=== regfile_wb_arbiter_flat ===
Figure 1. Metal layers overlaid (regfile_wb_arbiter_flat).
Only two layers are drawn.
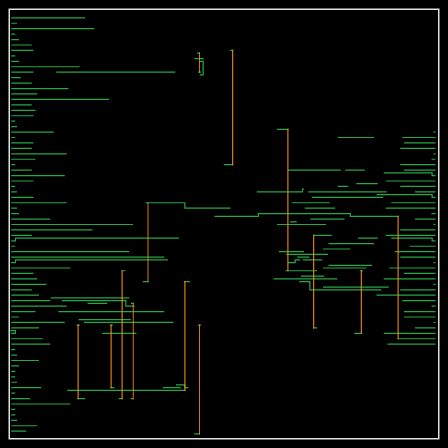

<file path="config.mk">
export PLATFORM = sky130hd
export DESIGN_NAME = regfile_wb_arbiter_flat
export DESIGN_NICKNAME = d
export VERILOG_FILES = /design/src/rtl/regfile_pkg.sv /design/src/rtl/regfile_wb_arbiter_if.sv /design/src/rtl/rr_arbiter.sv /design/src/rtl/regfile_wb_arbiter.sv /design/src/flat_wrapper.sv
export SDC_FILE = /design/constraint.sdc
export NUM_CORES = 1
export LEC_CHECK = 0
export CAP_MARGIN = 10
export CORE_MARGIN = 5
export CORE_UTILIZATION = 40
export DETAILED_ROUTE_END_ITERATION = 16
export PLACE_DENSITY = 0.81
export SYNTH_ARGS = -nofsm -noshare
export SYNTH_HDL_FRONTEND = slang
export SYNTH_SLANG_ARGS = --single-unit
</file>
<file path="constraint.sdc">
create_clock -name clk -period 3.55 [get_ports clk]
set_input_delay 0.8875 -clock clk [delete_from_list [all_inputs] [get_ports clk]]
set_output_delay 0.8875 -clock clk [all_outputs]
set_load 0.01 [all_outputs]
</file>
<file path="src/rtl/regfile_pkg.sv">
// Shared sizing defaults and data types for the register-file writeback path.
package regfile_pkg;

    localparam int N     = 5;
    localparam int WIDTH = 32;
    localparam int NREQ  = 3;

    typedef logic [N-1:0]     reg_addr_t;
    typedef logic [WIDTH-1:0] reg_data_t;

    // Width of a requester index, kept at least one bit so a single requester still elaborates
    function automatic int ptr_width(input int nreq);
        return (nreq > 1) ? $clog2(nreq) : 1;
    endfunction

endpackage

</file>
<file path="src/rtl/regfile_wb_arbiter_if.sv">
// Writeback bus: requester handshakes, issue-stage marks, register-file write port
// and the pending scoreboard, seen from the requester side (master) and the arbiter (slave).
interface regfile_wb_arbiter_if #(
    parameter int N     = regfile_pkg::N,
    parameter int WIDTH = regfile_pkg::WIDTH,
    parameter int NREQ  = regfile_pkg::NREQ
);
    logic [NREQ-1:0]            req_valid;
    logic [NREQ-1:0]            req_ready;
    logic [NREQ-1:0][N-1:0]     req_reg;
    logic [NREQ-1:0][WIDTH-1:0] req_data;

    logic                       rf_wenable;
    logic [N-1:0]               rf_reg;
    logic [WIDTH-1:0]           rf_din;

    logic                       iss_valid;
    logic [N-1:0]               iss_reg;
    logic [(1<<N)-1:0]          pending;

    modport master (
        output req_valid, req_reg, req_data, iss_valid, iss_reg,
        input  req_ready, rf_wenable, rf_reg, rf_din, pending
    );

    modport slave (
        input  req_valid, req_reg, req_data, iss_valid, iss_reg,
        output req_ready, rf_wenable, rf_reg, rf_din, pending
    );
endinterface

</file>
<file path="src/rtl/rr_arbiter.sv">
// Round-robin grant: the search starts just after the last granted requester and
// the first valid one found wins, so grant is always one-hot or all zero.
module rr_arbiter #(
    parameter  int NREQ = 3,
    localparam int PW   = regfile_pkg::ptr_width(NREQ)
) (
    input  logic [NREQ-1:0] valid,
    input  logic [PW-1:0]   pointer,
    output logic [NREQ-1:0] grant
);
    logic [PW-1:0] idx;

    // Walk from the farthest slot to the nearest so the nearest valid requester overwrites the rest
    always_comb begin
        grant = '0;
        idx   = '0;
        for (int k = NREQ; k >= 1; k--) begin
            idx = PW'((int'(pointer) + k) % NREQ);
            if (valid[idx]) begin
                grant      = '0;
                grant[idx] = 1'b1;
            end
        end
    end
endmodule

</file>
<file path="src/rtl/regfile_wb_arbiter.sv">
// Writeback arbiter: one round-robin winner per cycle is registered onto the
// register-file write port, and a scoreboard tracks registers with writes outstanding.
module regfile_wb_arbiter #(
    parameter int N     = regfile_pkg::N,
    parameter int WIDTH = regfile_pkg::WIDTH,
    parameter int NREQ  = regfile_pkg::NREQ
) (
    input  logic                clk,
    input  logic                rst,
    regfile_wb_arbiter_if.slave bus
);
    import regfile_pkg::*;

    localparam int PW = ptr_width(NREQ);

    logic [PW-1:0]      pointer;
    logic [NREQ-1:0]    grant;
    logic               xfer;
    logic [PW-1:0]      grant_idx;
    logic [N-1:0]       sel_reg;
    logic [WIDTH-1:0]   sel_data;

    logic               rf_wenable_q;
    logic [N-1:0]       rf_reg_q;
    logic [WIDTH-1:0]   rf_din_q;
    logic [(1<<N)-1:0]  pending_q;
    logic [(1<<N)-1:0]  pending_next;

    rr_arbiter #(.NREQ(NREQ)) u_rr_arbiter (
        .valid   (bus.req_valid),
        .pointer (pointer),
        .grant   (grant)
    );

    // Grants are suppressed during reset so nothing can transfer while state is held clear
    assign bus.req_ready = grant & {NREQ{rst}};
    assign xfer          = rst & (|grant);

    always_comb begin
        grant_idx = '0;
        sel_reg   = '0;
        sel_data  = '0;
        for (int i = 0; i < NREQ; i++) begin
            if (grant[i]) begin
                grant_idx = PW'(i);
                sel_reg   = bus.req_reg[i];
                sel_data  = bus.req_data[i];
            end
        end
    end

    // Pointer starts at the last slot so requester 0 is searched first after reset
    always_ff @(posedge clk or negedge rst) begin
        if (!rst) begin
            pointer <= PW'(NREQ - 1);
        end else if (xfer) begin
            pointer <= grant_idx;
        end
    end

    // Register 0 is hardwired, so a transfer to it is accepted but never written
    always_ff @(posedge clk or negedge rst) begin
        if (!rst) begin
            rf_wenable_q <= 1'b0;
            rf_reg_q     <= '0;
            rf_din_q     <= '0;
        end else begin
            rf_wenable_q <= xfer && (sel_reg != '0);
            if (xfer) begin
                rf_reg_q <= sel_reg;
                rf_din_q <= sel_data;
            end
        end
    end

    // Set is applied after clear so a same-cycle reissue leaves the newer producer outstanding
    always_comb begin
        pending_next = pending_q;
        if (rf_wenable_q) begin
            pending_next[rf_reg_q] = 1'b0;
        end
        if (bus.iss_valid && (bus.iss_reg != '0)) begin
            pending_next[bus.iss_reg] = 1'b1;
        end
        pending_next[0] = 1'b0;
    end

    always_ff @(posedge clk or negedge rst) begin
        if (!rst) begin
            pending_q <= '0;
        end else begin
            pending_q <= pending_next;
        end
    end

    assign bus.rf_wenable = rf_wenable_q;
    assign bus.rf_reg     = rf_reg_q;
    assign bus.rf_din     = rf_din_q;
    assign bus.pending    = pending_q;
endmodule

</file>
<file path="src/flat_wrapper.sv">
// flat-port wrapper written by rule: the top's interface ports become plain ports
module regfile_wb_arbiter_flat import regfile_pkg::*;
#(
    parameter int N     = regfile_pkg::N,
    parameter int WIDTH = regfile_pkg::WIDTH,
    parameter int NREQ  = regfile_pkg::NREQ
)
  (clk, rst, bus_req_valid, bus_req_reg, bus_req_data, bus_iss_valid, bus_iss_reg, bus_req_ready, bus_rf_wenable, bus_rf_reg, bus_rf_din, bus_pending);
  regfile_wb_arbiter_if #(.N(N), .WIDTH(WIDTH), .NREQ(NREQ)) bus_i ();
  input  logic clk;
  input  logic rst;
  input wire logic [$bits(bus_i.req_valid)-1:0] bus_req_valid;
  input wire logic [$bits(bus_i.req_reg)-1:0] bus_req_reg;
  input wire logic [$bits(bus_i.req_data)-1:0] bus_req_data;
  input wire logic [$bits(bus_i.iss_valid)-1:0] bus_iss_valid;
  input wire logic [$bits(bus_i.iss_reg)-1:0] bus_iss_reg;
  output wire logic [$bits(bus_i.req_ready)-1:0] bus_req_ready;
  output wire logic [$bits(bus_i.rf_wenable)-1:0] bus_rf_wenable;
  output wire logic [$bits(bus_i.rf_reg)-1:0] bus_rf_reg;
  output wire logic [$bits(bus_i.rf_din)-1:0] bus_rf_din;
  output wire logic [$bits(bus_i.pending)-1:0] bus_pending;
  assign bus_i.req_valid = bus_req_valid;
  assign bus_i.req_reg = bus_req_reg;
  assign bus_i.req_data = bus_req_data;
  assign bus_i.iss_valid = bus_iss_valid;
  assign bus_i.iss_reg = bus_iss_reg;
  assign bus_req_ready = bus_i.req_ready;
  assign bus_rf_wenable = bus_i.rf_wenable;
  assign bus_rf_reg = bus_i.rf_reg;
  assign bus_rf_din = bus_i.rf_din;
  assign bus_pending = bus_i.pending;
  regfile_wb_arbiter #(.N(N), .WIDTH(WIDTH), .NREQ(NREQ)) u_core (.clk(clk), .rst(rst), .bus(bus_i));
endmodule
</file>
=== pipe_fetch_ctrl ===
**src/rtl/pipe_fetch_ctrl.sv**
```systemverilog
// IF-stage sequencer for a synchronous instruction ROM: PC, next-PC select,
// ROM addressing, IF/ID register and saturating fetch/stall counters.
module pipe_fetch_ctrl #(
    parameter logic [31:0] RESET_PC = 32'h0000_0000,
    parameter int          ROM_AW   = 6
) (
    input  logic              clock,
    input  logic              reset,
    input  logic              wpcir,
    input  logic [1:0]        pcsource,
    input  logic [31:0]       bpc,
    input  logic [31:0]       rpc,
    input  logic [31:0]       jpc,
    input  logic [31:0]       rom_q,
    output logic [ROM_AW-1:0] rom_addr,
    output logic [31:0]       pc,
    output logic [31:0]       dpc4,
    output logic [31:0]       inst,
    output logic              d_valid,
    output logic [31:0]       fetch_cnt,
    output logic [31:0]       stall_cnt
);

    typedef enum logic {S_PRIME, S_RUN} state_e;

    localparam logic [31:0] CNT_MAX = 32'hFFFF_FFFF;

    state_e      state_q, state_d;
    logic [31:0] pc_q, pc_d;
    logic [31:0] dpc4_q, dpc4_d;
    logic [31:0] inst_q, inst_d;
    logic        d_valid_q, d_valid_d;
    logic [31:0] fetch_cnt_q, fetch_cnt_d;
    logic [31:0] stall_cnt_q, stall_cnt_d;

    logic [31:0] pc4, npc, npc_al;
    logic        advance;

    assign pc4 = pc_q + 32'h4;

    always_comb begin
        npc = pc4;
        unique case (pcsource)
            2'b00: npc = pc4;
            2'b01: npc = bpc;
            2'b10: npc = rpc;
            2'b11: npc = jpc;
            default: npc = pc4;
        endcase
    end

    // Targets are word aligned by construction; stray low bits are dropped.
    assign npc_al  = npc & ~32'h3;
    assign advance = (state_q == S_RUN) && wpcir;

    // Look ahead to npc when advancing so rom_q always holds the word at pc.
    assign rom_addr = advance ? npc_al[ROM_AW+1:2] : pc_q[ROM_AW+1:2];

    always_comb begin
        state_d     = state_q;
        pc_d        = pc_q;
        dpc4_d      = dpc4_q;
        inst_d      = inst_q;
        d_valid_d   = d_valid_q;
        fetch_cnt_d = fetch_cnt_q;
        stall_cnt_d = stall_cnt_q;
        unique case (state_q)
            S_PRIME: begin
                // ROM output is not yet meaningful; spend one edge filling it.
                d_valid_d = 1'b0;
                state_d   = S_RUN;
            end
            S_RUN: begin
                if (wpcir) begin
                    pc_d      = npc_al;
                    inst_d    = rom_q;
                    dpc4_d    = pc4;
                    d_valid_d = 1'b1;
                    if (fetch_cnt_q != CNT_MAX) fetch_cnt_d = fetch_cnt_q + 32'h1;
                end else begin
                    if (stall_cnt_q != CNT_MAX) stall_cnt_d = stall_cnt_q + 32'h1;
                end
            end
            default: state_d = S_PRIME;
        endcase
    end

    always_ff @(posedge clock or posedge reset) begin
        if (reset) begin
            state_q     <= S_PRIME;
            pc_q        <= RESET_PC;
            dpc4_q      <= 32'h0;
            inst_q      <= 32'h0;
            d_valid_q   <= 1'b0;
            fetch_cnt_q <= 32'h0;
            stall_cnt_q <= 32'h0;
        end else begin
            state_q     <= state_d;
            pc_q        <= pc_d;
            dpc4_q      <= dpc4_d;
            inst_q      <= inst_d;
            d_valid_q   <= d_valid_d;
            fetch_cnt_q <= fetch_cnt_d;
            stall_cnt_q <= stall_cnt_d;
        end
    end

    assign pc        = pc_q;
    assign dpc4      = dpc4_q;
    assign inst      = inst_q;
    assign d_valid   = d_valid_q;
    assign fetch_cnt = fetch_cnt_q;
    assign stall_cnt = stall_cnt_q;

endmodule

```
**config.mk**
```make
export PLATFORM = sky130hd
export DESIGN_NAME = pipe_fetch_ctrl
export DESIGN_NICKNAME = d
export VERILOG_FILES = /design/src/rtl/pipe_fetch_ctrl.sv
export SDC_FILE = /design/constraint.sdc
export NUM_CORES = 1
export LEC_CHECK = 0
export CORE_MARGIN = 3
export CORE_UTILIZATION = 30
export CTS_BUF_LIST = sky130_fd_sc_hd__clkbuf_4
export DETAILED_ROUTE_END_ITERATION = 10
export GPL_TIMING_DRIVEN = 0
export PLACE_DENSITY_LB_ADDON = 0.3
export SLEW_MARGIN = 20
export SYNTH_ARGS = -nofsm -noshare
export SYNTH_HDL_FRONTEND = slang
export SYNTH_SLANG_ARGS = --single-unit
```
**constraint.sdc**
```tcl
create_clock -name clock -period 9.6 [get_ports clock]
set_clock_uncertainty 0.2 [all_clocks]
set_input_delay 1.44 -clock clock [delete_from_list [all_inputs] [get_ports clock]]
set_output_delay 1.44 -clock clock [all_outputs]
set_load 0.005 [all_outputs]
```
Figure 2. Metal layers overlaid (pipe_fetch_ctrl).
Only two layers are drawn.
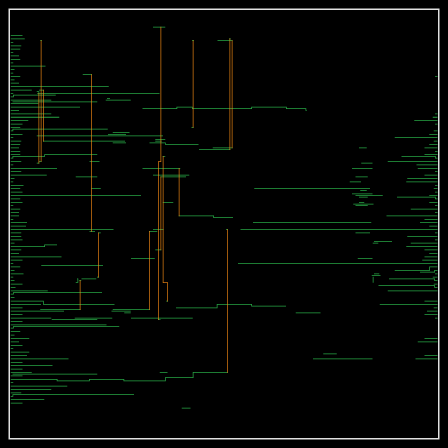
legend:
  green:
    layer: metal 3
    wire_length: 2540 um
  orange:
    layer: metal 4
    wire_length: 624 um

Figure 3. Placement by cell class (pipe_fetch_ctrl).
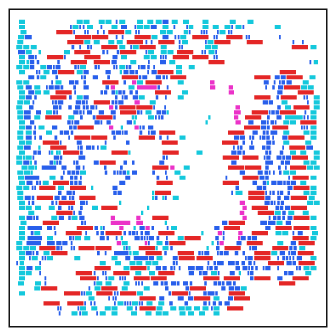
legend:
  red:
    class: flops
    cells: 158
  blue:
    class: combinational and other logic
    cells: 669
  cyan:
    class: other buffers and delay cells
    cells: 336
  magenta:
    class: clock drivers and dummy loads
    cells: 32

==> results.toml, pipe_fetch_ctrl <==
# generated from flow reports
[cells_and_area]
layout_top_cell = "clkdlybuf4s50_1"
final-clk-cell-share_pct = 2.48
layout_top_cells = "287 x clkdlybuf4s50_1, 189 x nand2_1, 158 x dfrtp_1"
inv_count = 14
fin_cells = 1531
ff_count = 158
final_area_um2 = 11800
dominant_cells = "combinational gates"

[power_and_ir_drop]
power.density_nw_per_um2 = 151
p_int_mw = 1.21
power.group.top = "registers"

[critical_path]
worst_path_max_delay_cell = "clkbuf_1"
cp-startpoint = "wpcir"
worst-path-max-fanout = 10
path_delay_family = "buffers and inverters"
crit_required_ns = 7.96
reg2reg_to = "pc[31]$_DFFE_PP0P_"

[logic_synthesis]
ys_warn_count = 0
xor_area_share_pct = 9.32
edf_count = 0
aoi_share_pct = 10.5
ys_sh_adder_pct = 0.459

[hold_path]
hold_path_depth = 2
hp-start = "inst[22]$_DFFE_PP0P_"

[cts]
post-cts-setup-buffer-count = 0
clockBufferDepth = 2

[floorplan]
core_area_um2 = 26400
rows = 59
dieWidth_um = 171
nWellTaps = 335

[routing]
top_layer_used = "met4"
drc = 0

[run_status]
status = "finished, final reports clean"

[grt]
grt_pass1_vias = 7579
grt_usage_pct = 19.4
grt_pass1_wl_um = 43800
use_met3_pct = 6.79

[sta]
fin_crit_sh_pct = 62.0
fin_ws_ns = 3.65
whs_ns = 0.290

[place]
place_congestion = 0.887
port_buffers = 287
dp_cells = 1498
Figure 4. Pin map (regfile_wb_arbiter_flat).
Pins as bars across the die edge, other pins in gray.
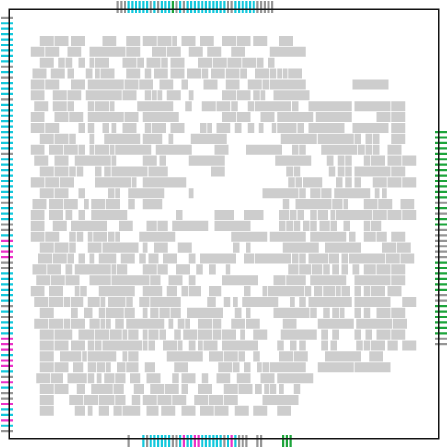
legend:
  magenta:
    port: `bus_req_reg`
    pins: 15
    direction: input
    edge: 11 west, 4 south
  cyan:
    port: `bus_req_data`
    pins: 96
    direction: input
    edge: 50 west, 28 north, 18 south
  green:
    port: `bus_pending`
    pins: 32
    direction: output
    edge: 28 east, 3 south, 1 north
die width: 107 um
Die Y: 107 um

Figure 5. Placement by cell class (regfile_wb_arbiter_flat).
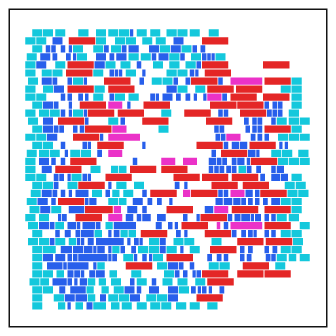
legend:
  magenta:
    class: clock drivers and dummy loads
    cells: 16
  red:
    class: flops
    cells: 71
  blue:
    class: combinational and other logic
    cells: 297
  cyan:
    class: other buffers and delay cells
    cells: 214

About Figure 1:
legend:
  green:
    layer: metal 3
    wire_length: 1450 um
  orange:
    layer: metal 4
    wire_length: 302 um

==> results.toml, regfile_wb_arbiter_flat <==
# generated from flow reports
[cells_and_area]
comb_area_share_pct = 29.9
fin_cells = 709
syn2layout_area_growth_pct = 61.7
n_antenna_cell = 0
inv_count = 4
seqCellArea_um2 = 1780
utilization_pct = 66.2

[logic_synthesis]
ys_seq_share_pct = 47.2
top_cell = "o21ai_0"
top_cells_by_count = "114 x o21ai_0, 70 x dfrtp_1, 48 x nand2_1"
ys.flops = 71
synthCells = 396

[power_and_ir_drop]
p_int_mw = 3.47
seqPwrFrac_pct = 24.6
powerComb_mw = 3.65
leakage_nw = 2.39

[floorplan]
io_pins = 195
chipArea_um2 = 11500

[routing]
ant_nets = 0
wl_met1_um = 4920
first_pass_iters = 4
wl_met3_um = 1450
drc = 0
wl_per_cell_um = 18.5
wl_met2_um = 6410
top_layer_used = "met4"

[sta]
finalSetupTns_ns = 0
finalSetupViolCount = 0
fin_crit_sh_pct = 96.6

[grt]
grt_pass1_vias = 4102
grt_pass1_wl_um = 20500
antenna_found_initial = 0
grt.busiest_layer = "met2"
grt_overflow = 0
grt_usage_pct = 22.4

[critical_path]
critPathCapture = "bus_req_ready[0]"
crit_required_ns = 2.66
startpoint_type = "input port"
worstSetupEndpointType = "output port"

[run_status]
status = "finished, final reports clean"

[cts]
clockBufferDepth = 2
post-cts-setup-buffer-count = 0
cts-buffers-inserted = 9

[place]
dp_hpwl_um = 10200
port_buffers = 193

==> screenshots <==
Clock distribution.
shot_01.png
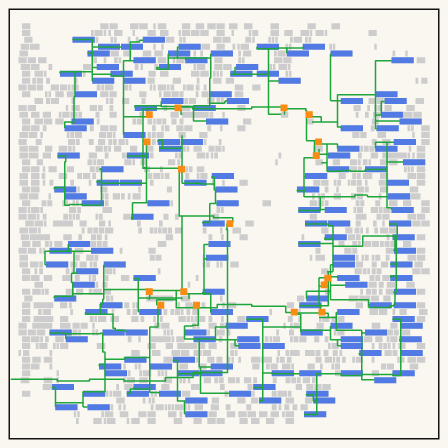
shot_02.png
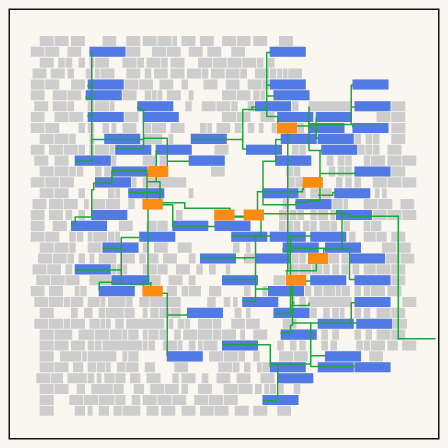
regfile_wb_arbiter_flat is shot_02.png.
pipe_fetch_ctrl is shot_01.png.
The one with the most sequential cells is shot_01.png.

Key to shot_02.png:
legend:
  orange:
    item: clock drivers
    count: 9
  green:
    item: clock wires
    length: 884 um
  blue:
    item: flip-flops
    count: 71
routed clock nets: 10


=== regfile_scoreboard ===
===== src/rtl/regfile_scoreboard.sv =====
// 32-entry register file with a per-register busy scoreboard for RAW hazard stalls.
// Optional macro REGFILE_WRITE_BYPASS_EN forwards same-cycle writeback data to the read ports.
module regfile_scoreboard #(
  parameter int DATA_WIDTH = 32,
  parameter int NUM_REGS   = 32
) (
  input  logic                  clock,
  input  logic                  ctrl_reset_n,
  input  logic                  ctrl_writeEnable,
  input  logic [31:0]           ctrl_writeSelect,
  input  logic [DATA_WIDTH-1:0] data_writeReg,
  input  logic                  ctrl_issueValid,
  input  logic [31:0]           ctrl_issueSelect,
  input  logic [4:0]            ctrl_readRegA,
  input  logic [4:0]            ctrl_readRegB,
  output logic [DATA_WIDTH-1:0] data_readRegA,
  output logic [DATA_WIDTH-1:0] data_readRegB,
  output logic                  busy_A,
  output logic                  busy_B,
  output logic [31:0]           busy_vec,
  output logic                  sel_error
);

  if (NUM_REGS != 32) begin : g_num_regs_check
    $error("regfile_scoreboard: NUM_REGS must be 32");
  end

  logic [DATA_WIDTH-1:0] regs_q [NUM_REGS];
  logic [DATA_WIDTH-1:0] regs_d [NUM_REGS];
  logic [31:0]           busy_q, busy_d;
  logic                  sel_error_q, sel_error_d;

  logic wr_zero, wr_onehot, wr_ok, wr_multi;
  logic is_zero, is_onehot, is_ok, is_multi;

  // A select is one-hot when non-zero and clearing its lowest set bit leaves nothing.
  always_comb begin
    wr_zero   = (ctrl_writeSelect == 32'd0);
    wr_onehot = !wr_zero && ((ctrl_writeSelect & (ctrl_writeSelect - 32'd1)) == 32'd0);
    wr_ok     = ctrl_writeEnable && wr_onehot;
    wr_multi  = ctrl_writeEnable && !wr_zero && !wr_onehot;
    is_zero   = (ctrl_issueSelect == 32'd0);
    is_onehot = !is_zero && ((ctrl_issueSelect & (ctrl_issueSelect - 32'd1)) == 32'd0);
    is_ok     = ctrl_issueValid && is_onehot;
    is_multi  = ctrl_issueValid && !is_zero && !is_onehot;
  end

  always_comb begin
    regs_d      = regs_q;
    busy_d      = busy_q;
    sel_error_d = sel_error_q || wr_multi || is_multi;
    for (int i = 1; i < NUM_REGS; i++) begin
      if (wr_ok && ctrl_writeSelect[i]) begin
        regs_d[i] = data_writeReg;
        busy_d[i] = 1'b0;
      end
      // A new issue wins over a retiring writeback to the same register.
      if (is_ok && ctrl_issueSelect[i]) begin
        busy_d[i] = 1'b1;
      end
    end
    regs_d[0] = '0;
    busy_d[0] = 1'b0;
  end

  always_ff @(posedge clock or negedge ctrl_reset_n) begin
    if (!ctrl_reset_n) begin
      for (int i = 0; i < NUM_REGS; i++) begin
        regs_q[i] <= '0;
      end
      busy_q      <= 32'd0;
      sel_error_q <= 1'b0;
    end else begin
      regs_q      <= regs_d;
      busy_q      <= busy_d;
      sel_error_q <= sel_error_d;
    end
  end

  always_comb begin
    data_readRegA = (ctrl_readRegA == 5'd0) ? '0 : regs_q[ctrl_readRegA];
    data_readRegB = (ctrl_readRegB == 5'd0) ? '0 : regs_q[ctrl_readRegB];
    busy_A        = busy_q[ctrl_readRegA];
    busy_B        = busy_q[ctrl_readRegB];
`ifdef REGFILE_WRITE_BYPASS_EN
    if (wr_ok && ctrl_writeSelect[ctrl_readRegA] && (ctrl_readRegA != 5'd0)) begin
      data_readRegA = data_writeReg;
      busy_A        = is_ok && ctrl_issueSelect[ctrl_readRegA];
    end
    if (wr_ok && ctrl_writeSelect[ctrl_readRegB] && (ctrl_readRegB != 5'd0)) begin
      data_readRegB = data_writeReg;
      busy_B        = is_ok && ctrl_issueSelect[ctrl_readRegB];
    end
`endif
  end

  assign busy_vec  = busy_q;
  assign sel_error = sel_error_q;

endmodule

===== config.mk =====
export PLATFORM = sky130hd
export DESIGN_NAME = regfile_scoreboard
export DESIGN_NICKNAME = d
export VERILOG_FILES = /design/src/rtl/regfile_scoreboard.sv
export SDC_FILE = /design/constraint.sdc
export NUM_CORES = 2
export LEC_CHECK = 0
export ABC_CLOCK_PERIOD_IN_PS = 3100
export CAP_MARGIN = 20
export CELL_PAD_IN_SITES_DETAIL_PLACEMENT = 1
export CELL_PAD_IN_SITES_GLOBAL_PLACEMENT = 2
export CORE_MARGIN = 5
export CORE_UTILIZATION = 42
export DETAILED_ROUTE_END_ITERATION = 7
export PLACE_DENSITY = 0.79
export SYNTH_ARGS = -nofsm -noshare
export SYNTH_HDL_FRONTEND = slang
export SYNTH_SLANG_ARGS = --single-unit
export TNS_END_PERCENT = 10

===== constraint.sdc =====
create_clock -name clock -period 3.1 [get_ports clock]
set_clock_uncertainty 0.05 [all_clocks]
set_input_delay 0.31 -clock clock [delete_from_list [all_inputs] [get_ports clock]]
set_output_delay 0.31 -clock clock [all_outputs]
set_load 0.005 [all_outputs]

=== mbed_serial_rx_multi ===
===== src/rtl/mbed_serial_rx_multi.sv =====
// mbed_serial_rx_multi
//   Oversampling receiver for the mbed one-wire link. Decodes frames of
//   start(1) / address / data / optional even parity / stop(0) and writes
//   the data field into one of NUM_CH channel registers feeding the servo
//   drivers.
//
// Ports
//   clk         system clock, rising edge
//   rst_n       asynchronous active-low reset
//   mbed_pulse  raw serial line, idle low, asynchronous to clk
//   err_clr     synchronous clear of the sticky error flags
//   ch_data     flattened channel registers, channel k at [k*DATA_W +: DATA_W]
//   ch_update   one-cycle write strobe per channel
//   busy        receiver is inside a frame (not IDLE)
//   parity_err  sticky: parity mismatch seen
//   frame_err   sticky: stop bit was not 0
//   addr_err    sticky: address >= NUM_CH
module mbed_serial_rx_multi #(
  parameter int NUM_CH       = 4,
  parameter int ADDR_W       = 2,
  parameter int DATA_W       = 8,
  parameter int CLKS_PER_BIT = 4,
  parameter int PARITY_EN    = 1,
  parameter int RESET_VAL    = 0
) (
  input  logic                     clk,
  input  logic                     rst_n,
  input  logic                     mbed_pulse,
  input  logic                     err_clr,
  output logic [NUM_CH*DATA_W-1:0] ch_data,
  output logic [NUM_CH-1:0]        ch_update,
  output logic                     busy,
  output logic                     parity_err,
  output logic                     frame_err,
  output logic                     addr_err
);

  localparam int FRAME_W = ADDR_W + DATA_W;
  localparam int CNT_W   = $clog2(CLKS_PER_BIT);
  localparam int BIT_W   = $clog2(FRAME_W);
  localparam logic [CNT_W-1:0] HALF_LAST  = CNT_W'(CLKS_PER_BIT / 2 - 1);
  localparam logic [CNT_W-1:0] BIT_LAST   = CNT_W'(CLKS_PER_BIT - 1);
  localparam logic [BIT_W-1:0] SHIFT_LAST = BIT_W'(FRAME_W - 1);
  localparam logic [ADDR_W:0]  NUM_CH_L   = (ADDR_W + 1)'(NUM_CH);

  typedef enum logic [2:0] {
    S_IDLE, S_START, S_SHIFT, S_PARITY, S_STOP, S_COMMIT
  } state_t;

  state_t             state, state_nxt;
  logic               sync_ff1, sync_in;
  logic [CNT_W-1:0]   timer;
  logic [BIT_W-1:0]   bit_cnt;
  logic [FRAME_W-1:0] shreg;
  logic               par_bit, stop_bit;
  logic               half_tick, bit_tick;
  logic [ADDR_W-1:0]  frm_addr;
  logic [DATA_W-1:0]  frm_data;
  logic               par_ok, addr_ok, stop_ok, frame_good;

  assign half_tick = (timer == HALF_LAST);
  assign bit_tick  = (timer == BIT_LAST);
  assign busy      = (state != S_IDLE);

  assign frm_addr   = shreg[FRAME_W-1 -: ADDR_W];
  assign frm_data   = shreg[DATA_W-1:0];
  // Even parity: the received parity bit must equal the XOR of addr+data.
  assign par_ok     = (PARITY_EN == 0) || ((^shreg) == par_bit);
  assign addr_ok    = ({1'b0, frm_addr} < NUM_CH_L);
  assign stop_ok    = !stop_bit;
  assign frame_good = par_ok && addr_ok && stop_ok;

  always_ff @(posedge clk or negedge rst_n) begin
    if (!rst_n) begin
      sync_ff1 <= 1'b0;
      sync_in  <= 1'b0;
    end else begin
      sync_ff1 <= mbed_pulse;
      sync_in  <= sync_ff1;
    end
  end

  always_ff @(posedge clk or negedge rst_n) begin
    if (!rst_n) state <= S_IDLE;
    else        state <= state_nxt;
  end

  always_comb begin
    state_nxt = state;
    case (state)
      S_IDLE:   if (sync_in) state_nxt = S_START;
      S_START:  if (half_tick) state_nxt = sync_in ? S_SHIFT : S_IDLE;
      S_SHIFT:  if (bit_tick && (bit_cnt == SHIFT_LAST))
                  state_nxt = (PARITY_EN != 0) ? S_PARITY : S_STOP;
      S_PARITY: if (bit_tick) state_nxt = S_STOP;
      S_STOP:   if (bit_tick) state_nxt = S_COMMIT;
      S_COMMIT: state_nxt = S_IDLE;
      default:  state_nxt = S_IDLE;
    endcase
  end

  // The bit timer restarts on every state change, so after the half-bit wait
  // in START each later sample lands one full bit period later (mid-bit).
  always_ff @(posedge clk or negedge rst_n) begin
    if (!rst_n) begin
      timer    <= '0;
      bit_cnt  <= '0;
      shreg    <= '0;
      par_bit  <= 1'b0;
      stop_bit <= 1'b0;
    end else begin
      if ((state_nxt != state) || bit_tick) timer <= '0;
      else if (state != S_IDLE)             timer <= timer + CNT_W'(1);

      if (state == S_START)                 bit_cnt <= '0;
      else if (state == S_SHIFT && bit_tick) bit_cnt <= bit_cnt + BIT_W'(1);

      if (state == S_SHIFT && bit_tick)  shreg    <= {shreg[FRAME_W-2:0], sync_in};
      if (state == S_PARITY && bit_tick) par_bit  <= sync_in;
      if (state == S_STOP && bit_tick)   stop_bit <= sync_in;
    end
  end

  always_ff @(posedge clk or negedge rst_n) begin
    if (!rst_n) begin
      ch_data    <= {NUM_CH{DATA_W'(RESET_VAL)}};
      ch_update  <= '0;
      parity_err <= 1'b0;
      frame_err  <= 1'b0;
      addr_err   <= 1'b0;
    end else begin
      ch_update <= '0;
      if (state == S_COMMIT && frame_good) begin
        for (int unsigned k = 0; k < NUM_CH; k++) begin
          if (frm_addr == ADDR_W'(k)) begin
            ch_data[k*DATA_W +: DATA_W] <= frm_data;
            ch_update[k]                <= 1'b1;
          end
        end
      end
      // Clear first, then set, so a new error in the clear cycle survives.
      if (err_clr) begin
        parity_err <= 1'b0;
        frame_err  <= 1'b0;
        addr_err   <= 1'b0;
      end
      if (state == S_COMMIT) begin
        if (!par_ok)  parity_err <= 1'b1;
        if (!stop_ok) frame_err  <= 1'b1;
        if (!addr_ok) addr_err   <= 1'b1;
      end
    end
  end

endmodule


===== config.mk =====
export PLATFORM = sky130hd
export DESIGN_NAME = mbed_serial_rx_multi
export DESIGN_NICKNAME = d
export VERILOG_FILES = /design/src/rtl/mbed_serial_rx_multi.sv
export SDC_FILE = /design/constraint.sdc
export NUM_CORES = 1
export LEC_CHECK = 0
export ABC_AREA = 0
export CAP_MARGIN = 10
export CORE_ASPECT_RATIO = 1.2
export CORE_UTILIZATION = 45
export CTS_BUF_LIST = sky130_fd_sc_hd__clkbuf_16
export DETAILED_ROUTE_END_ITERATION = 16
export PLACE_DENSITY = 0.69
export SYNTH_ARGS = -nofsm -noshare
export SYNTH_HDL_FRONTEND = slang
export SYNTH_SLANG_ARGS = --single-unit
export TNS_END_PERCENT = 30

===== constraint.sdc =====
create_clock -name clk -period 5.97 [get_ports clk]
set_clock_uncertainty 0.2 [all_clocks]
set_input_delay 0.8955 -clock clk [delete_from_list [all_inputs] [get_ports clk]]
set_output_delay 0.8955 -clock clk [all_outputs]
set_load 0.05 [all_outputs]

Figure 6. Metal layers overlaid (regfile_scoreboard).
Only two layers are drawn.
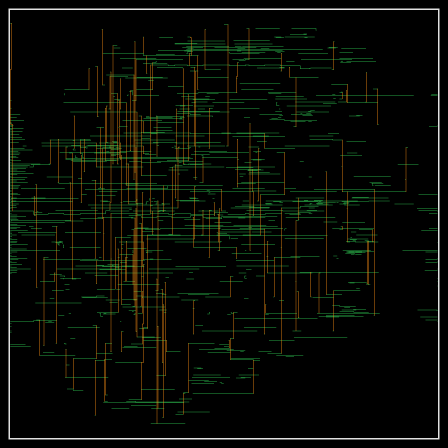
legend:
  green:
    layer: metal 3
    wire_length: 13100 um
  orange:
    layer: metal 4
    wire_length: 7190 um

Figure 7. Pin map (regfile_scoreboard).
Pins as bars across the die edge, other pins in gray.
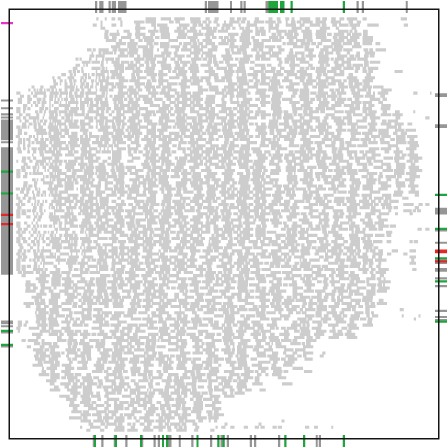
legend:
  magenta:
    port: `clock`
    pins: 1
    direction: input
    edge: west
  green:
    port: `data_readRegA`
    pins: 32
    direction: output
    edge: 12 north, 11 south, 5 east, 4 west
  red:
    port: `ctrl_readRegB`
    pins: 5
    direction: input
    edge: 3 east, 2 west
Die Y: 376 um
die width: 376 um

==> results.toml, regfile_scoreboard <==
# generated from flow reports
[cells_and_area]
syn2layout_area_growth_pct = 24.0
inv_count = 36

[grt]
grt.busiest_layer = "met2"

[power_and_ir_drop]
p_int_mw = 23.0

[critical_path]
cp-startpoint = "ctrl_writeSelect[0]"

[cts]
clockBufferDepth = 3
cts_root_buffer = "clkbuf_16"

[routing]
wl_met1_um = 81300
top_layer_used = "met5"

[run_status]
status = "finished, violations left"
violations = "setup timing"

[logic_synthesis]
yosys.area.top_type_share_pct = 45.4
synth_cell_types = 53
largest_area_cell = "dfrtp_1"

[sta]
fin_ws_ns = -0.0199
finalSetupViolCount = 4
Figure 8. Clock distribution (mbed_serial_rx_multi).
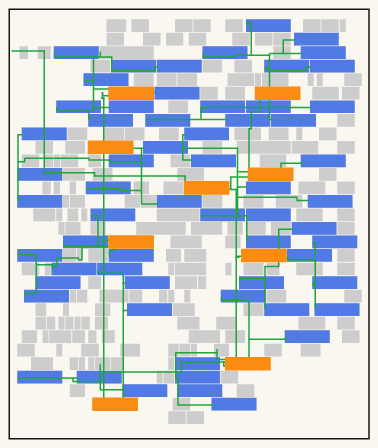
legend:
  green:
    item: clock wires
    length: 765 um
  orange:
    item: clock drivers
    count: 9
  blue:
    item: flip-flops
    count: 61
routed clock nets: 10
flops lie: widely spread

==> results.toml, mbed_serial_rx_multi <==
# generated from flow reports
[critical_path]
crit_chain = "nor2_1, nand2_1, clkdlybuf4s50_1"
crit_required_ns = 4.87
reg2reg_to = "ch_data[4]$_DFFE_PN0P_"

[grt]
grt_max_degree = 62

[logic_synthesis]
ys_sh_simple_pct = 8.30
largest_area_cell = "dfrtp_1"
ys_seq_share_pct = 57.5

[run_status]
status = "finished, final reports clean"

[routing]
wirelength_um = 4600
top_layer_used = "met4"

[cells_and_area]
ff_count = 61
layout.nets = 248
inv_count = 13
comb_area_share_pct = 30.3
dominant_cells = "registers"
layout_top_cell = "dfrtp_1"
final_area_um2 = 3490
sh_seq_area_pct = 43.8

[cts]
clock-sinks = 61
holdBufCountCts = 0
clock.latency.late_pin_ns = 0.32

[place]
dp_hpwl_um = 3050
place_ws_ns = 3.25
port_buffers = 42

[power_and_ir_drop]
p_comb_share_pct = 16.5
p_sw_mw = 0.341
p_clk_mw = 0.555

[sta]
whs_ns = 0.146
rsz0062_at_grt = "no"
maxSlewHeadroom_pct = 50.1

[floorplan]
core_area_um2 = 5670

=== mtc_ptcalc_scheduler ===
Figure 9. Metal layers overlaid (mtc_ptcalc_scheduler).
Only two layers are drawn.
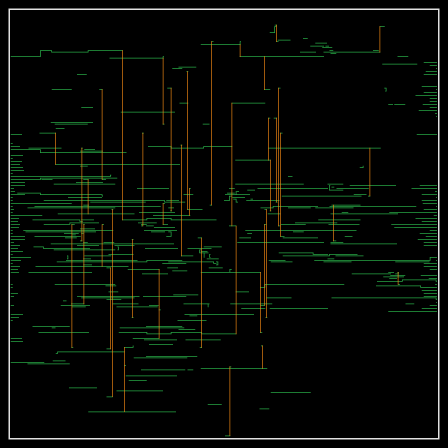

[config.mk]
export PLATFORM = sky130hd
export DESIGN_NAME = mtc_ptcalc_scheduler
export DESIGN_NICKNAME = d
export VERILOG_FILES = /design/src/rtl/mtc_sched_pkg.sv /design/src/rtl/mtc_sched_fifo.sv /design/src/rtl/mtc_ptcalc_scheduler.sv
export SDC_FILE = /design/constraint.sdc
export NUM_CORES = 1
export LEC_CHECK = 0
export CORE_MARGIN = 3
export CORE_UTILIZATION = 58
export CTS_CLUSTER_SIZE = 14
export DETAILED_ROUTE_END_ITERATION = 8
export GPL_ROUTABILITY_DRIVEN = 0
export MAX_ROUTING_LAYER = met4
export PLACE_DENSITY = 0.91
export SLEW_MARGIN = 10
export SYNTH_ARGS = -nofsm -noshare
export SYNTH_HDL_FRONTEND = slang
export SYNTH_SLANG_ARGS = --single-unit
[constraint.sdc]
create_clock -name clock -period 8.3 [get_ports clock]
set_input_delay 1.245 -clock clock [delete_from_list [all_inputs] [get_ports clock]]
set_output_delay 1.245 -clock clock [all_outputs]
set_load 0.02 [all_outputs]
[src/rtl/mtc_sched_pkg.sv]
// Shared types, defaults and the saturating-counter helper for the pT-calc to MTC scheduler.
// PTCALC2MTC_LEN mirrors the value of the same name in the buses constants header.
package mtc_sched_pkg;

  localparam int PTCALC2MTC_LEN = 32;
  localparam int MAX_THREADS    = 8;
  localparam int DEF_FIFO_DEPTH = 4;
  localparam int DEF_CNT_WIDTH  = 16;

  // Wide enough for the largest supported thread count.
  typedef logic [2:0] thread_idx_t;

  // Increment value, saturating at the all-ones pattern of the low 'width' bits (width <= 32).
  function automatic logic [31:0] sat_inc(input logic [31:0] value, input int width);
    logic [31:0] ceiling;
    ceiling = (width >= 32) ? 32'hFFFF_FFFF : ((32'd1 << width) - 32'd1);
    return (value >= ceiling) ? ceiling : (value + 32'd1);
  endfunction

endpackage

[src/rtl/mtc_sched_fifo.sv]
// Single-clock per-thread FIFO with registered pointers, full/empty flags and no fall-through.
// Pointers carry one extra wrap bit so a full FIFO and an empty FIFO can be told apart.
module mtc_sched_fifo
  import mtc_sched_pkg::*;
#(
  parameter int WIDTH = PTCALC2MTC_LEN,
  parameter int DEPTH = DEF_FIFO_DEPTH,
  localparam int AW   = $clog2(DEPTH)
) (
  input  logic             clock,
  input  logic             rst,
  input  logic             push,
  input  logic [WIDTH-1:0] push_data,
  input  logic             pop,
  output logic [WIDTH-1:0] pop_data,
  output logic             full,
  output logic             empty
);

  logic [WIDTH-1:0] mem [DEPTH];
  logic [AW:0]      wr_ptr;
  logic [AW:0]      rd_ptr;
  logic             do_push;
  logic             do_pop;

  assign full     = (wr_ptr[AW] != rd_ptr[AW]) && (wr_ptr[AW-1:0] == rd_ptr[AW-1:0]);
  assign empty    = (wr_ptr == rd_ptr);
  // A pop in the same cycle frees the slot, so a full FIFO still accepts the push.
  assign do_push  = push && (!full || pop);
  assign do_pop   = pop && !empty;
  assign pop_data = mem[rd_ptr[AW-1:0]];

  // Pointer update.
  always_ff @(posedge clock or posedge rst) begin
    if (rst) begin
      wr_ptr <= '0;
      rd_ptr <= '0;
    end else begin
      if (do_push) begin
        wr_ptr <= wr_ptr + {{AW{1'b0}}, 1'b1};
      end
      if (do_pop) begin
        rd_ptr <= rd_ptr + {{AW{1'b0}}, 1'b1};
      end
    end
  end

  // Storage write; contents need no reset because the pointers gate visibility.
  always_ff @(posedge clock) begin
    if (do_push) begin
      mem[wr_ptr[AW-1:0]] <= push_data;
    end
  end

endmodule

[src/rtl/mtc_ptcalc_scheduler.sv]
// Round-robin scheduler sharing one MTC builder input slot between pT-calc thread FIFOs.
// Optional per-thread grant counters are built when MTC_SCHED_STATS_EN is defined.
module mtc_ptcalc_scheduler
  import mtc_sched_pkg::*;
#(
  parameter int PTCALC_WIDTH  = PTCALC2MTC_LEN,
  parameter int c_NUM_THREADS = 3,
  parameter int FIFO_DEPTH    = DEF_FIFO_DEPTH,
  parameter int CNT_WIDTH     = DEF_CNT_WIDTH,
  localparam int TW           = (c_NUM_THREADS > 1) ? $clog2(c_NUM_THREADS) : 1
) (
  input  logic                                clock,
  input  logic                                rst,
  input  logic [PTCALC_WIDTH*c_NUM_THREADS-1:0] ptcalc,
  input  logic [c_NUM_THREADS-1:0]            ptcalc_valid,
  output logic [PTCALC_WIDTH-1:0]             mtc_out,
  output logic                                mtc_out_valid,
  input  logic                                mtc_out_ready,
  output logic [TW-1:0]                       mtc_out_thread,
  output logic [c_NUM_THREADS-1:0]            overflow,
  output logic [CNT_WIDTH*c_NUM_THREADS-1:0]  drop_cnt
`ifdef MTC_SCHED_STATS_EN
  ,
  output logic [CNT_WIDTH*c_NUM_THREADS-1:0]  grant_cnt
`endif
);

  logic [c_NUM_THREADS-1:0] full;
  logic [c_NUM_THREADS-1:0] empty;
  logic [c_NUM_THREADS-1:0] pop;
  logic [c_NUM_THREADS-1:0] drop;
  logic [PTCALC_WIDTH-1:0]  rd_data [c_NUM_THREADS];
  logic [PTCALC_WIDTH-1:0]  sel_data;
  logic [MAX_THREADS-1:0]   empty_pad;
  thread_idx_t              rr;
  thread_idx_t              grant;
  thread_idx_t              next_rr;
  thread_idx_t              idx;
  logic                     take;
  logic                     hit;
  logic                     load_en;

  function automatic logic [CNT_WIDTH-1:0] bump(input logic [CNT_WIDTH-1:0] value);
    logic [31:0] wide;
    wide                = '0;
    wide[CNT_WIDTH-1:0] = value;
    wide                = sat_inc(wide, CNT_WIDTH);
    return wide[CNT_WIDTH-1:0];
  endfunction

  generate
    for (genvar i = 0; i < c_NUM_THREADS; i++) begin : g_fifo
      mtc_sched_fifo #(
        .WIDTH (PTCALC_WIDTH),
        .DEPTH (FIFO_DEPTH)
      ) u_fifo (
        .clock     (clock),
        .rst       (rst),
        .push      (ptcalc_valid[i]),
        .push_data (ptcalc[i*PTCALC_WIDTH +: PTCALC_WIDTH]),
        .pop       (pop[i]),
        .pop_data  (rd_data[i]),
        .full      (full[i]),
        .empty     (empty[i])
      );
    end
  endgenerate

  // Output slot may take a new word when it is empty or its word leaves this cycle.
  assign load_en = !mtc_out_valid || mtc_out_ready;

  // Round-robin search from rr, pop selection and drop detection.
  always_comb begin
    empty_pad                    = {MAX_THREADS{1'b1}};
    empty_pad[c_NUM_THREADS-1:0] = empty;
    hit                          = 1'b0;
    grant                        = '0;
    idx                          = '0;
    take                         = 1'b0;
    for (int off = 0; off < c_NUM_THREADS; off++) begin
      idx   = thread_idx_t'((int'(rr) + off) % c_NUM_THREADS);
      take  = !hit && !empty_pad[idx];
      grant = take ? idx : grant;
      hit   = hit || take;
    end
    next_rr  = thread_idx_t'((int'(grant) + 1) % c_NUM_THREADS);
    sel_data = '0;
    pop      = '0;
    drop     = '0;
    for (int i = 0; i < c_NUM_THREADS; i++) begin
      sel_data = (grant == thread_idx_t'(i)) ? rd_data[i] : sel_data;
      pop[i]   = load_en && hit && (grant == thread_idx_t'(i));
      drop[i]  = ptcalc_valid[i] && full[i] && !pop[i];
    end
  end

  // Output register and round-robin pointer; the held word is stable while not accepted.
  always_ff @(posedge clock or posedge rst) begin
    if (rst) begin
      mtc_out        <= '0;
      mtc_out_valid  <= 1'b0;
      mtc_out_thread <= '0;
      rr             <= '0;
    end else if (load_en) begin
      if (hit) begin
        mtc_out        <= sel_data;
        mtc_out_valid  <= 1'b1;
        mtc_out_thread <= grant[TW-1:0];
        rr             <= next_rr;
      end else begin
        mtc_out_valid  <= 1'b0;
      end
    end
  end

  // Overflow pulses and saturating per-thread drop counters.
  always_ff @(posedge clock or posedge rst) begin
    if (rst) begin
      overflow <= '0;
      drop_cnt <= '0;
    end else begin
      overflow <= drop;
      for (int i = 0; i < c_NUM_THREADS; i++) begin
        if (drop[i]) begin
          drop_cnt[i*CNT_WIDTH +: CNT_WIDTH] <= bump(drop_cnt[i*CNT_WIDTH +: CNT_WIDTH]);
        end
      end
    end
  end

`ifdef MTC_SCHED_STATS_EN
  // Saturating count of words accepted downstream, per source thread.
  always_ff @(posedge clock or posedge rst) begin
    if (rst) begin
      grant_cnt <= '0;
    end else if (mtc_out_valid && mtc_out_ready) begin
      for (int i = 0; i < c_NUM_THREADS; i++) begin
        if (mtc_out_thread == TW'(i)) begin
          grant_cnt[i*CNT_WIDTH +: CNT_WIDTH] <= bump(grant_cnt[i*CNT_WIDTH +: CNT_WIDTH]);
        end
      end
    end
  end
`endif

endmodule

=== interrupt_controller ===
**config.mk**
```make
export PLATFORM = sky130hd
export DESIGN_NAME = interrupt_controller
export DESIGN_NICKNAME = d
export VERILOG_FILES = /design/src/rtl/cpu_pkg.sv /design/src/rtl/int_request_latch.sv /design/src/rtl/interrupt_controller.sv
export SDC_FILE = /design/constraint.sdc
export NUM_CORES = 1
export LEC_CHECK = 0
export CORE_AREA = 3 3 111 81
export DETAILED_ROUTE_END_ITERATION = 12
export DIE_AREA = 0 0 114 84
export GPL_ROUTABILITY_DRIVEN = 0
export HOLD_SLACK_MARGIN = 0.08
export PLACE_DENSITY_LB_ADDON = 0.2
export SETUP_SLACK_MARGIN = 0.3
export SYNTH_ARGS = -nofsm -noshare
export SYNTH_HDL_FRONTEND = slang
export SYNTH_SLANG_ARGS = --single-unit
```
**constraint.sdc**
```tcl
create_clock -name i_clk -period 1.65 [get_ports i_clk]
set_clock_uncertainty 0.1 [all_clocks]
set_input_delay 0.2475 -clock i_clk [delete_from_list [all_inputs] [get_ports i_clk]]
set_output_delay 0.2475 -clock i_clk [all_outputs]
set_load 0.01 [all_outputs]
```
**src/rtl/cpu_pkg.sv**
```systemverilog
// Shared CPU definitions used by the interrupt controller.
// Provides the default datapath widths, the default interrupt vector
// location and the interrupt-service state encoding.
package cpu_pkg;

   localparam int unsigned CpuDataW = 16;
   localparam int unsigned CpuPcW   = 32;   // always 2 * CpuDataW
   localparam int unsigned CpuFlagW = 3;    // Z, N, C

   // Data-memory address of the vector high word; low word follows it.
   localparam logic [CpuPcW-1:0] CpuVectorAddr = '0;

   typedef enum logic [2:0] {
      StIdle      = 3'd0,
      StPushHi    = 3'd1,
      StPushLo    = 3'd2,
      StPushFlags = 3'd3,
      StVecHi     = 3'd4,
      StVecLo     = 3'd5,
      StJump      = 3'd6
   } int_state_e;

endpackage

```
**src/rtl/int_request_latch.sv**
```systemverilog
// Interrupt request latch: rising-edge detector on the external interrupt
// line plus a single pending bit. Repeated edges while pending merge.
//
// Ports:
//   i_clk     clock, rising edge
//   i_rst     synchronous active-high reset
//   i_int     external interrupt line
//   i_clear   drop the pending request (service is being started)
//   o_pending request outstanding; includes an edge seen this cycle so
//             service can start at the very next edge
module int_request_latch (
   input  logic i_clk,
   input  logic i_rst,
   input  logic i_int,
   input  logic i_clear,
   output logic o_pending
);

   logic int_prev_q;
   logic pending_q, pending_d;
   logic int_rise;

   assign int_rise  = i_int & ~int_prev_q;
   assign o_pending = pending_q | int_rise;

   // An edge arriving in the same cycle as the clear is the one being
   // serviced, so the clear wins.
   always_comb begin
      pending_d = o_pending;
      if (i_clear) begin
         pending_d = 1'b0;
      end
   end

   always_ff @(posedge i_clk) begin
      if (i_rst) begin
         int_prev_q <= 1'b0;
         pending_q  <= 1'b0;
      end else begin
         int_prev_q <= i_int;
         pending_q  <= pending_d;
      end
   end

endmodule

```
**src/rtl/interrupt_controller.sv**
```systemverilog
// Interrupt controller for the pipelined CPU.
// Latches an external interrupt request, waits until the hazard unit no
// longer blocks interrupts, then runs a fixed six-cycle service sequence:
// push return PC (high, low) and flags onto the downward-growing data stack,
// read the two-word interrupt vector, and redirect the PC with a flush.
//
// Ports:
//   i_clk, i_rst         clock and synchronous active-high reset
//   i_int                external interrupt line (rising edge requests)
//   i_stall_interrupt    hazard unit blocks starting a service when high
//   i_pc, i_flags, i_sp  return address, CCR and stack pointer
//   i_mem_rdata          data memory read data (one cycle after request)
//   o_interrupt_call     high while servicing (to hazard unit)
//   o_stall_fetch        hold PC and F/D while servicing
//   o_mem_write/_read    data memory strobes
//   o_mem_addr/_wdata    data memory address and write data
//   o_sp_dec             decrement SP at the next edge
//   o_pc_load/_value     redirect PC to the vector target
//   o_flush              flush F/D and D/EM
module interrupt_controller
   import cpu_pkg::*;
#(
   parameter int unsigned      PC_W        = CpuPcW,
   parameter int unsigned      DATA_W      = CpuDataW,
   parameter int unsigned      FLAG_W      = CpuFlagW,
   parameter logic [PC_W-1:0]  VECTOR_ADDR = PC_W'(CpuVectorAddr)
) (
   input  logic              i_clk,
   input  logic              i_rst,
   input  logic              i_int,
   input  logic              i_stall_interrupt,
   input  logic [PC_W-1:0]   i_pc,
   input  logic [FLAG_W-1:0] i_flags,
   input  logic [PC_W-1:0]   i_sp,
   input  logic [DATA_W-1:0] i_mem_rdata,
   output logic              o_interrupt_call,
   output logic              o_stall_fetch,
   output logic              o_mem_write,
   output logic              o_mem_read,
   output logic [PC_W-1:0]   o_mem_addr,
   output logic [DATA_W-1:0] o_mem_wdata,
   output logic              o_sp_dec,
   output logic              o_pc_load,
   output logic [PC_W-1:0]   o_pc_value,
   output logic              o_flush
);

   int_state_e          state_q, state_d;
   logic [PC_W-1:0]     ret_q, ret_d;
   logic [FLAG_W-1:0]   flags_q, flags_d;
   logic [DATA_W-1:0]   vec_hi_q, vec_hi_d;
   logic                pending;
   logic                pend_clear;

   int_request_latch u_req (
      .i_clk     (i_clk),
      .i_rst     (i_rst),
      .i_int     (i_int),
      .i_clear   (pend_clear),
      .o_pending (pending)
   );

   always_comb begin
      state_d    = state_q;
      ret_d      = ret_q;
      flags_d    = flags_q;
      vec_hi_d   = vec_hi_q;
      pend_clear = 1'b0;

      o_interrupt_call = 1'b0;
      o_stall_fetch    = 1'b0;
      o_mem_write      = 1'b0;
      o_mem_read       = 1'b0;
      o_mem_addr       = '0;
      o_mem_wdata      = '0;
      o_sp_dec         = 1'b0;
      o_pc_load        = 1'b0;
      o_pc_value       = '0;
      o_flush          = 1'b0;

      unique case (state_q)
         StIdle: begin
            // The stall is only honoured here; once started the sequence
            // runs to completion.
            if (pending && !i_stall_interrupt) begin
               state_d    = StPushHi;
               ret_d      = i_pc;
               flags_d    = i_flags;
               pend_clear = 1'b1;
            end
         end
         StPushHi: begin
            o_mem_write = 1'b1;
            o_mem_addr  = i_sp;
            o_mem_wdata = ret_q[PC_W-1:DATA_W];
            o_sp_dec    = 1'b1;
            state_d     = StPushLo;
         end
         StPushLo: begin
            o_mem_write = 1'b1;
            o_mem_addr  = i_sp;
            o_mem_wdata = ret_q[DATA_W-1:0];
            o_sp_dec    = 1'b1;
            state_d     = StPushFlags;
         end
         StPushFlags: begin
            o_mem_write = 1'b1;
            o_mem_addr  = i_sp;
            o_mem_wdata = DATA_W'(flags_q);
            o_sp_dec    = 1'b1;
            state_d     = StVecHi;
         end
         StVecHi: begin
            o_mem_read = 1'b1;
            o_mem_addr = VECTOR_ADDR;
            state_d    = StVecLo;
         end
         StVecLo: begin
            // Read data returning now belongs to the VecHi request.
            o_mem_read = 1'b1;
            o_mem_addr = VECTOR_ADDR + PC_W'(1);
            vec_hi_d   = i_mem_rdata;
            state_d    = StJump;
         end
         StJump: begin
            o_pc_load  = 1'b1;
            o_pc_value = {vec_hi_q, i_mem_rdata};
            o_flush    = 1'b1;
            state_d    = StIdle;
         end
         default: begin
            state_d = StIdle;
         end
      endcase

      if (state_q != StIdle) begin
         o_interrupt_call = 1'b1;
         o_stall_fetch    = 1'b1;
      end
   end

   always_ff @(posedge i_clk) begin
      if (i_rst) begin
         state_q  <= StIdle;
         ret_q    <= '0;
         flags_q  <= '0;
         vec_hi_q <= '0;
      end else begin
         state_q  <= state_d;
         ret_q    <= ret_d;
         flags_q  <= flags_d;
         vec_hi_q <= vec_hi_d;
      end
   end

endmodule
```

==> layout pictures side by side <==
Pin map.
Pins as bars across the die edge, other pins in gray.
image #1
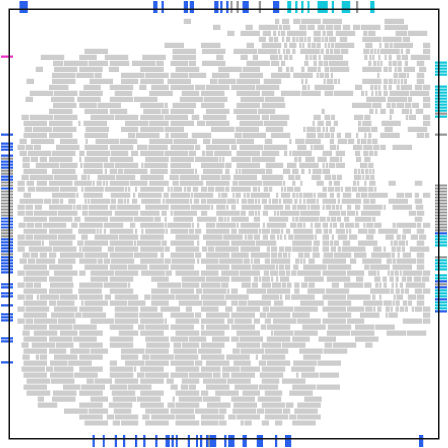
image #2
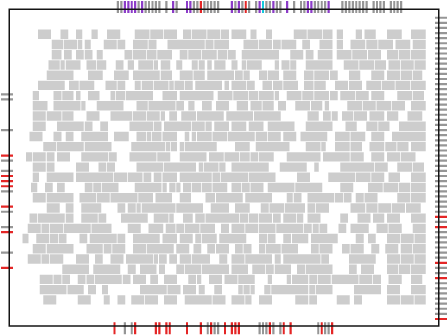
image #2 -> interrupt_controller
image #1 -> mtc_ptcalc_scheduler

Figure 10. Placement by cell class (interrupt_controller).
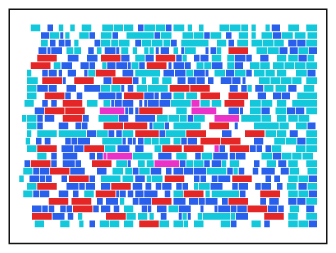
legend:
  red:
    class: flops
    cells: 56
  blue:
    class: combinational and other logic
    cells: 280
  cyan:
    class: other buffers and delay cells
    cells: 243
  magenta:
    class: clock drivers and dummy loads
    cells: 8

==> results.toml, interrupt_controller <==
# generated from flow reports
[sta]
drv_slew = 0
fmax_ghz = 0.529
fin_ws_ns = -0.242
finalSetupViolCount = 97
worst-slew-pin-transition_ns = 0.321

[run_status]
violations = "setup timing"
status = "finished, violations left"

[cts]
holdBufCountCts = 0
clock.latency.late_pin_ns = 0.29

[cells_and_area]
final_area_um2 = 6150
utilization_pct = 77.8
seqCellArea_um2 = 1130
ff_count = 56
fin_cells = 688
layout_top_cells = "85 x clkdlybuf4s50_1, 70 x nand2b_1, 64 x buf_6"
comb_area_share_pct = 36.0

[routing]
drt_iter0_markers = 151
ant_nets = 0
first_pass_iters = 6
wl_met2_um = 6040

[critical_path]
cp-startpoint = "state_q[1]$_SDFFE_PP0P_"
r2r_start = "state_q[0]$_SDFFE_PP0P_"
worst_path_max_delay_cell = "dfxtp_4"
crit_chain = "buf_6, and2b_2, buf_6, a22oi_2, nor2_2, buf_2"
worst-path-max-fanout = 4

[logic_synthesis]
flop_cell = "dfxtp_1"
yosysCellCount = 370
synth_area_per_cell_um2 = 8.44
synth-async-reset-ratio_pct = 0

[grt]
grt_overflow = 0
grt_util_met2_pct = 40.0
grt_pass1_vias = 3229

[floorplan]
die_y_um = 84

[place]
dp_hpwl_um = 7320
Figure 11. Congestion heat map (mtc_ptcalc_scheduler).
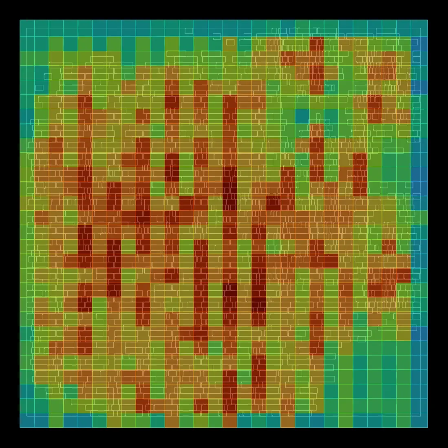
total track usage: 26.4%
GR Util met1: 32.7%
GR peak layer: met2

Figure 12. Clock distribution (mtc_ptcalc_scheduler).
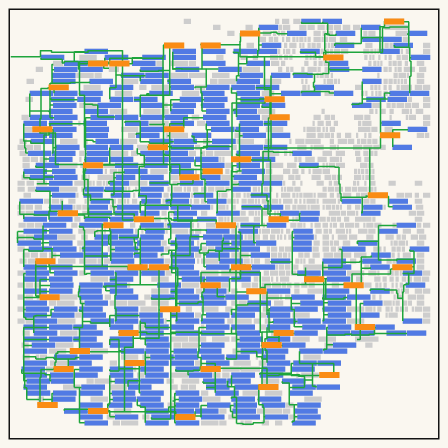
legend:
  green:
    item: clock wires
    length: 5230 um
  blue:
    item: flip-flops
    count: 491
  orange:
    item: clock drivers
    count: 48
routed clock nets: 49
flops lie: widely spread
clk_skew: 0.0135 ns
Clk Latency, worst-skew pair: 0.57 ns

About Figure 9:
legend:
  green:
    layer: metal 3
    wire_length: 4150 um
  orange:
    layer: metal 4
    wire_length: 1440 um
drt wl/cell: 24.9 um
Post-Route WL: 48200 um
vias: 12200

==> results.toml, mtc_ptcalc_scheduler <==
# generated from flow reports
[run_status]
status = "finished, final reports clean"

[cts]
cts-buffers-inserted = 48
post_cts_resize_count = 0
clkTransAtPathRegs_ns = 0.06

[logic_synthesis]
yosysCellCount = 1239
ys_sh_mux_pct = 12.0
synth_cell_types = 71
ys_sh_adder_pct = 2.72
topCellsByArea = "edfxtp_1 56%, dfrtp_1 13%, mux4_2 11%"

[sta]
rsz0062_at_grt = "no"
worst-slew-pin-transition_ns = 1.11
hold_viol_final = 0

[critical_path]
crit_arrival_ns = 7.19
cp-startpoint = "rr[0]$_DFFE_PP0P_"
crit_top_cell = "ha_1"
critical_path_class = "flip-flop to flip-flop"

[floorplan]
floorplan.core_util_pct = 59.2
chipArea_um2 = 37700
die_y_um = 194

[routing]
drt_iter0_markers = 1128
drc = 0

[grt]
grt_pass1_wl_um = 74700

[cells_and_area]
comb_area_share_pct = 24.4
largest_reg_flops = 384
fin_cells = 1936
clock_buffers = 65

[job]
cap_viol_max_count = 0

=== keypad_emulator ===
--- config.mk ---
export PLATFORM = sky130hd
export DESIGN_NAME = keypad_emulator
export DESIGN_NICKNAME = d
export VERILOG_FILES = /design/src/rtl/keypad_pkg.sv /design/src/rtl/keypad_emu_fifo.sv /design/src/rtl/keypad_emulator.sv
export SDC_FILE = /design/constraint.sdc
export NUM_CORES = 1
export LEC_CHECK = 0
export ABC_CLOCK_PERIOD_IN_PS = 2300
export CORE_MARGIN = 3
export CORE_UTILIZATION = 53
export DETAILED_ROUTE_END_ITERATION = 12
export PLACE_DENSITY = 0.77
export RECOVER_POWER = 100
export SETUP_SLACK_MARGIN = 0.02
export SYNTH_ARGS = -nofsm -noshare
export SYNTH_HDL_FRONTEND = slang
export SYNTH_SLANG_ARGS = --single-unit
export TNS_END_PERCENT = 100
--- constraint.sdc ---
create_clock -name CLK -period 2.3 [get_ports CLK]
set_input_delay 0.23 -clock CLK [delete_from_list [all_inputs] [get_ports CLK]]
set_output_delay 0.23 -clock CLK [all_outputs]
set_load 0.1 [all_outputs]
--- src/rtl/keypad_pkg.sv ---
// Shared definitions for the 4x4 matrix keypad: key codes, the code to
// row/column map and the emulator state encoding.
//
// Column c is selected when COLS[c] is low; row r answers by pulling ROWS[r]
// low. Layout (rows top to bottom):
//   c0: 1 4 7 *     c1: 2 5 8 0     c2: 3 6 9 #     c3: A B C D
package keypad_pkg;

    localparam logic [3:0] KEY_0    = 4'h0;
    localparam logic [3:0] KEY_1    = 4'h1;
    localparam logic [3:0] KEY_2    = 4'h2;
    localparam logic [3:0] KEY_3    = 4'h3;
    localparam logic [3:0] KEY_4    = 4'h4;
    localparam logic [3:0] KEY_5    = 4'h5;
    localparam logic [3:0] KEY_6    = 4'h6;
    localparam logic [3:0] KEY_7    = 4'h7;
    localparam logic [3:0] KEY_8    = 4'h8;
    localparam logic [3:0] KEY_9    = 4'h9;
    localparam logic [3:0] KEY_A    = 4'hA;
    localparam logic [3:0] KEY_B    = 4'hB;
    localparam logic [3:0] KEY_C    = 4'hC;
    localparam logic [3:0] KEY_D    = 4'hD;
    localparam logic [3:0] KEY_STAR = 4'hE;
    localparam logic [3:0] KEY_HASH = 4'hF;

    typedef enum logic [2:0] {
        IDLE       = 3'd0,
        BOUNCE_IN  = 3'd1,
        HOLD       = 3'd2,
        BOUNCE_OUT = 3'd3,
        GAP        = 3'd4
    } emu_state_e;

    function automatic int max_int(input int a, input int b);
        return (a > b) ? a : b;
    endfunction

    // Returns {row[1:0], col[1:0]} for a key code.
    function automatic logic [3:0] key_to_rc(input logic [3:0] code);
        logic [1:0] row;
        logic [1:0] col;
        row = 2'd0;
        col = 2'd0;
        case (code)
            KEY_1:    begin row = 2'd0; col = 2'd0; end
            KEY_4:    begin row = 2'd1; col = 2'd0; end
            KEY_7:    begin row = 2'd2; col = 2'd0; end
            KEY_STAR: begin row = 2'd3; col = 2'd0; end
            KEY_2:    begin row = 2'd0; col = 2'd1; end
            KEY_5:    begin row = 2'd1; col = 2'd1; end
            KEY_8:    begin row = 2'd2; col = 2'd1; end
            KEY_0:    begin row = 2'd3; col = 2'd1; end
            KEY_3:    begin row = 2'd0; col = 2'd2; end
            KEY_6:    begin row = 2'd1; col = 2'd2; end
            KEY_9:    begin row = 2'd2; col = 2'd2; end
            KEY_HASH: begin row = 2'd3; col = 2'd2; end
            KEY_A:    begin row = 2'd0; col = 2'd3; end
            KEY_B:    begin row = 2'd1; col = 2'd3; end
            KEY_C:    begin row = 2'd2; col = 2'd3; end
            KEY_D:    begin row = 2'd3; col = 2'd3; end
            default:  begin row = 2'd0; col = 2'd0; end
        endcase
        return {row, col};
    endfunction

endpackage

--- src/rtl/keypad_emu_fifo.sv ---
// Synchronous FIFO holding the key codes waiting to be played back.
// Ports:
//   clk, rst   clock and synchronous active-high reset
//   clr        synchronous clear (drops all entries)
//   push, din  write request and data (ignored when full)
//   pop, dout  read request and head-of-queue data (ignored when empty)
//   count      occupancy, 0..DEPTH
//   full/empty occupancy flags
// DEPTH must be a power of two so the pointers wrap naturally.
module keypad_emu_fifo
    import keypad_pkg::*;
#(
    parameter int WIDTH = 4,
    parameter int DEPTH = 8
) (
    input  logic                     clk,
    input  logic                     rst,
    input  logic                     clr,
    input  logic                     push,
    input  logic                     pop,
    input  logic [WIDTH-1:0]         din,
    output logic [WIDTH-1:0]         dout,
    output logic [$clog2(DEPTH):0]   count,
    output logic                     full,
    output logic                     empty
);

    localparam int AW = $clog2(DEPTH);
    localparam int CW = AW + 1;
    localparam logic [CW-1:0] DEPTH_C = CW'(DEPTH);

    logic [WIDTH-1:0] mem_q [DEPTH];
    logic [WIDTH-1:0] mem_d [DEPTH];
    logic [AW-1:0]    wr_q, wr_d;
    logic [AW-1:0]    rd_q, rd_d;
    logic [CW-1:0]    cnt_q, cnt_d;
    logic             do_push;
    logic             do_pop;

    assign full  = (cnt_q == DEPTH_C);
    assign empty = (cnt_q == '0);
    assign count = cnt_q;
    assign dout  = mem_q[rd_q];

    always_comb begin
        mem_d   = mem_q;
        wr_d    = wr_q;
        rd_d    = rd_q;
        cnt_d   = cnt_q;
        do_push = 1'b0;
        do_pop  = 1'b0;
        if (clr) begin
            wr_d  = '0;
            rd_d  = '0;
            cnt_d = '0;
        end else begin
            do_push = push && !full;
            do_pop  = pop && !empty;
            if (do_push) begin
                mem_d[wr_q] = din;
                wr_d        = wr_q + AW'(1);
            end
            if (do_pop) begin
                rd_d = rd_q + AW'(1);
            end
            case ({do_push, do_pop})
                2'b10:   cnt_d = cnt_q + CW'(1);
                2'b01:   cnt_d = cnt_q - CW'(1);
                default: cnt_d = cnt_q;
            endcase
        end
    end

    always_ff @(posedge clk) begin
        if (rst) begin
            wr_q  <= '0;
            rd_q  <= '0;
            cnt_q <= '0;
        end else begin
            wr_q  <= wr_d;
            rd_q  <= rd_d;
            cnt_q <= cnt_d;
        end
    end

    // Storage carries no reset; validity is tracked by the pointers.
    always_ff @(posedge clk) begin
        mem_q <= mem_d;
    end

endmodule

--- src/rtl/keypad_emulator.sv ---
// Matrix keypad emulator: plays queued key codes back onto the active-low
// ROWS lines in answer to the scanner's active-low COLS strobes.
// Each key runs: optional leading bounce, stable hold, optional trailing
// bounce, then a released gap that ends with a one-cycle KEY_DONE pulse.
// Ports:
//   CLK, RST            clock, synchronous active-high reset
//   KEY_CODE/KEY_VALID  enqueue a key; accepted when KEY_READY is high
//   KEY_READY           queue not full
//   FLUSH               drop the queue and cut the current press short
//   COLS_IN             column strobes from the scanner (active low)
//   ROWS_OUT            registered row answers (active low)
//   BUSY                a key is in progress or queued
//   KEY_DONE            pulse on the last gap cycle of each key
//   FIFO_COUNT          queue occupancy
module keypad_emulator
    import keypad_pkg::*;
#(
    parameter int FIFO_DEPTH    = 8,
    parameter int PRESS_CYC     = 50_000_000,
    parameter int RELEASE_CYC   = 50_000_000,
    parameter int BOUNCE_CYC    = 0,
    parameter int BOUNCE_PERIOD = 5000
) (
    input  logic                          CLK,
    input  logic                          RST,
    input  logic [3:0]                    KEY_CODE,
    input  logic                          KEY_VALID,
    output logic                          KEY_READY,
    input  logic                          FLUSH,
    input  logic [3:0]                    COLS_IN,
    output logic [3:0]                    ROWS_OUT,
    output logic                          BUSY,
    output logic                          KEY_DONE,
    output logic [$clog2(FIFO_DEPTH):0]   FIFO_COUNT
);

    localparam int CNT_MAX = max_int(max_int(PRESS_CYC, RELEASE_CYC),
                                     max_int(BOUNCE_CYC, BOUNCE_PERIOD));
    localparam int CNT_W   = $clog2(CNT_MAX + 1);
    localparam bit BOUNCE_EN = (BOUNCE_CYC > 0);

    localparam logic [CNT_W-1:0] PRESS_LAST   = CNT_W'(PRESS_CYC - 1);
    localparam logic [CNT_W-1:0] RELEASE_LAST = CNT_W'(RELEASE_CYC - 1);
    localparam logic [CNT_W-1:0] BOUNCE_LAST  = CNT_W'((BOUNCE_CYC > 0) ? BOUNCE_CYC - 1 : 0);
    localparam logic [CNT_W-1:0] PERIOD_LAST  = CNT_W'(BOUNCE_PERIOD - 1);

    emu_state_e       state_q, state_d;
    logic [CNT_W-1:0] cnt_q, cnt_d;
    logic [CNT_W-1:0] ph_cnt_q, ph_cnt_d;
    logic             phase_q, phase_d;
    logic [1:0]       row_q, row_d;
    logic [1:0]       col_q, col_d;
    logic [3:0]       rows_q, rows_d;

    logic             fifo_push;
    logic             fifo_pop;
    logic             fifo_full;
    logic             fifo_empty;
    logic [3:0]       fifo_dout;
    logic [3:0]       rc;
    logic             press_active;
    logic             key_done;

    // A push in the FLUSH cycle is dropped along with the rest of the queue.
    assign KEY_READY = !fifo_full;
    assign fifo_push = KEY_VALID && !fifo_full && !FLUSH;

    keypad_emu_fifo #(
        .WIDTH (4),
        .DEPTH (FIFO_DEPTH)
    ) u_fifo (
        .clk   (CLK),
        .rst   (RST),
        .clr   (FLUSH),
        .push  (fifo_push),
        .pop   (fifo_pop),
        .din   (KEY_CODE),
        .dout  (fifo_dout),
        .count (FIFO_COUNT),
        .full  (fifo_full),
        .empty (fifo_empty)
    );

    always_comb begin
        state_d  = state_q;
        cnt_d    = cnt_q;
        ph_cnt_d = ph_cnt_q;
        phase_d  = phase_q;
        row_d    = row_q;
        col_d    = col_q;
        fifo_pop = 1'b0;
        key_done = 1'b0;
        rc       = key_to_rc(fifo_dout);

        case (state_q)
            IDLE: begin
                if (!fifo_empty && !FLUSH) begin
                    fifo_pop = 1'b1;
                    row_d    = rc[3:2];
                    col_d    = rc[1:0];
                    cnt_d    = '0;
                    ph_cnt_d = '0;
                    phase_d  = 1'b1;
                    state_d  = BOUNCE_EN ? BOUNCE_IN : HOLD;
                end
            end
            BOUNCE_IN, BOUNCE_OUT: begin
                // Bounce phase starts pressed and flips every BOUNCE_PERIOD cycles.
                if (ph_cnt_q == PERIOD_LAST) begin
                    ph_cnt_d = '0;
                    phase_d  = !phase_q;
                end else begin
                    ph_cnt_d = ph_cnt_q + CNT_W'(1);
                end
                if (cnt_q == BOUNCE_LAST) begin
                    cnt_d   = '0;
                    state_d = (state_q == BOUNCE_IN) ? HOLD : GAP;
                end else begin
                    cnt_d = cnt_q + CNT_W'(1);
                end
            end
            HOLD: begin
                if (cnt_q == PRESS_LAST) begin
                    cnt_d    = '0;
                    ph_cnt_d = '0;
                    phase_d  = 1'b1;
                    state_d  = BOUNCE_EN ? BOUNCE_OUT : GAP;
                end else begin
                    cnt_d = cnt_q + CNT_W'(1);
                end
            end
            GAP: begin
                if (cnt_q == RELEASE_LAST) begin
                    key_done = 1'b1;
                    cnt_d    = '0;
                    state_d  = IDLE;
                end else begin
                    cnt_d = cnt_q + CNT_W'(1);
                end
            end
            default: begin
                cnt_d   = '0;
                state_d = IDLE;
            end
        endcase

        // An aborted press still gets its full release gap.
        if (FLUSH && (state_q == BOUNCE_IN || state_q == HOLD || state_q == BOUNCE_OUT)) begin
            state_d = GAP;
            cnt_d   = '0;
        end
    end

    always_comb begin
        press_active = (state_q == HOLD) ||
                       ((state_q == BOUNCE_IN || state_q == BOUNCE_OUT) && phase_q);
        rows_d = 4'hF;
        if (press_active && !COLS_IN[col_q]) begin
            rows_d[row_q] = 1'b0;
        end
    end

    always_ff @(posedge CLK) begin
        if (RST) begin
            state_q  <= IDLE;
            cnt_q    <= '0;
            ph_cnt_q <= '0;
            phase_q  <= 1'b0;
            row_q    <= 2'd0;
            col_q    <= 2'd0;
            rows_q   <= 4'hF;
        end else begin
            state_q  <= state_d;
            cnt_q    <= cnt_d;
            ph_cnt_q <= ph_cnt_d;
            phase_q  <= phase_d;
            row_q    <= row_d;
            col_q    <= col_d;
            rows_q   <= rows_d;
        end
    end

    assign ROWS_OUT = rows_q;
    assign KEY_DONE = key_done;
    assign BUSY     = (state_q != IDLE) || !fifo_empty;

endmodule
=== sram_port_arb ===
`config.mk`:
```
export PLATFORM = sky130hd
export DESIGN_NAME = sram_port_arb
export DESIGN_NICKNAME = d
export VERILOG_FILES = /design/src/rtl/sram_arb_pkg.sv /design/src/rtl/sram_port_arb.sv
export SDC_FILE = /design/constraint.sdc
export NUM_CORES = 1
export LEC_CHECK = 0
export ABC_AREA = 1
export CORE_MARGIN = 5
export CORE_UTILIZATION = 19
export DETAILED_ROUTE_END_ITERATION = 7
export PLACE_DENSITY_LB_ADDON = 0.2
export REMOVE_ABC_BUFFERS = 1
export SKIP_CTS_REPAIR_TIMING = 1
export SYNTH_ARGS = -nofsm -noshare
export SYNTH_HDL_FRONTEND = slang
export SYNTH_SLANG_ARGS = --single-unit
```
`constraint.sdc`:
```
create_clock -name clk -period 1.15 [get_ports clk]
set_input_delay 0.23 -clock clk [delete_from_list [all_inputs] [get_ports clk]]
set_output_delay 0.23 -clock clk [all_outputs]
set_load 0.02 [all_outputs]
```
`src/rtl/sram_arb_pkg.sv`:
```
// Shared types for the IFU/LSU single-port SRAM arbiter: arbitration state,
// response ownership, and byte-lane helpers.
package sram_arb_pkg;

    typedef enum logic {
        LSU_PRI   = 1'b0,
        IFU_FORCE = 1'b1
    } arb_st_t;

    typedef enum logic {
        OWN_IFU = 1'b0,
        OWN_LSU = 1'b1
    } rsp_own_t;

    localparam int unsigned BYTE_W      = 8;
    localparam int unsigned DEF_DATA_W  = 32;
    localparam int unsigned DEF_LANES   = DEF_DATA_W / BYTE_W;

    function automatic int unsigned lanes_of(input int unsigned data_w);
        return data_w / BYTE_W;
    endfunction

endpackage

```
`src/rtl/sram_port_arb.sv`:
```
// Per-cycle arbiter sharing one 1-cycle-latency byte-lane SRAM between the IFU
// (read-only) and LSU (read/write) ports, LSU first with IFU starvation relief.
module sram_port_arb
    import sram_arb_pkg::*;
#(
    parameter int ADDR_W     = 16,
    parameter int DATA_W     = 32,
    parameter int STARVE_MAX = 4
) (
    input  logic                         clk,
    input  logic                         rstn,
    input  logic                         ins_e,
    input  logic [ADDR_W-1:0]            ins_a,
    output logic                         ins_gnt,
    output logic                         ins_vld,
    output logic [DATA_W-1:0]            ins,
    input  logic                         dat_re,
    input  logic [lanes_of(DATA_W)-1:0]  dat_we,
    input  logic [ADDR_W-1:0]            dat_a,
    input  logic [DATA_W-1:0]            dat_wd,
    output logic                         dat_gnt,
    output logic                         dat_vld,
    output logic [DATA_W-1:0]            dat_rd,
    output logic                         sram_e,
    output logic [lanes_of(DATA_W)-1:0]  sram_we,
    output logic [ADDR_W-3:0]            sram_a,
    output logic [DATA_W-1:0]            sram_wd,
    input  logic [DATA_W-1:0]            sram_o
);

    localparam int LANES = lanes_of(DATA_W);
    localparam int CNT_W = $clog2(STARVE_MAX + 1);

    arb_st_t           state_q;
    logic [CNT_W-1:0]  starve_cnt_q;
    logic              rsp_vld_q;
    rsp_own_t          rsp_own_q;

    logic lsu_req;
    logic lsu_wr;
    logic rd_gnt;
    logic starve_hit;
    logic addr_lsb_unused;

    assign lsu_wr          = |dat_we;
    assign lsu_req         = dat_re | lsu_wr;
    assign addr_lsb_unused = ^{ins_a[1:0], dat_a[1:0]};

    always_comb begin
        ins_gnt = 1'b0;
        dat_gnt = 1'b0;
        if (rstn) begin
            if (state_q == IFU_FORCE) begin
                ins_gnt = ins_e;
                dat_gnt = lsu_req & ~ins_e;
            end else begin
                dat_gnt = lsu_req;
                ins_gnt = ins_e & ~lsu_req;
            end
        end
    end

    assign sram_e  = ins_gnt | dat_gnt;
    assign sram_we = dat_gnt ? dat_we : {LANES{1'b0}};
    assign sram_wd = dat_gnt ? dat_wd : {DATA_W{1'b0}};
    assign sram_a  = dat_gnt ? dat_a[ADDR_W-1:2] :
                     ins_gnt ? ins_a[ADDR_W-1:2] : {(ADDR_W-2){1'b0}};

    assign rd_gnt = ins_gnt | (dat_gnt & ~lsu_wr);

    // The count never holds STARVE_MAX: the denial that would reach it
    // forces the IFU instead and clears the count in the same edge.
    assign starve_hit = ins_e & ~ins_gnt &
                        (starve_cnt_q >= CNT_W'(STARVE_MAX - 1));

    always_ff @(posedge clk or negedge rstn) begin
        if (!rstn) begin
            state_q      <= LSU_PRI;
            starve_cnt_q <= '0;
            rsp_vld_q    <= 1'b0;
            rsp_own_q    <= OWN_IFU;
        end else begin
            rsp_vld_q <= rd_gnt;
            rsp_own_q <= dat_gnt ? OWN_LSU : OWN_IFU;
            state_q   <= starve_hit ? IFU_FORCE : LSU_PRI;
            if (!ins_e || ins_gnt || starve_hit) begin
                starve_cnt_q <= '0;
            end else begin
                starve_cnt_q <= starve_cnt_q + CNT_W'(1);
            end
        end
    end

    assign ins_vld = rsp_vld_q & (rsp_own_q == OWN_IFU);
    assign dat_vld = rsp_vld_q & (rsp_own_q == OWN_LSU);
    assign ins     = ins_vld ? sram_o : {DATA_W{1'b0}};
    assign dat_rd  = dat_vld ? sram_o : {DATA_W{1'b0}};

endmodule

```
=== approx_error_monitor ===
File: config.mk
export PLATFORM = sky130hd
export DESIGN_NAME = approx_error_monitor
export DESIGN_NICKNAME = d
export VERILOG_FILES = /design/src/rtl/approx_error_monitor.sv
export SDC_FILE = /design/constraint.sdc
export NUM_CORES = 1
export LEC_CHECK = 0
export ABC_AREA = 1
export CAP_MARGIN = 20
export CORE_ASPECT_RATIO = 0.6
export CORE_MARGIN = 2
export CORE_UTILIZATION = 56
export CTS_CLUSTER_SIZE = 12
export DETAILED_ROUTE_END_ITERATION = 7
export DONT_BUFFER_PORTS = 1
export PLACE_DENSITY_LB_ADDON = 0.3
export REMOVE_ABC_BUFFERS = 1
export SLEW_MARGIN = 10
export SYNTH_ARGS = -nofsm -noshare
export SYNTH_HDL_FRONTEND = slang
export SYNTH_SLANG_ARGS = --single-unit
File: constraint.sdc
create_clock -name clk -period 3.4 [get_ports clk]
set_input_delay 0.68 -clock clk [delete_from_list [all_inputs] [get_ports clk]]
set_output_delay 0.68 -clock clk [all_outputs]
set_load 0.03 [all_outputs]
File: src/rtl/approx_error_monitor.sv
// Exhaustive-sweep error monitor for approximate adders: drives every input vector,
// compares the DUT response against the exact sum and accumulates error statistics.
module approx_error_monitor #(
  parameter int N_IN  = 4,
  parameter int N_OUT = 3,
  parameter int ET    = 5,
  parameter int LAT   = 0
) (
  input  logic                    clk,
  input  logic                    rst,
  input  logic                    start,
  output logic [N_IN-1:0]         dut_in,
  input  logic [N_OUT-1:0]        dut_out,
  output logic                    busy,
  output logic                    done,
  output logic                    pass,
  output logic [N_OUT-1:0]        max_err,
  output logic [N_IN+N_OUT-1:0]   err_sum,
  output logic [N_IN:0]           viol_cnt,
  output logic [N_IN-1:0]         first_viol,
  output logic                    first_viol_vld
);

  localparam int HALF = N_IN / 2;
  localparam int CW   = (LAT > 1) ? $clog2(LAT) : 1;
  localparam logic [N_IN-1:0] LAST = '1;

  typedef enum logic [1:0] {IDLE, SWEEP, DRAIN, DONE} state_t;
  state_t state, state_nxt;

  logic [CW-1:0]          drain_cnt;
  logic                   chk_vld;
  logic [N_IN-1:0]        chk_vec;
  logic [N_OUT-1:0]       exact, abs_err;
  logic signed [N_OUT:0]  diff;
  logic                   viol, clr;
  logic [N_IN:0]          viol_cnt_nxt;

  // The check point trails issue by LAT cycles so dut_out lines up with its vector.
  generate
    if (LAT == 0) begin : g_nopipe
      assign chk_vld = (state == SWEEP);
      assign chk_vec = dut_in;
    end else begin : g_pipe
      logic [LAT-1:0]  vld_pipe;
      logic [N_IN-1:0] vec_pipe [LAT];
      always_ff @(posedge clk) begin
        if (rst) begin
          vld_pipe <= '0;
          for (int unsigned i = 0; i < LAT; i++) vec_pipe[i] <= '0;
        end else begin
          vld_pipe[0] <= (state == SWEEP);
          vec_pipe[0] <= dut_in;
          for (int unsigned i = 1; i < LAT; i++) begin
            vld_pipe[i] <= vld_pipe[i-1];
            vec_pipe[i] <= vec_pipe[i-1];
          end
        end
      end
      assign chk_vld = vld_pipe[LAT-1];
      assign chk_vec = vec_pipe[LAT-1];
    end
  endgenerate

  always_comb begin
    state_nxt = state;
    case (state)
      IDLE:  if (start) state_nxt = SWEEP;
      SWEEP: if (dut_in == LAST) state_nxt = (LAT == 0) ? DONE : DRAIN;
      DRAIN: if (int'(drain_cnt) == LAT - 1) state_nxt = DONE;
      DONE:  if (start) state_nxt = SWEEP;
      default: state_nxt = IDLE;
    endcase
  end

  always_comb begin
    clr          = start && ((state == IDLE) || (state == DONE));
    exact        = N_OUT'(chk_vec[HALF-1:0]) + N_OUT'(chk_vec[N_IN-1:HALF]);
    diff         = $signed({1'b0, exact}) - $signed({1'b0, dut_out});
    abs_err      = diff[N_OUT] ? N_OUT'(-diff) : diff[N_OUT-1:0];
    viol         = int'(abs_err) > ET;
    viol_cnt_nxt = viol_cnt + (N_IN+1)'(chk_vld && viol);
  end

  always_ff @(posedge clk) begin
    if (rst) begin
      state          <= IDLE;
      drain_cnt      <= '0;
      dut_in         <= '0;
      busy           <= 1'b0;
      done           <= 1'b0;
      pass           <= 1'b0;
      max_err        <= '0;
      err_sum        <= '0;
      viol_cnt       <= '0;
      first_viol     <= '0;
      first_viol_vld <= 1'b0;
    end else begin
      state     <= state_nxt;
      busy      <= (state_nxt == SWEEP) || (state_nxt == DRAIN);
      done      <= (state_nxt == DONE);
      dut_in    <= (state == SWEEP) ? dut_in + N_IN'(1) : '0;
      drain_cnt <= (state == DRAIN) ? drain_cnt + CW'(1) : '0;
      // pass must see the final check, which may land on the same edge as DONE entry.
      if (state_nxt != DONE) pass <= 1'b0;
      else if (state != DONE) pass <= (viol_cnt_nxt == '0);
      if (clr) begin
        max_err        <= '0;
        err_sum        <= '0;
        viol_cnt       <= '0;
        first_viol     <= '0;
        first_viol_vld <= 1'b0;
      end else if (chk_vld) begin
        if (abs_err > max_err) max_err <= abs_err;
        err_sum  <= err_sum + (N_IN+N_OUT)'(abs_err);
        viol_cnt <= viol_cnt_nxt;
        if (viol && !first_viol_vld) begin
          first_viol     <= chk_vec;
          first_viol_vld <= 1'b1;
        end
      end
    end
  end

endmodule

Figure 13. Placement by cell class (approx_error_monitor).
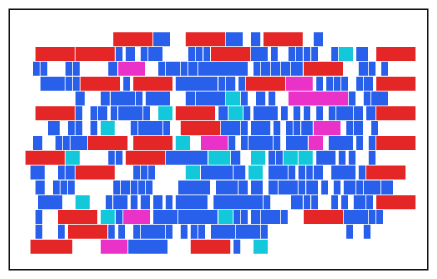
legend:
  blue:
    class: combinational and other logic
    cells: 204
  cyan:
    class: other buffers and delay cells
    cells: 17
  magenta:
    class: clock drivers and dummy loads
    cells: 8
  red:
    class: flops
    cells: 29
final core occ: 71.6%
placeable core area: 2950 um^2
Seq/total area: 27.6%

Figure 14. Congestion heat map (approx_error_monitor).
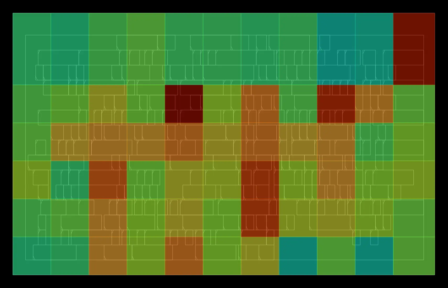
met2 GRT Util: 34.3%
routing usage on met3: 9.43%
drt wl/cell: 12.9 um
GR peak layer: met2

==> results.toml, approx_error_monitor <==
# generated from flow reports
[run_status]
status = "finished, final reports clean"

[cells_and_area]
layout_top_cells = "39 x inv_1, 39 x nand2_1, 36 x nor2_1"
syn2layout_area_growth_pct = 19.4
comb_cells = 161

[cts]
post-cts-setup-buffer-count = 0
clkTransAtPathRegs_ns = 0.07
h-tree-depth = 2
cts_tree = "built"
holdBufCountCts = 0
clockBufferDepth = 2

[hold_path]
hp-start = "rst"

[critical_path]
path_delay_family = "adder cells"
cp-startpoint = "dut_in[1]$_SDFF_PP0_"
reg2reg_to = "viol_cnt[2]$_SDFFE_PP0P_"
crit_required_ns = 3.63
crit_arrival_ns = 3.52

[logic_synthesis]
ys_sh_simple_pct = 31.4
ys_seq_share_pct = 32.8
logic_family = "simple AND/OR/NAND/NOR gates"
top_cells_by_count = "41 x inv_1, 40 x nand2_1, 36 x nor2_1"
yosys.area.top_type_share_pct = 32.8
ys_sh_adder_pct = 15.0
synth_area_um2 = 1770
top_cell = "inv_1"

[power_and_ir_drop]
seq_cell_power_mw = 0.575
p_sw_mw = 0.797
power.density_nw_per_um2 = 843

[grt]
antenna_found_initial = 0

[floorplan]
rows = 15
chipArea_um2 = 3640
io_pins = 33

[sta]
fin_crit_sh_pct = 96.6

[routing]
top_layer_used = "met4"
Figure 15. Placement by cell class (sram_port_arb).
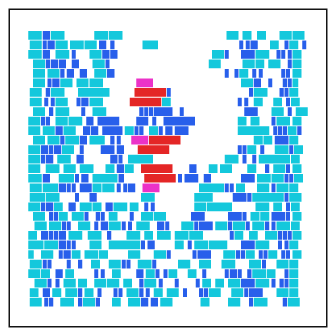
legend:
  cyan:
    class: other buffers and delay cells
    cells: 237
  magenta:
    class: clock drivers
    cells: 3
  blue:
    class: combinational and other logic
    cells: 245
  red:
    class: flops
    cells: 6
Seq/total area: 3.86%
final core occ: 61.6%
placeable core area: 6310 um^2
final instance area: 3890 um^2

==> results.toml, sram_port_arb <==
# generated from flow reports
[run_status]
violations = "setup timing"
status = "finished, violations left"

[floorplan]
dieWidth_um = 90.2
floorplan.core_util_pct = 19.3

[sta]
finalSetupViolCount = 122
hold_viol_final = 0
fin_ws_ns = -0.385

[logic_synthesis]
largest_area_cell = "nor2_1"
synth_area_um2 = 1220
ys_sh_simple_pct = 52.9
yosys_area_um2 = 1220
logic_family = "simple AND/OR/NAND/NOR gates"
ys.flops = 6
synth-async-reset-ratio_pct = 100
synth_cell_types = 16
yosys.area.top_type_share_pct = 32.6

[power_and_ir_drop]
p_sw_mw = 1.12
power.group.top = "combinational logic"
leakage_nw = 2.20

[grt]
grt_max_degree = 39
grt.busiest_layer = "met2"

[job]
cap_viol_max_count = 0
warnings = 30

[critical_path]
r2r_slack_ns = -0.03
cp-startpoint = "state_q$_DFF_PN0_"
reg2reg_depth = 7

[cells_and_area]
layout_top_cells = "92 x clkdlybuf4s50_1, 80 x buf_4, 74 x inv_1"
comb_cells = 166
comb_area_share_pct = 23.9
ff_count = 6

[routing]
ant_nets = 0

[place]
place_congestion = 0.770
Figure 16. Congestion heat map (keypad_emulator).
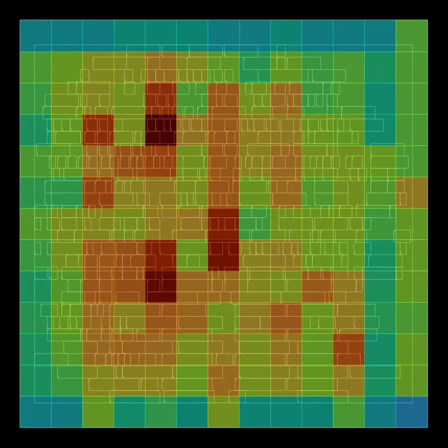
routing usage on met3: 5.34%
drt wl/cell: 15.3 um
final core occ: 68.1%

Figure 17. Placement by cell class (keypad_emulator).
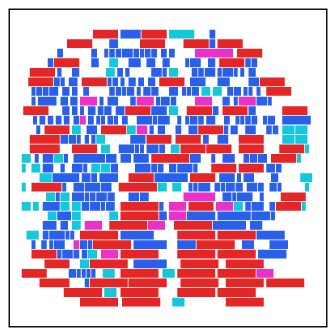
legend:
  magenta:
    class: clock drivers and dummy loads
    cells: 16
  blue:
    class: combinational and other logic
    cells: 260
  red:
    class: flops
    cells: 78
  cyan:
    class: other buffers and delay cells
    cells: 49
Seq/total area: 42.4%
final instance area: 4470 um^2
# rows: 29
placeable core area: 6570 um^2

==> results.toml, keypad_emulator <==
# generated from flow reports
[floorplan]
dieWidth_um = 89.8
die_y_um = 89.8

[logic_synthesis]
ys_warn_count = 0
logic_family = "simple AND/OR/NAND/NOR gates"

[power_and_ir_drop]
seqPwrFrac_pct = 44.1

[critical_path]
critical_path_class = "flip-flop to flip-flop"
cp-startpoint = "u_fifo.count[2]$_SDFFE_PP0P_"

[sta]
fin_skew_ns = 0.0115
maxSlewHeadroom_pct = 22.5
whs_ns = 0.434
fin_crit_sh_pct = 99.8

[grt]
grt_overflow = 0

[cells_and_area]
n_antenna_cell = 0
layout-drive-gt1-share_pct = 19.9
layout.area.comb_um2 = 1830

[run_status]
status = "finished, final reports clean"

==> gallery <==
Metal layers overlaid.
Only two layers are drawn.
(a)
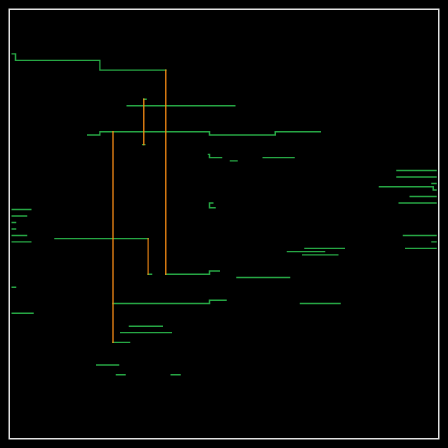
(b)
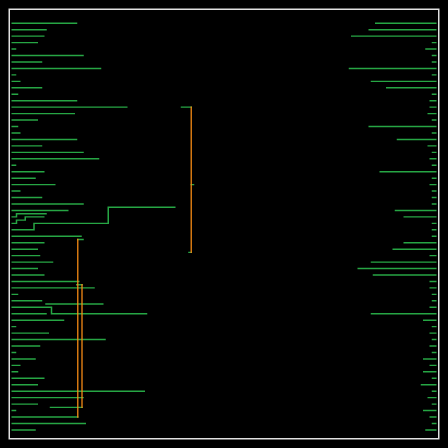
(c)
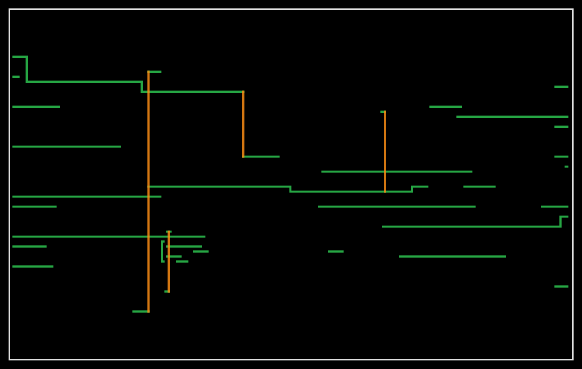
The one with the least wire is (c).
- sram_port_arb = (b)
- approx_error_monitor = (c)
- keypad_emulator = (a)

Key to (c):
legend:
  orange:
    layer: metal 4
    wire_length: 60.5 um
  green:
    layer: metal 3
    wire_length: 298 um


=== multicycle_alu ===
Figure 18. Pin map (multicycle_alu).
Pins as bars across the die edge, other pins in gray.
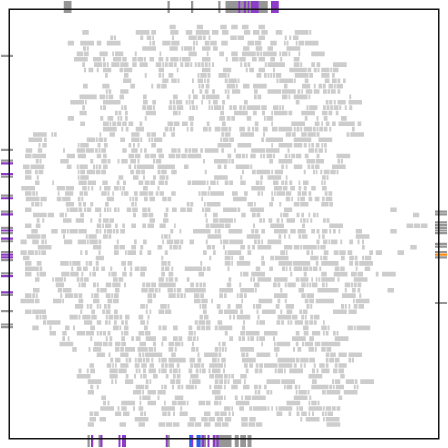

**config.mk**
```make
export PLATFORM = sky130hd
export DESIGN_NAME = multicycle_alu
export DESIGN_NICKNAME = d
export VERILOG_FILES = /design/src/rtl/alu_pkg.sv /design/src/rtl/shift_add_mul.sv /design/src/rtl/multicycle_alu.sv
export SDC_FILE = /design/constraint.sdc
export NUM_CORES = 1
export LEC_CHECK = 0
export CAP_MARGIN = 20
export CORE_MARGIN = 5
export CORE_UTILIZATION = 28
export DETAILED_ROUTE_END_ITERATION = 8
export PLACE_DENSITY = 0.5
export SLEW_MARGIN = 20
export SYNTH_ARGS = -nofsm -noshare
export SYNTH_HDL_FRONTEND = slang
export SYNTH_SLANG_ARGS = --single-unit
export TNS_END_PERCENT = 20
```
**constraint.sdc**
```tcl
create_clock -name clk_i -period 4.7 [get_ports clk_i]
set_input_delay 1.175 -clock clk_i [delete_from_list [all_inputs] [get_ports clk_i]]
set_output_delay 1.175 -clock clk_i [all_outputs]
set_load 0.02 [all_outputs]
```
**src/rtl/alu_pkg.sv**
```systemverilog
// Control codes and FSM state encoding for the EX-stage ALU.
// The decode-side control logic imports the same package.
package alu_pkg;

  localparam logic [2:0] ALU_ADDI = 3'b000;
  localparam logic [2:0] ALU_SUB  = 3'b001;
  localparam logic [2:0] ALU_MUL  = 3'b010;
  localparam logic [2:0] ALU_AND  = 3'b011;
  localparam logic [2:0] ALU_OR   = 3'b100;
  localparam logic [2:0] ALU_ADD  = 3'b101;

  typedef enum logic [1:0] {
    IDLE = 2'd0,
    MUL  = 2'd1,
    DONE = 2'd2
  } state_e;

endpackage

```
**src/rtl/shift_add_mul.sv**
```systemverilog
// Iterative shift-add multiplier datapath; one multiplier bit per step.
// Defining MULTICYCLE_ALU_EARLY_EXIT_EN flags the last step once the remaining multiplier is zero.
module shift_add_mul #(
  parameter int DATA_W = 32
) (
  input  logic              clk_i,
  input  logic              rst_i,
  input  logic              start_i,
  input  logic              step_i,
  input  logic [DATA_W-1:0] mcand_i,
  input  logic [DATA_W-1:0] mplier_i,
  output logic [DATA_W-1:0] acc_next_o,
  output logic              last_o
);

  localparam int CNT_W = $clog2(DATA_W + 1);

  logic [DATA_W-1:0] acc_q, acc_d;
  logic [DATA_W-1:0] mcand_q, mcand_d;
  logic [DATA_W-1:0] mplier_q, mplier_d;
  logic [CNT_W-1:0]  cnt_q, cnt_d;

  assign acc_next_o = acc_q + (mplier_q[0] ? mcand_q : '0);

`ifdef MULTICYCLE_ALU_EARLY_EXIT_EN
  // The post-shift multiplier is zero when no set bits remain above bit 0.
  assign last_o = (cnt_q == CNT_W'(DATA_W - 1)) || ((mplier_q >> 1) == '0);
`else
  assign last_o = (cnt_q == CNT_W'(DATA_W - 1));
`endif

  always_comb begin
    acc_d    = acc_q;
    mcand_d  = mcand_q;
    mplier_d = mplier_q;
    cnt_d    = cnt_q;
    if (start_i) begin
      acc_d    = '0;
      mcand_d  = mcand_i;
      mplier_d = mplier_i;
      cnt_d    = '0;
    end else if (step_i) begin
      acc_d    = acc_next_o;
      mcand_d  = mcand_q << 1;
      mplier_d = mplier_q >> 1;
      cnt_d    = cnt_q + 1'b1;
    end
  end

  always_ff @(posedge clk_i) begin
    if (!rst_i) begin
      acc_q    <= '0;
      mcand_q  <= '0;
      mplier_q <= '0;
      cnt_q    <= '0;
    end else begin
      acc_q    <= acc_d;
      mcand_q  <= mcand_d;
      mplier_q <= mplier_d;
      cnt_q    <= cnt_d;
    end
  end

endmodule

```
**src/rtl/multicycle_alu.sv**
```systemverilog
// EX-stage ALU: single-cycle add/sub/and/or, iterative mul, valid/ready on both sides.
// Optional MULTICYCLE_ALU_EARLY_EXIT_EN shortens mul to the highest set bit of B.
module multicycle_alu
  import alu_pkg::*;
#(
  parameter int DATA_W = 32
) (
  input  logic              clk_i,
  input  logic              rst_i,
  input  logic              valid_i,
  output logic              ready_o,
  input  logic [2:0]        ctrl_i,
  input  logic [DATA_W-1:0] src_a_i,
  input  logic [DATA_W-1:0] src_b_i,
  output logic              valid_o,
  input  logic              ready_i,
  output logic [DATA_W-1:0] result_o,
  output logic              zero_o,
  output logic              busy_o
);

  state_e            state_q, state_d;
  logic [DATA_W-1:0] result_q, result_d;
  logic              mul_start, mul_step, mul_last;
  logic [DATA_W-1:0] mul_acc_next;
  logic              accept;

  // Illegal codes fall through to zero so they still complete like any other op.
  function automatic logic [DATA_W-1:0] single_op(input logic [2:0] ctrl,
                                                  input logic [DATA_W-1:0] a,
                                                  input logic [DATA_W-1:0] b);
    case (ctrl)
      ALU_ADD, ALU_ADDI: single_op = a + b;
      ALU_SUB:           single_op = a + ~b + 1'b1;
      ALU_AND:           single_op = a & b;
      ALU_OR:            single_op = a | b;
      default:           single_op = '0;
    endcase
  endfunction

  shift_add_mul #(.DATA_W(DATA_W)) u_mul (
    .clk_i      (clk_i),
    .rst_i      (rst_i),
    .start_i    (mul_start),
    .step_i     (mul_step),
    .mcand_i    (src_a_i),
    .mplier_i   (src_b_i),
    .acc_next_o (mul_acc_next),
    .last_o     (mul_last)
  );

  assign ready_o  = (state_q == IDLE);
  assign valid_o  = (state_q == DONE);
  assign busy_o   = (state_q == MUL);
  assign result_o = result_q;
  assign zero_o   = (result_q == '0);
  assign accept   = valid_i && ready_o;

  always_comb begin
    state_d   = state_q;
    result_d  = result_q;
    mul_start = 1'b0;
    mul_step  = 1'b0;
    case (state_q)
      IDLE: begin
        if (accept) begin
          if (ctrl_i == ALU_MUL) begin
`ifdef MULTICYCLE_ALU_EARLY_EXIT_EN
            if (src_b_i == '0) begin
              result_d = '0;
              state_d  = DONE;
            end else begin
              mul_start = 1'b1;
              state_d   = MUL;
            end
`else
            mul_start = 1'b1;
            state_d   = MUL;
`endif
          end else begin
            result_d = single_op(ctrl_i, src_a_i, src_b_i);
            state_d  = DONE;
          end
        end
      end
      MUL: begin
        mul_step = 1'b1;
        if (mul_last) begin
          result_d = mul_acc_next;
          state_d  = DONE;
        end
      end
      DONE: begin
        if (ready_i) state_d = IDLE;
      end
      default: state_d = IDLE;
    endcase
  end

  always_ff @(posedge clk_i) begin
    if (!rst_i) begin
      state_q  <= IDLE;
      result_q <= '0;
    end else begin
      state_q  <= state_d;
      result_q <= result_d;
    end
  end

endmodule

```
=== sv_pipe_alu ===
==> config.mk <==
export PLATFORM = sky130hd
export DESIGN_NAME = sv_pipe_alu
export DESIGN_NICKNAME = d
export VERILOG_FILES = /design/src/rtl/sv_alu_pkg.sv /design/src/rtl/sv_alu_core.sv /design/src/rtl/sv_pipe_alu.sv
export SDC_FILE = /design/constraint.sdc
export NUM_CORES = 1
export LEC_CHECK = 0
export CAP_MARGIN = 20
export CORE_MARGIN = 4
export CORE_UTILIZATION = 55
export CTS_BUF_LIST = sky130_fd_sc_hd__clkbuf_16
export CTS_CLUSTER_SIZE = 14
export DETAILED_ROUTE_END_ITERATION = 10
export PLACE_DENSITY = 0.86
export SYNTH_ARGS = -nofsm -noshare
export SYNTH_HDL_FRONTEND = slang
export SYNTH_SLANG_ARGS = --single-unit
==> constraint.sdc <==
create_clock -name clk -period 3.3 [get_ports clk]
set_input_delay 0.33 -clock clk [delete_from_list [all_inputs] [get_ports clk]]
set_output_delay 0.33 -clock clk [all_outputs]
set_load 0.005 [all_outputs]
==> src/rtl/sv_alu_pkg.sv <==
// sv_alu_pkg: shared mode encoding and default width for the pipelined ALU
package sv_alu_pkg;
  typedef enum logic [1:0] {
    MODE_SUM = 2'd0,
    MODE_SUB = 2'd1,
    MODE_ACC = 2'd2,
    MODE_CLR = 2'd3
  } mode_e;
  localparam int DEF_W = 8;
endpackage

==> src/rtl/sv_alu_core.sv <==
// sv_alu_core: combinational next-result/flag/accumulator datapath
// SV_PIPE_ALU_SATURATE_EN clamps overflow to all-ones and underflow to zero
module sv_alu_core
  import sv_alu_pkg::*;
#(
  parameter int W   = DEF_W,
  parameter int INC = 1
) (
  input  logic [W-1:0] i_a,
  input  logic [W-1:0] i_b,
  input  logic [W-1:0] i_acc,
  input  logic [1:0]   i_mode,
  output logic [W-1:0] o_r,
  output logic         o_flag,
  output logic [W-1:0] o_acc_nxt
);
  localparam logic [W-1:0] INC_W = W'(INC);
  logic [W:0] w_sum;
  logic [W:0] w_sub;
  logic [W:0] w_add;
  logic [W:0] w_raw;
  assign w_sum = {1'b0, i_a} + {1'b0, i_b} + {1'b0, INC_W};
  assign w_sub = {1'b0, i_a} - {1'b0, i_b};
  assign w_add = {1'b0, i_acc} + {1'b0, i_a};
  assign w_raw = i_mode == MODE_SUB ? w_sub : i_mode == MODE_ACC ? w_add : w_sum;
  assign o_flag = i_mode == MODE_CLR ? 1'b0 : w_raw[W];
`ifdef SV_PIPE_ALU_SATURATE_EN
  // bit W is carry for additions and borrow for subtraction
  assign o_r = i_mode == MODE_CLR ? i_acc :
               !w_raw[W]          ? w_raw[W-1:0] :
               i_mode == MODE_SUB ? '0 : '1;
`else
  assign o_r = i_mode == MODE_CLR ? i_acc : w_raw[W-1:0];
`endif
  assign o_acc_nxt = i_mode == MODE_ACC ? o_r : i_mode == MODE_CLR ? '0 : i_acc;
endmodule

==> src/rtl/sv_pipe_alu.sv <==
// sv_pipe_alu: single-register valid/ready ALU stage with accumulator
// optional SV_PIPE_ALU_SATURATE_EN selects clamping arithmetic in sv_alu_core
module sv_pipe_alu
  import sv_alu_pkg::*;
#(
  parameter int W   = DEF_W,
  parameter int INC = 1
) (
  input  logic         clk,
  input  logic         rst_n,
  input  logic         in_valid,
  output logic         in_ready,
  input  logic [W-1:0] a,
  input  logic [W-1:0] b,
  input  logic [1:0]   mode,
  output logic         out_valid,
  input  logic         out_ready,
  output logic [W-1:0] result,
  output logic         flag,
  output logic [W-1:0] acc
);
  logic [W-1:0] r_result;
  logic         r_flag;
  logic         r_valid;
  logic [W-1:0] r_acc;
  logic [W-1:0] w_r;
  logic         w_flag;
  logic [W-1:0] w_acc_nxt;
  logic         w_accept;
  sv_alu_core #(.W(W), .INC(INC)) u_core (
    .i_a       (a),
    .i_b       (b),
    .i_acc     (r_acc),
    .i_mode    (mode),
    .o_r       (w_r),
    .o_flag    (w_flag),
    .o_acc_nxt (w_acc_nxt)
  );
  assign in_ready  = rst_n & (!r_valid | out_ready);
  assign w_accept  = in_valid & in_ready;
  assign out_valid = r_valid;
  assign result    = r_result;
  assign flag      = r_flag;
  assign acc       = r_acc;
  always_ff @(posedge clk) begin
    if (!rst_n) begin
      r_result <= '0;
      r_flag   <= 1'b0;
      r_valid  <= 1'b0;
      r_acc    <= '0;
    end else if (w_accept) begin
      r_result <= w_r;
      r_flag   <= w_flag;
      r_valid  <= 1'b1;
      r_acc    <= w_acc_nxt;
    end else if (out_ready) begin
      r_valid  <= 1'b0;
    end
  end
endmodule

=== xbar_arbiter ===
### src/rtl/xbar_pkg.sv
// Shared crossbar types: source/destination index widths and the per-output lock state.
package xbar_pkg;

  localparam int XBAR_NUM_INPUT  = 4;
  localparam int XBAR_NUM_OUTPUT = 4;
  localparam int SRC_W           = $clog2(XBAR_NUM_INPUT);
  localparam int DST_W           = $clog2(XBAR_NUM_OUTPUT);

  typedef logic [SRC_W-1:0] src_idx_t;
  typedef logic [DST_W-1:0] dst_idx_t;

  typedef enum logic [0:0] {
    LOCK_IDLE   = 1'b0,
    LOCK_LOCKED = 1'b1
  } lock_state_e;

  // Modular add used for round-robin scanning and pointer advance.
  function automatic int wrap_add(input int a, input int b, input int n);
    return (a + b) % n;
  endfunction

endpackage

### src/rtl/rr_arbiter.sv
// Round-robin priority pick: first set request at or above the pointer, wrapping at N-1.
module rr_arbiter
  import xbar_pkg::*;
#(
  parameter int N = 4,
  localparam int W = $clog2(N)
) (
  input  logic [N-1:0] i_req,
  input  logic [W-1:0] i_ptr,
  output logic [N-1:0] o_gnt,
  output logic [W-1:0] o_idx,
  output logic         o_valid
);

  logic [W-1:0] w_scan;

  // Scan from farthest to nearest so the candidate closest to the pointer is written last.
  always_comb begin
    w_scan  = '0;
    o_idx   = '0;
    o_valid = 1'b0;
    for (int k = N - 1; k >= 0; k--) begin
      w_scan  = W'(wrap_add(int'(i_ptr), k, N));
      o_idx   = i_req[w_scan] ? w_scan : o_idx;
      o_valid = o_valid | i_req[w_scan];
    end
    o_gnt = o_valid ? (N'(1) << o_idx) : '0;
  end

endmodule

### src/rtl/xbar_arbiter.sv
// Per-output round-robin crossbar arbiter with zero-latency grants.
// Define XBAR_ARBITER_LOCK_EN to hold an output on one source until its last beat.
module xbar_arbiter
  import xbar_pkg::*;
#(
  parameter int NUM_INPUT  = XBAR_NUM_INPUT,
  parameter int NUM_OUTPUT = XBAR_NUM_OUTPUT,
  localparam int SW = $clog2(NUM_INPUT),
  localparam int DW = $clog2(NUM_OUTPUT)
) (
  input  logic                                clk_i,
  input  logic                                rst_i,
  input  logic [NUM_INPUT-1:0]                req_valid_i,
  input  logic [NUM_INPUT-1:0][DW-1:0]        req_dest_i,
  input  logic [NUM_INPUT-1:0]                req_last_i,
  output logic [NUM_INPUT-1:0]                req_ready_o,
  input  logic [NUM_OUTPUT-1:0]               out_ready_i,
  output logic [NUM_OUTPUT-1:0]               out_valid_o,
  output logic [NUM_OUTPUT-1:0][SW-1:0]       select_vector_o
);

  logic [NUM_OUTPUT-1:0][NUM_INPUT-1:0] w_cand;
  logic [NUM_OUTPUT-1:0][NUM_INPUT-1:0] w_req;
  logic [NUM_OUTPUT-1:0][NUM_INPUT-1:0] w_gnt;
  logic [NUM_OUTPUT-1:0][SW-1:0]        w_idx;
  logic [NUM_OUTPUT-1:0][SW-1:0]        r_ptr;
  logic [NUM_OUTPUT-1:0][SW-1:0]        r_last_sel;
  logic [NUM_OUTPUT-1:0]                w_valid;
  logic [NUM_OUTPUT-1:0]                w_hs;
  logic [NUM_OUTPUT-1:0]                w_adv;

  // Candidate matrix: source i competes for the output it addresses.
  always_comb begin
    w_cand = '0;
    for (int o = 0; o < NUM_OUTPUT; o++) begin
      for (int i = 0; i < NUM_INPUT; i++) begin
        w_cand[o][i] = req_valid_i[i] && (req_dest_i[i] == DW'(o));
      end
    end
  end

  for (genvar o = 0; o < NUM_OUTPUT; o++) begin : g_out
    rr_arbiter #(.N(NUM_INPUT)) u_rr (
      .i_req   (w_req[o]),
      .i_ptr   (r_ptr[o]),
      .o_gnt   (w_gnt[o]),
      .o_idx   (w_idx[o]),
      .o_valid (w_valid[o])
    );
  end

  assign out_valid_o = w_valid;
  assign w_hs        = w_valid & out_ready_i;

  // Select holds the previous winner when idle; ready folds in the output's back-pressure.
  always_comb begin
    select_vector_o = '0;
    req_ready_o     = '0;
    for (int o = 0; o < NUM_OUTPUT; o++) begin
      select_vector_o[o] = w_valid[o] ? w_idx[o] : r_last_sel[o];
      req_ready_o        = req_ready_o | (w_gnt[o] & {NUM_INPUT{out_ready_i[o]}});
    end
  end

`ifdef XBAR_ARBITER_LOCK_EN
  lock_state_e                   r_state     [NUM_OUTPUT];
  lock_state_e                   w_state_nxt [NUM_OUTPUT];
  logic [NUM_OUTPUT-1:0][SW-1:0] r_lock_src;
  logic [NUM_OUTPUT-1:0]         w_last;

  // Lock state register and the source captured on the first beat of a packet.
  always_ff @(posedge clk_i) begin
    if (rst_i) begin
      r_lock_src <= '0;
      for (int o = 0; o < NUM_OUTPUT; o++) r_state[o] <= LOCK_IDLE;
    end else begin
      for (int o = 0; o < NUM_OUTPUT; o++) begin
        r_state[o] <= w_state_nxt[o];
        if (r_state[o] == LOCK_IDLE && w_hs[o] && !w_last[o]) r_lock_src[o] <= w_idx[o];
      end
    end
  end

  // While locked, every other candidate is masked so a stalled or absent owner keeps the output.
  always_comb begin
    w_req = w_cand;
    for (int o = 0; o < NUM_OUTPUT; o++) begin
      case (r_state[o])
        LOCK_IDLE:   w_req[o] = w_cand[o];
        LOCK_LOCKED: w_req[o] = w_cand[o] & (NUM_INPUT'(1) << r_lock_src[o]);
        default:     w_req[o] = w_cand[o];
      endcase
    end
  end

  // Next lock state; the pointer only advances when a packet closes.
  always_comb begin
    w_last = '0;
    w_adv  = '0;
    for (int o = 0; o < NUM_OUTPUT; o++) begin
      w_state_nxt[o] = r_state[o];
      w_last[o]      = |(w_gnt[o] & req_last_i);
      w_adv[o]       = w_hs[o] && w_last[o];
      case (r_state[o])
        LOCK_IDLE:   w_state_nxt[o] = (w_hs[o] && !w_last[o]) ? LOCK_LOCKED : LOCK_IDLE;
        LOCK_LOCKED: w_state_nxt[o] = (w_hs[o] && w_last[o]) ? LOCK_IDLE : LOCK_LOCKED;
        default:     w_state_nxt[o] = LOCK_IDLE;
      endcase
    end
  end
`else
  logic w_unused_last;

  assign w_req         = w_cand;
  assign w_adv         = w_hs;
  assign w_unused_last = ^req_last_i;
`endif

  // Pointer and held select move only on a completed transfer.
  always_ff @(posedge clk_i) begin
    if (rst_i) begin
      r_ptr      <= '0;
      r_last_sel <= '0;
    end else begin
      for (int o = 0; o < NUM_OUTPUT; o++) begin
        if (w_hs[o])  r_last_sel[o] <= w_idx[o];
        if (w_adv[o]) r_ptr[o]      <= SW'(wrap_add(int'(w_idx[o]), 1, NUM_INPUT));
      end
    end
  end

endmodule

### config.mk
export PLATFORM = sky130hd
export DESIGN_NAME = xbar_arbiter
export DESIGN_NICKNAME = d
export VERILOG_FILES = /design/src/rtl/xbar_pkg.sv /design/src/rtl/rr_arbiter.sv /design/src/rtl/xbar_arbiter.sv
export SDC_FILE = /design/constraint.sdc
export NUM_CORES = 1
export LEC_CHECK = 0
export CORE_MARGIN = 3
export CORE_UTILIZATION = 40
export DETAILED_ROUTE_END_ITERATION = 16
export PLACE_DENSITY = 0.69
export SLEW_MARGIN = 20
export SYNTH_ARGS = -nofsm -noshare
export SYNTH_HDL_FRONTEND = slang
export SYNTH_SLANG_ARGS = --single-unit
### constraint.sdc
create_clock -name clk_i -period 3.68 [get_ports clk_i]
set_input_delay 0.552 -clock clk_i [delete_from_list [all_inputs] [get_ports clk_i]]
set_output_delay 0.552 -clock clk_i [all_outputs]
set_load 0.01 [all_outputs]
Figure 19. Pin map (xbar_arbiter).
Pins as bars across the die edge, other pins in gray.
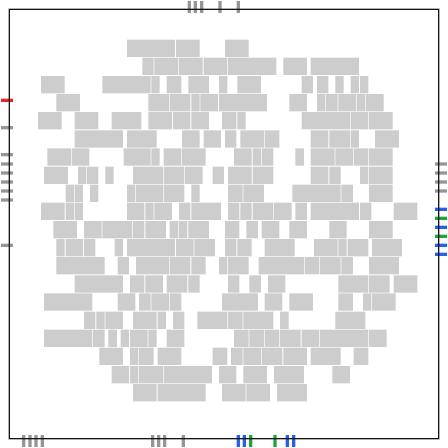
legend:
  green:
    port: `req_valid_i`
    pins: 4
    direction: input
    edge: 2 south, 2 east
  red:
    port: `clk_i`
    pins: 1
    direction: input
    edge: west
  blue:
    port: `req_dest_i`
    pins: 8
    direction: input
    edge: 4 south, 4 east

==> results.toml, xbar_arbiter <==
# generated from flow reports
[place]
post_dp_cell_area_um2 = 1820
place_congestion = 0.831

[cells_and_area]
layout-drive-gt1-share_pct = 18.8
ff_count = 16

[grt]
grt_max_degree = 11

[power_and_ir_drop]
p_sw_mw = 0.170
seq_cell_power_mw = 0.195
power.group.top = "combinational logic"
clkPwrFrac_pct = 22.8

[run_status]
status = "finished, final reports clean"

[critical_path]
crit_chain = "clkdlybuf4s50_1, and3_1, o221ai_1, a22oi_2, inv_1, ha_1, a2111o_1, clkdlybuf4s50_1"
max_stage_delay_ns = 0.61

[logic_synthesis]
synth-async-reset-ratio_pct = 0
aoi_share_pct = 29.1

[sta]
finalSetupTns_ns = 0
fin_skew_ns = 0.00558

[floorplan]
floorplan.core_util_pct = 43.0

[job]
cap_viol_max_count = 0

[cts]
clock.latency.late_pin_ns = 0.29
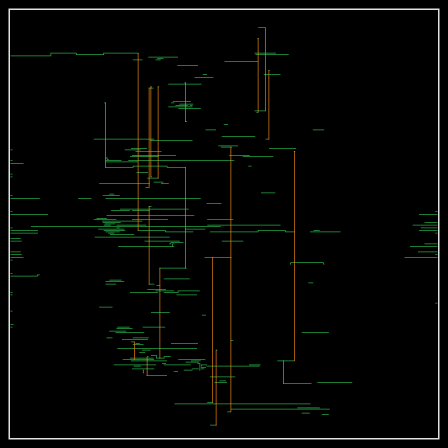
Figure 20: multicycle_alu, metal layers overlaid.
Only two layers are drawn.
legend:
  orange:
    layer: metal 4
    wire_length: 916 um
  green:
    layer: metal 3
    wire_length: 2200 um
Post-Route WL: 47100 um
drt wl/cell: 20.4 um
total track usage: 19.6%

Figure 21. Placement by cell class (multicycle_alu).
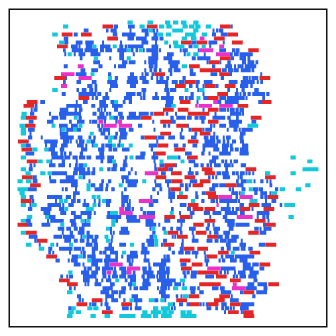
legend:
  cyan:
    class: other buffers and delay cells
    cells: 201
  red:
    class: flops
    cells: 136
  magenta:
    class: clock drivers and dummy loads
    cells: 32
  blue:
    class: combinational and other logic
    cells: 1401
# rows: 75
Seq/total area: 18.5%
placeable core area: 42100 um^2

Notes on Figure 18 above:
legend:
  orange:
    port: `ready_o`
    pins: 1
    direction: output
    edge: east
  blue:
    port: `ctrl_i`
    pins: 3
    direction: input
    edge: south
  purple:
    port: `src_a_i`
    pins: 32
    direction: input
    edge: 11 south, 11 north, 10 west

==> results.toml, multicycle_alu <==
# generated from flow reports
[run_status]
status = "finished, final reports clean"

[floorplan]
nWellTaps = 539

[power_and_ir_drop]
p_sw_mw = 1.40
seq_cell_power_mw = 1.27
powerComb_mw = 1.17
p_total_mw = 3.86

[cells_and_area]
dominant_cells = "combinational gates"
inv_count = 108
layout-drive-gt1-share_pct = 9.15
fin_cells = 2309
buffers = 201

[critical_path]
critical_path_class = "input port to flip-flop"
worst-path-max-fanout = 4
crit_chain = "clkdlybuf4s50_1, inv_1, ha_1, o21bai_1, o211ai_1, a2111oi_2, buf_4, nor2b_1, o31ai_1, a21oi_1, a221o_1, a221oi_1, o2bb2ai_1"
worst-path-stages = 13
reg2reg_depth = 12
critPathBufInv = 3
cp-startpoint = "src_b_i[1]"

[routing]
wl_met3_um = 2200
vias_per_cell = 5.44

[logic_synthesis]
xor_area_share_pct = 3.13
synthCells = 1633
synth-async-reset-ratio_pct = 0
edf_count = 0
synth_area_um2 = 12000

[cts]
h-tree-depth = 4
cts_tree = "built"
clock.latency.late_pin_ns = 0.46

[grt]
grt_max_degree = 109
grtUsageMet1_pct = 29.1
grt_overflow = 0
grt_util_met2_pct = 29.8

[sta]
hold_viol_final = 0
finalSetupViolCount = 0
fin_crit_sh_pct = 92.5

[hold_path]
hold_path_depth = 2

[place]
dp_hpwl_um = 36100
Figure 22. Metal layers overlaid (sv_pipe_alu).
Only two layers are drawn.
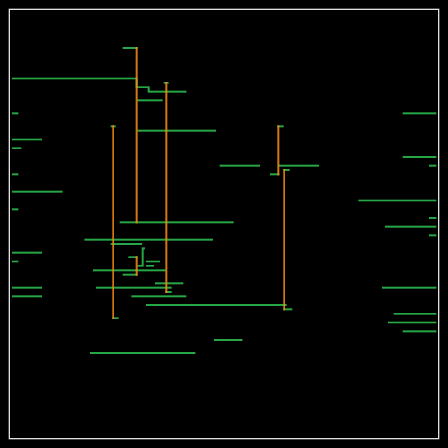
legend:
  green:
    layer: metal 3
    wire_length: 280 um
  orange:
    layer: metal 4
    wire_length: 122 um
drt wl/cell: 15.1 um
total track usage: 23.5%
Post-Route WL: 4830 um
vias: 1896

==> results.toml, sv_pipe_alu <==
# generated from flow reports
[grt]
grt_util_met2_pct = 43.4
grt_pass1_vias = 1826
grt_overflow = 0
use_met3_pct = 4.05

[critical_path]
reg2reg_to = "result[6]$_SDFFE_PN0P_"
startpoint_type = "input port"
worstSetupEndpointType = "flip-flop"
worst-path-max-fanout = 6
critical_path_class = "input port to flip-flop"
path_delay_family = "AND-OR/OR-AND gates"

[logic_synthesis]
yosys_area_um2 = 1900
xor_area_share_pct = 4.61
ys_seq_share_pct = 19.0
ys_sh_mux_pct = 3.29
yosys.area.top_type_share_pct = 19.0
largest_area_cell = "dfxtp_1"
yosysCellCount = 236

[power_and_ir_drop]
p_sw_mw = 0.219
switching_share_pct = 29.4
p_comb_share_pct = 35.8

[place]
dp_hpwl_um = 3850

[sta]
fin_ws_ns = 0.705
hold_viol_final = 0
fin_crit_sh_pct = 78.6
whs_ns = 0.452

[cells_and_area]
comb_area_share_pct = 58.7
dominant_cells = "combinational gates"
seqCellArea_um2 = 360
final-clk-cell-share_pct = 3.25

[floorplan]
nWellTaps = 46

[run_status]
status = "finished, final reports clean"

[cts]
clkTransAtPathRegs_ns = 0.05
h-tree-depth = 1

## Gallery

Congestion heat map.
panel A
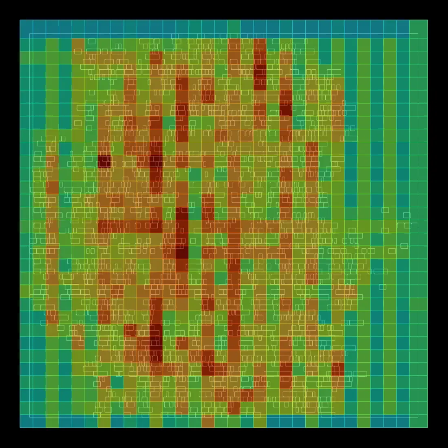
panel B
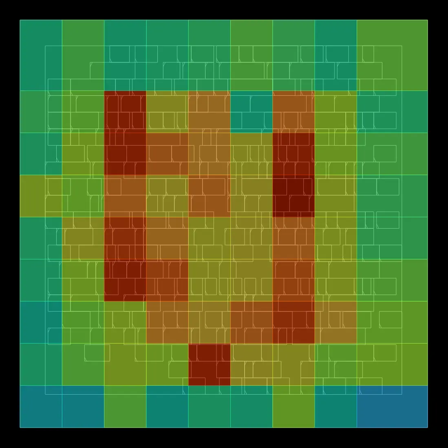
panel C
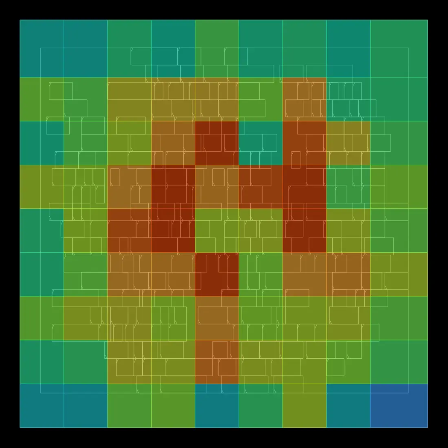
Panel B is sv_pipe_alu.
Panel C is xbar_arbiter.
Panel A is multicycle_alu.
The one with the highest utilization is panel B.
The one with the most wire per cell is panel A.



## Gallery

Pin map.
Pins as bars across the die edge, other pins in gray.
picture 1
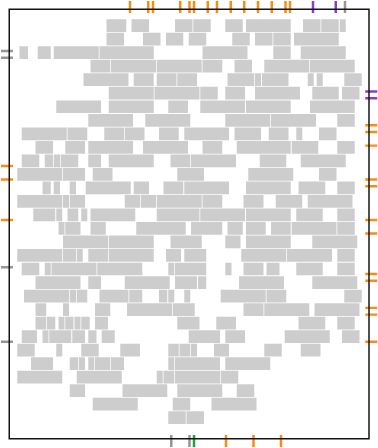
picture 2
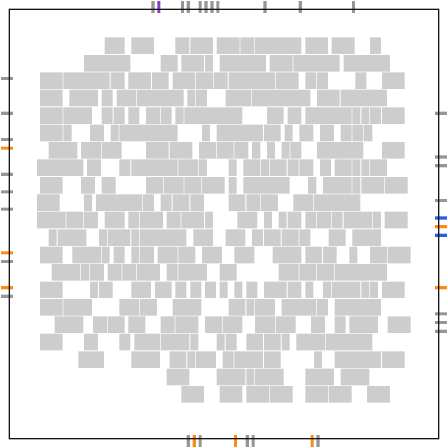
picture 3
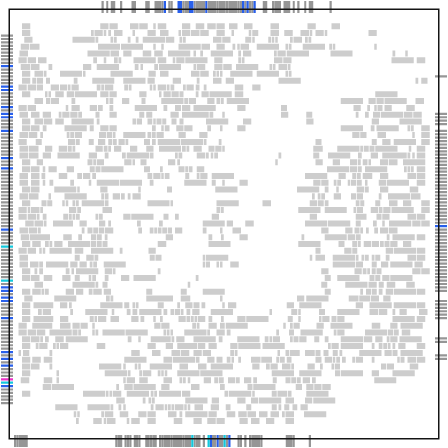
picture 4
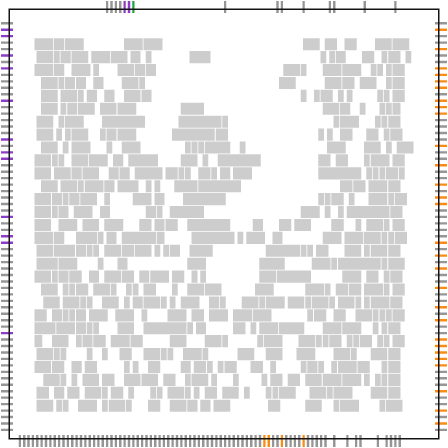
picture 5
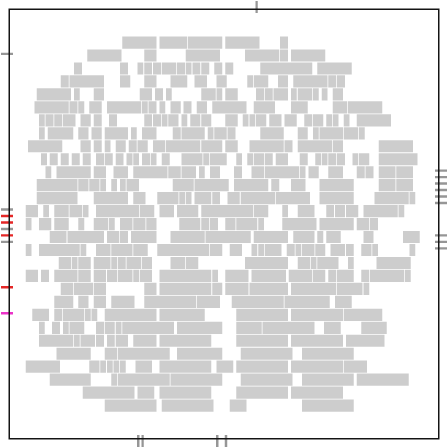
picture 6
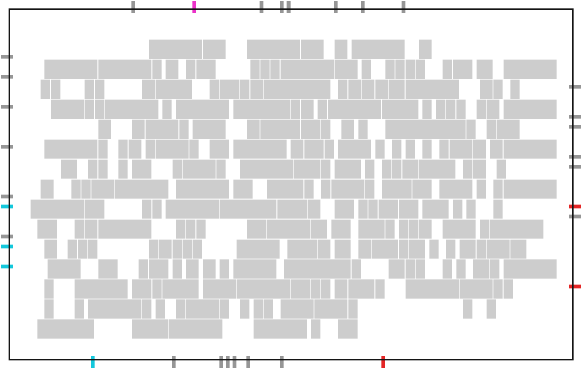
The one with the fewest pins is picture 5.
The one with the most pins is picture 3.
- picture 1 = mbed_serial_rx_multi
- picture 6 = approx_error_monitor
- picture 3 = pipe_fetch_ctrl
- picture 5 = keypad_emulator
- picture 2 = sv_pipe_alu
- picture 4 = sram_port_arb


==> notes/layouts.md <==
Pictures saved along the way, in no particular order.

Placement by cell class.
Plate I
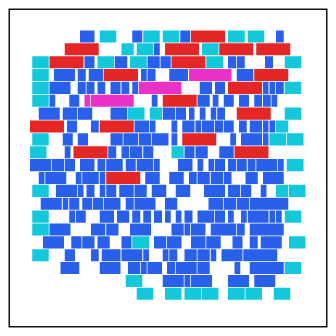
Plate II
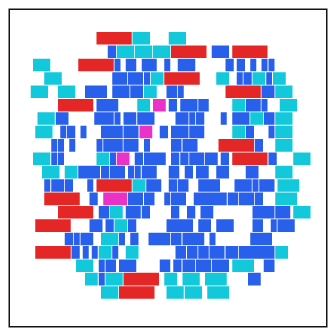
Plate III
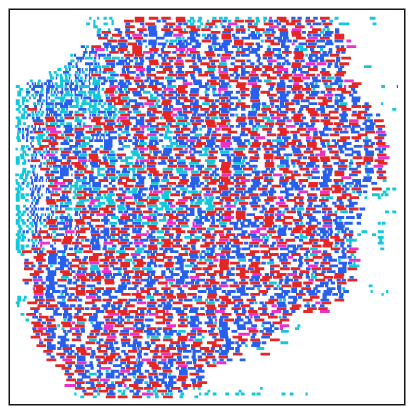
Plate IV
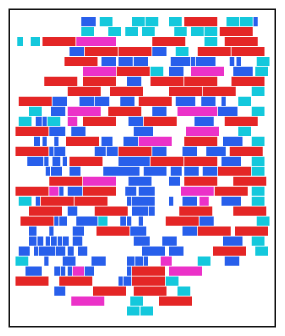
Plate V
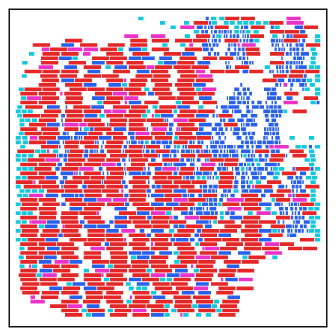
Of these, fewest cells: Plate II
Of these, lowest utilization: Plate III
| picture | from |
|---|---|
| Plate I | sv_pipe_alu |
| Plate II | xbar_arbiter |
| Plate III | regfile_scoreboard |
| Plate V | mtc_ptcalc_scheduler |
| Plate IV | mbed_serial_rx_multi |

Key to Plate I:
legend:
  cyan:
    class: other buffers and delay cells
    cells: 45
  magenta:
    class: clock drivers and dummy loads
    cells: 4
  blue:
    class: combinational and other logic
    cells: 206
  red:
    class: flops
    cells: 18

Power figures rest on the tool's default switching activity, not on a simulated workload.
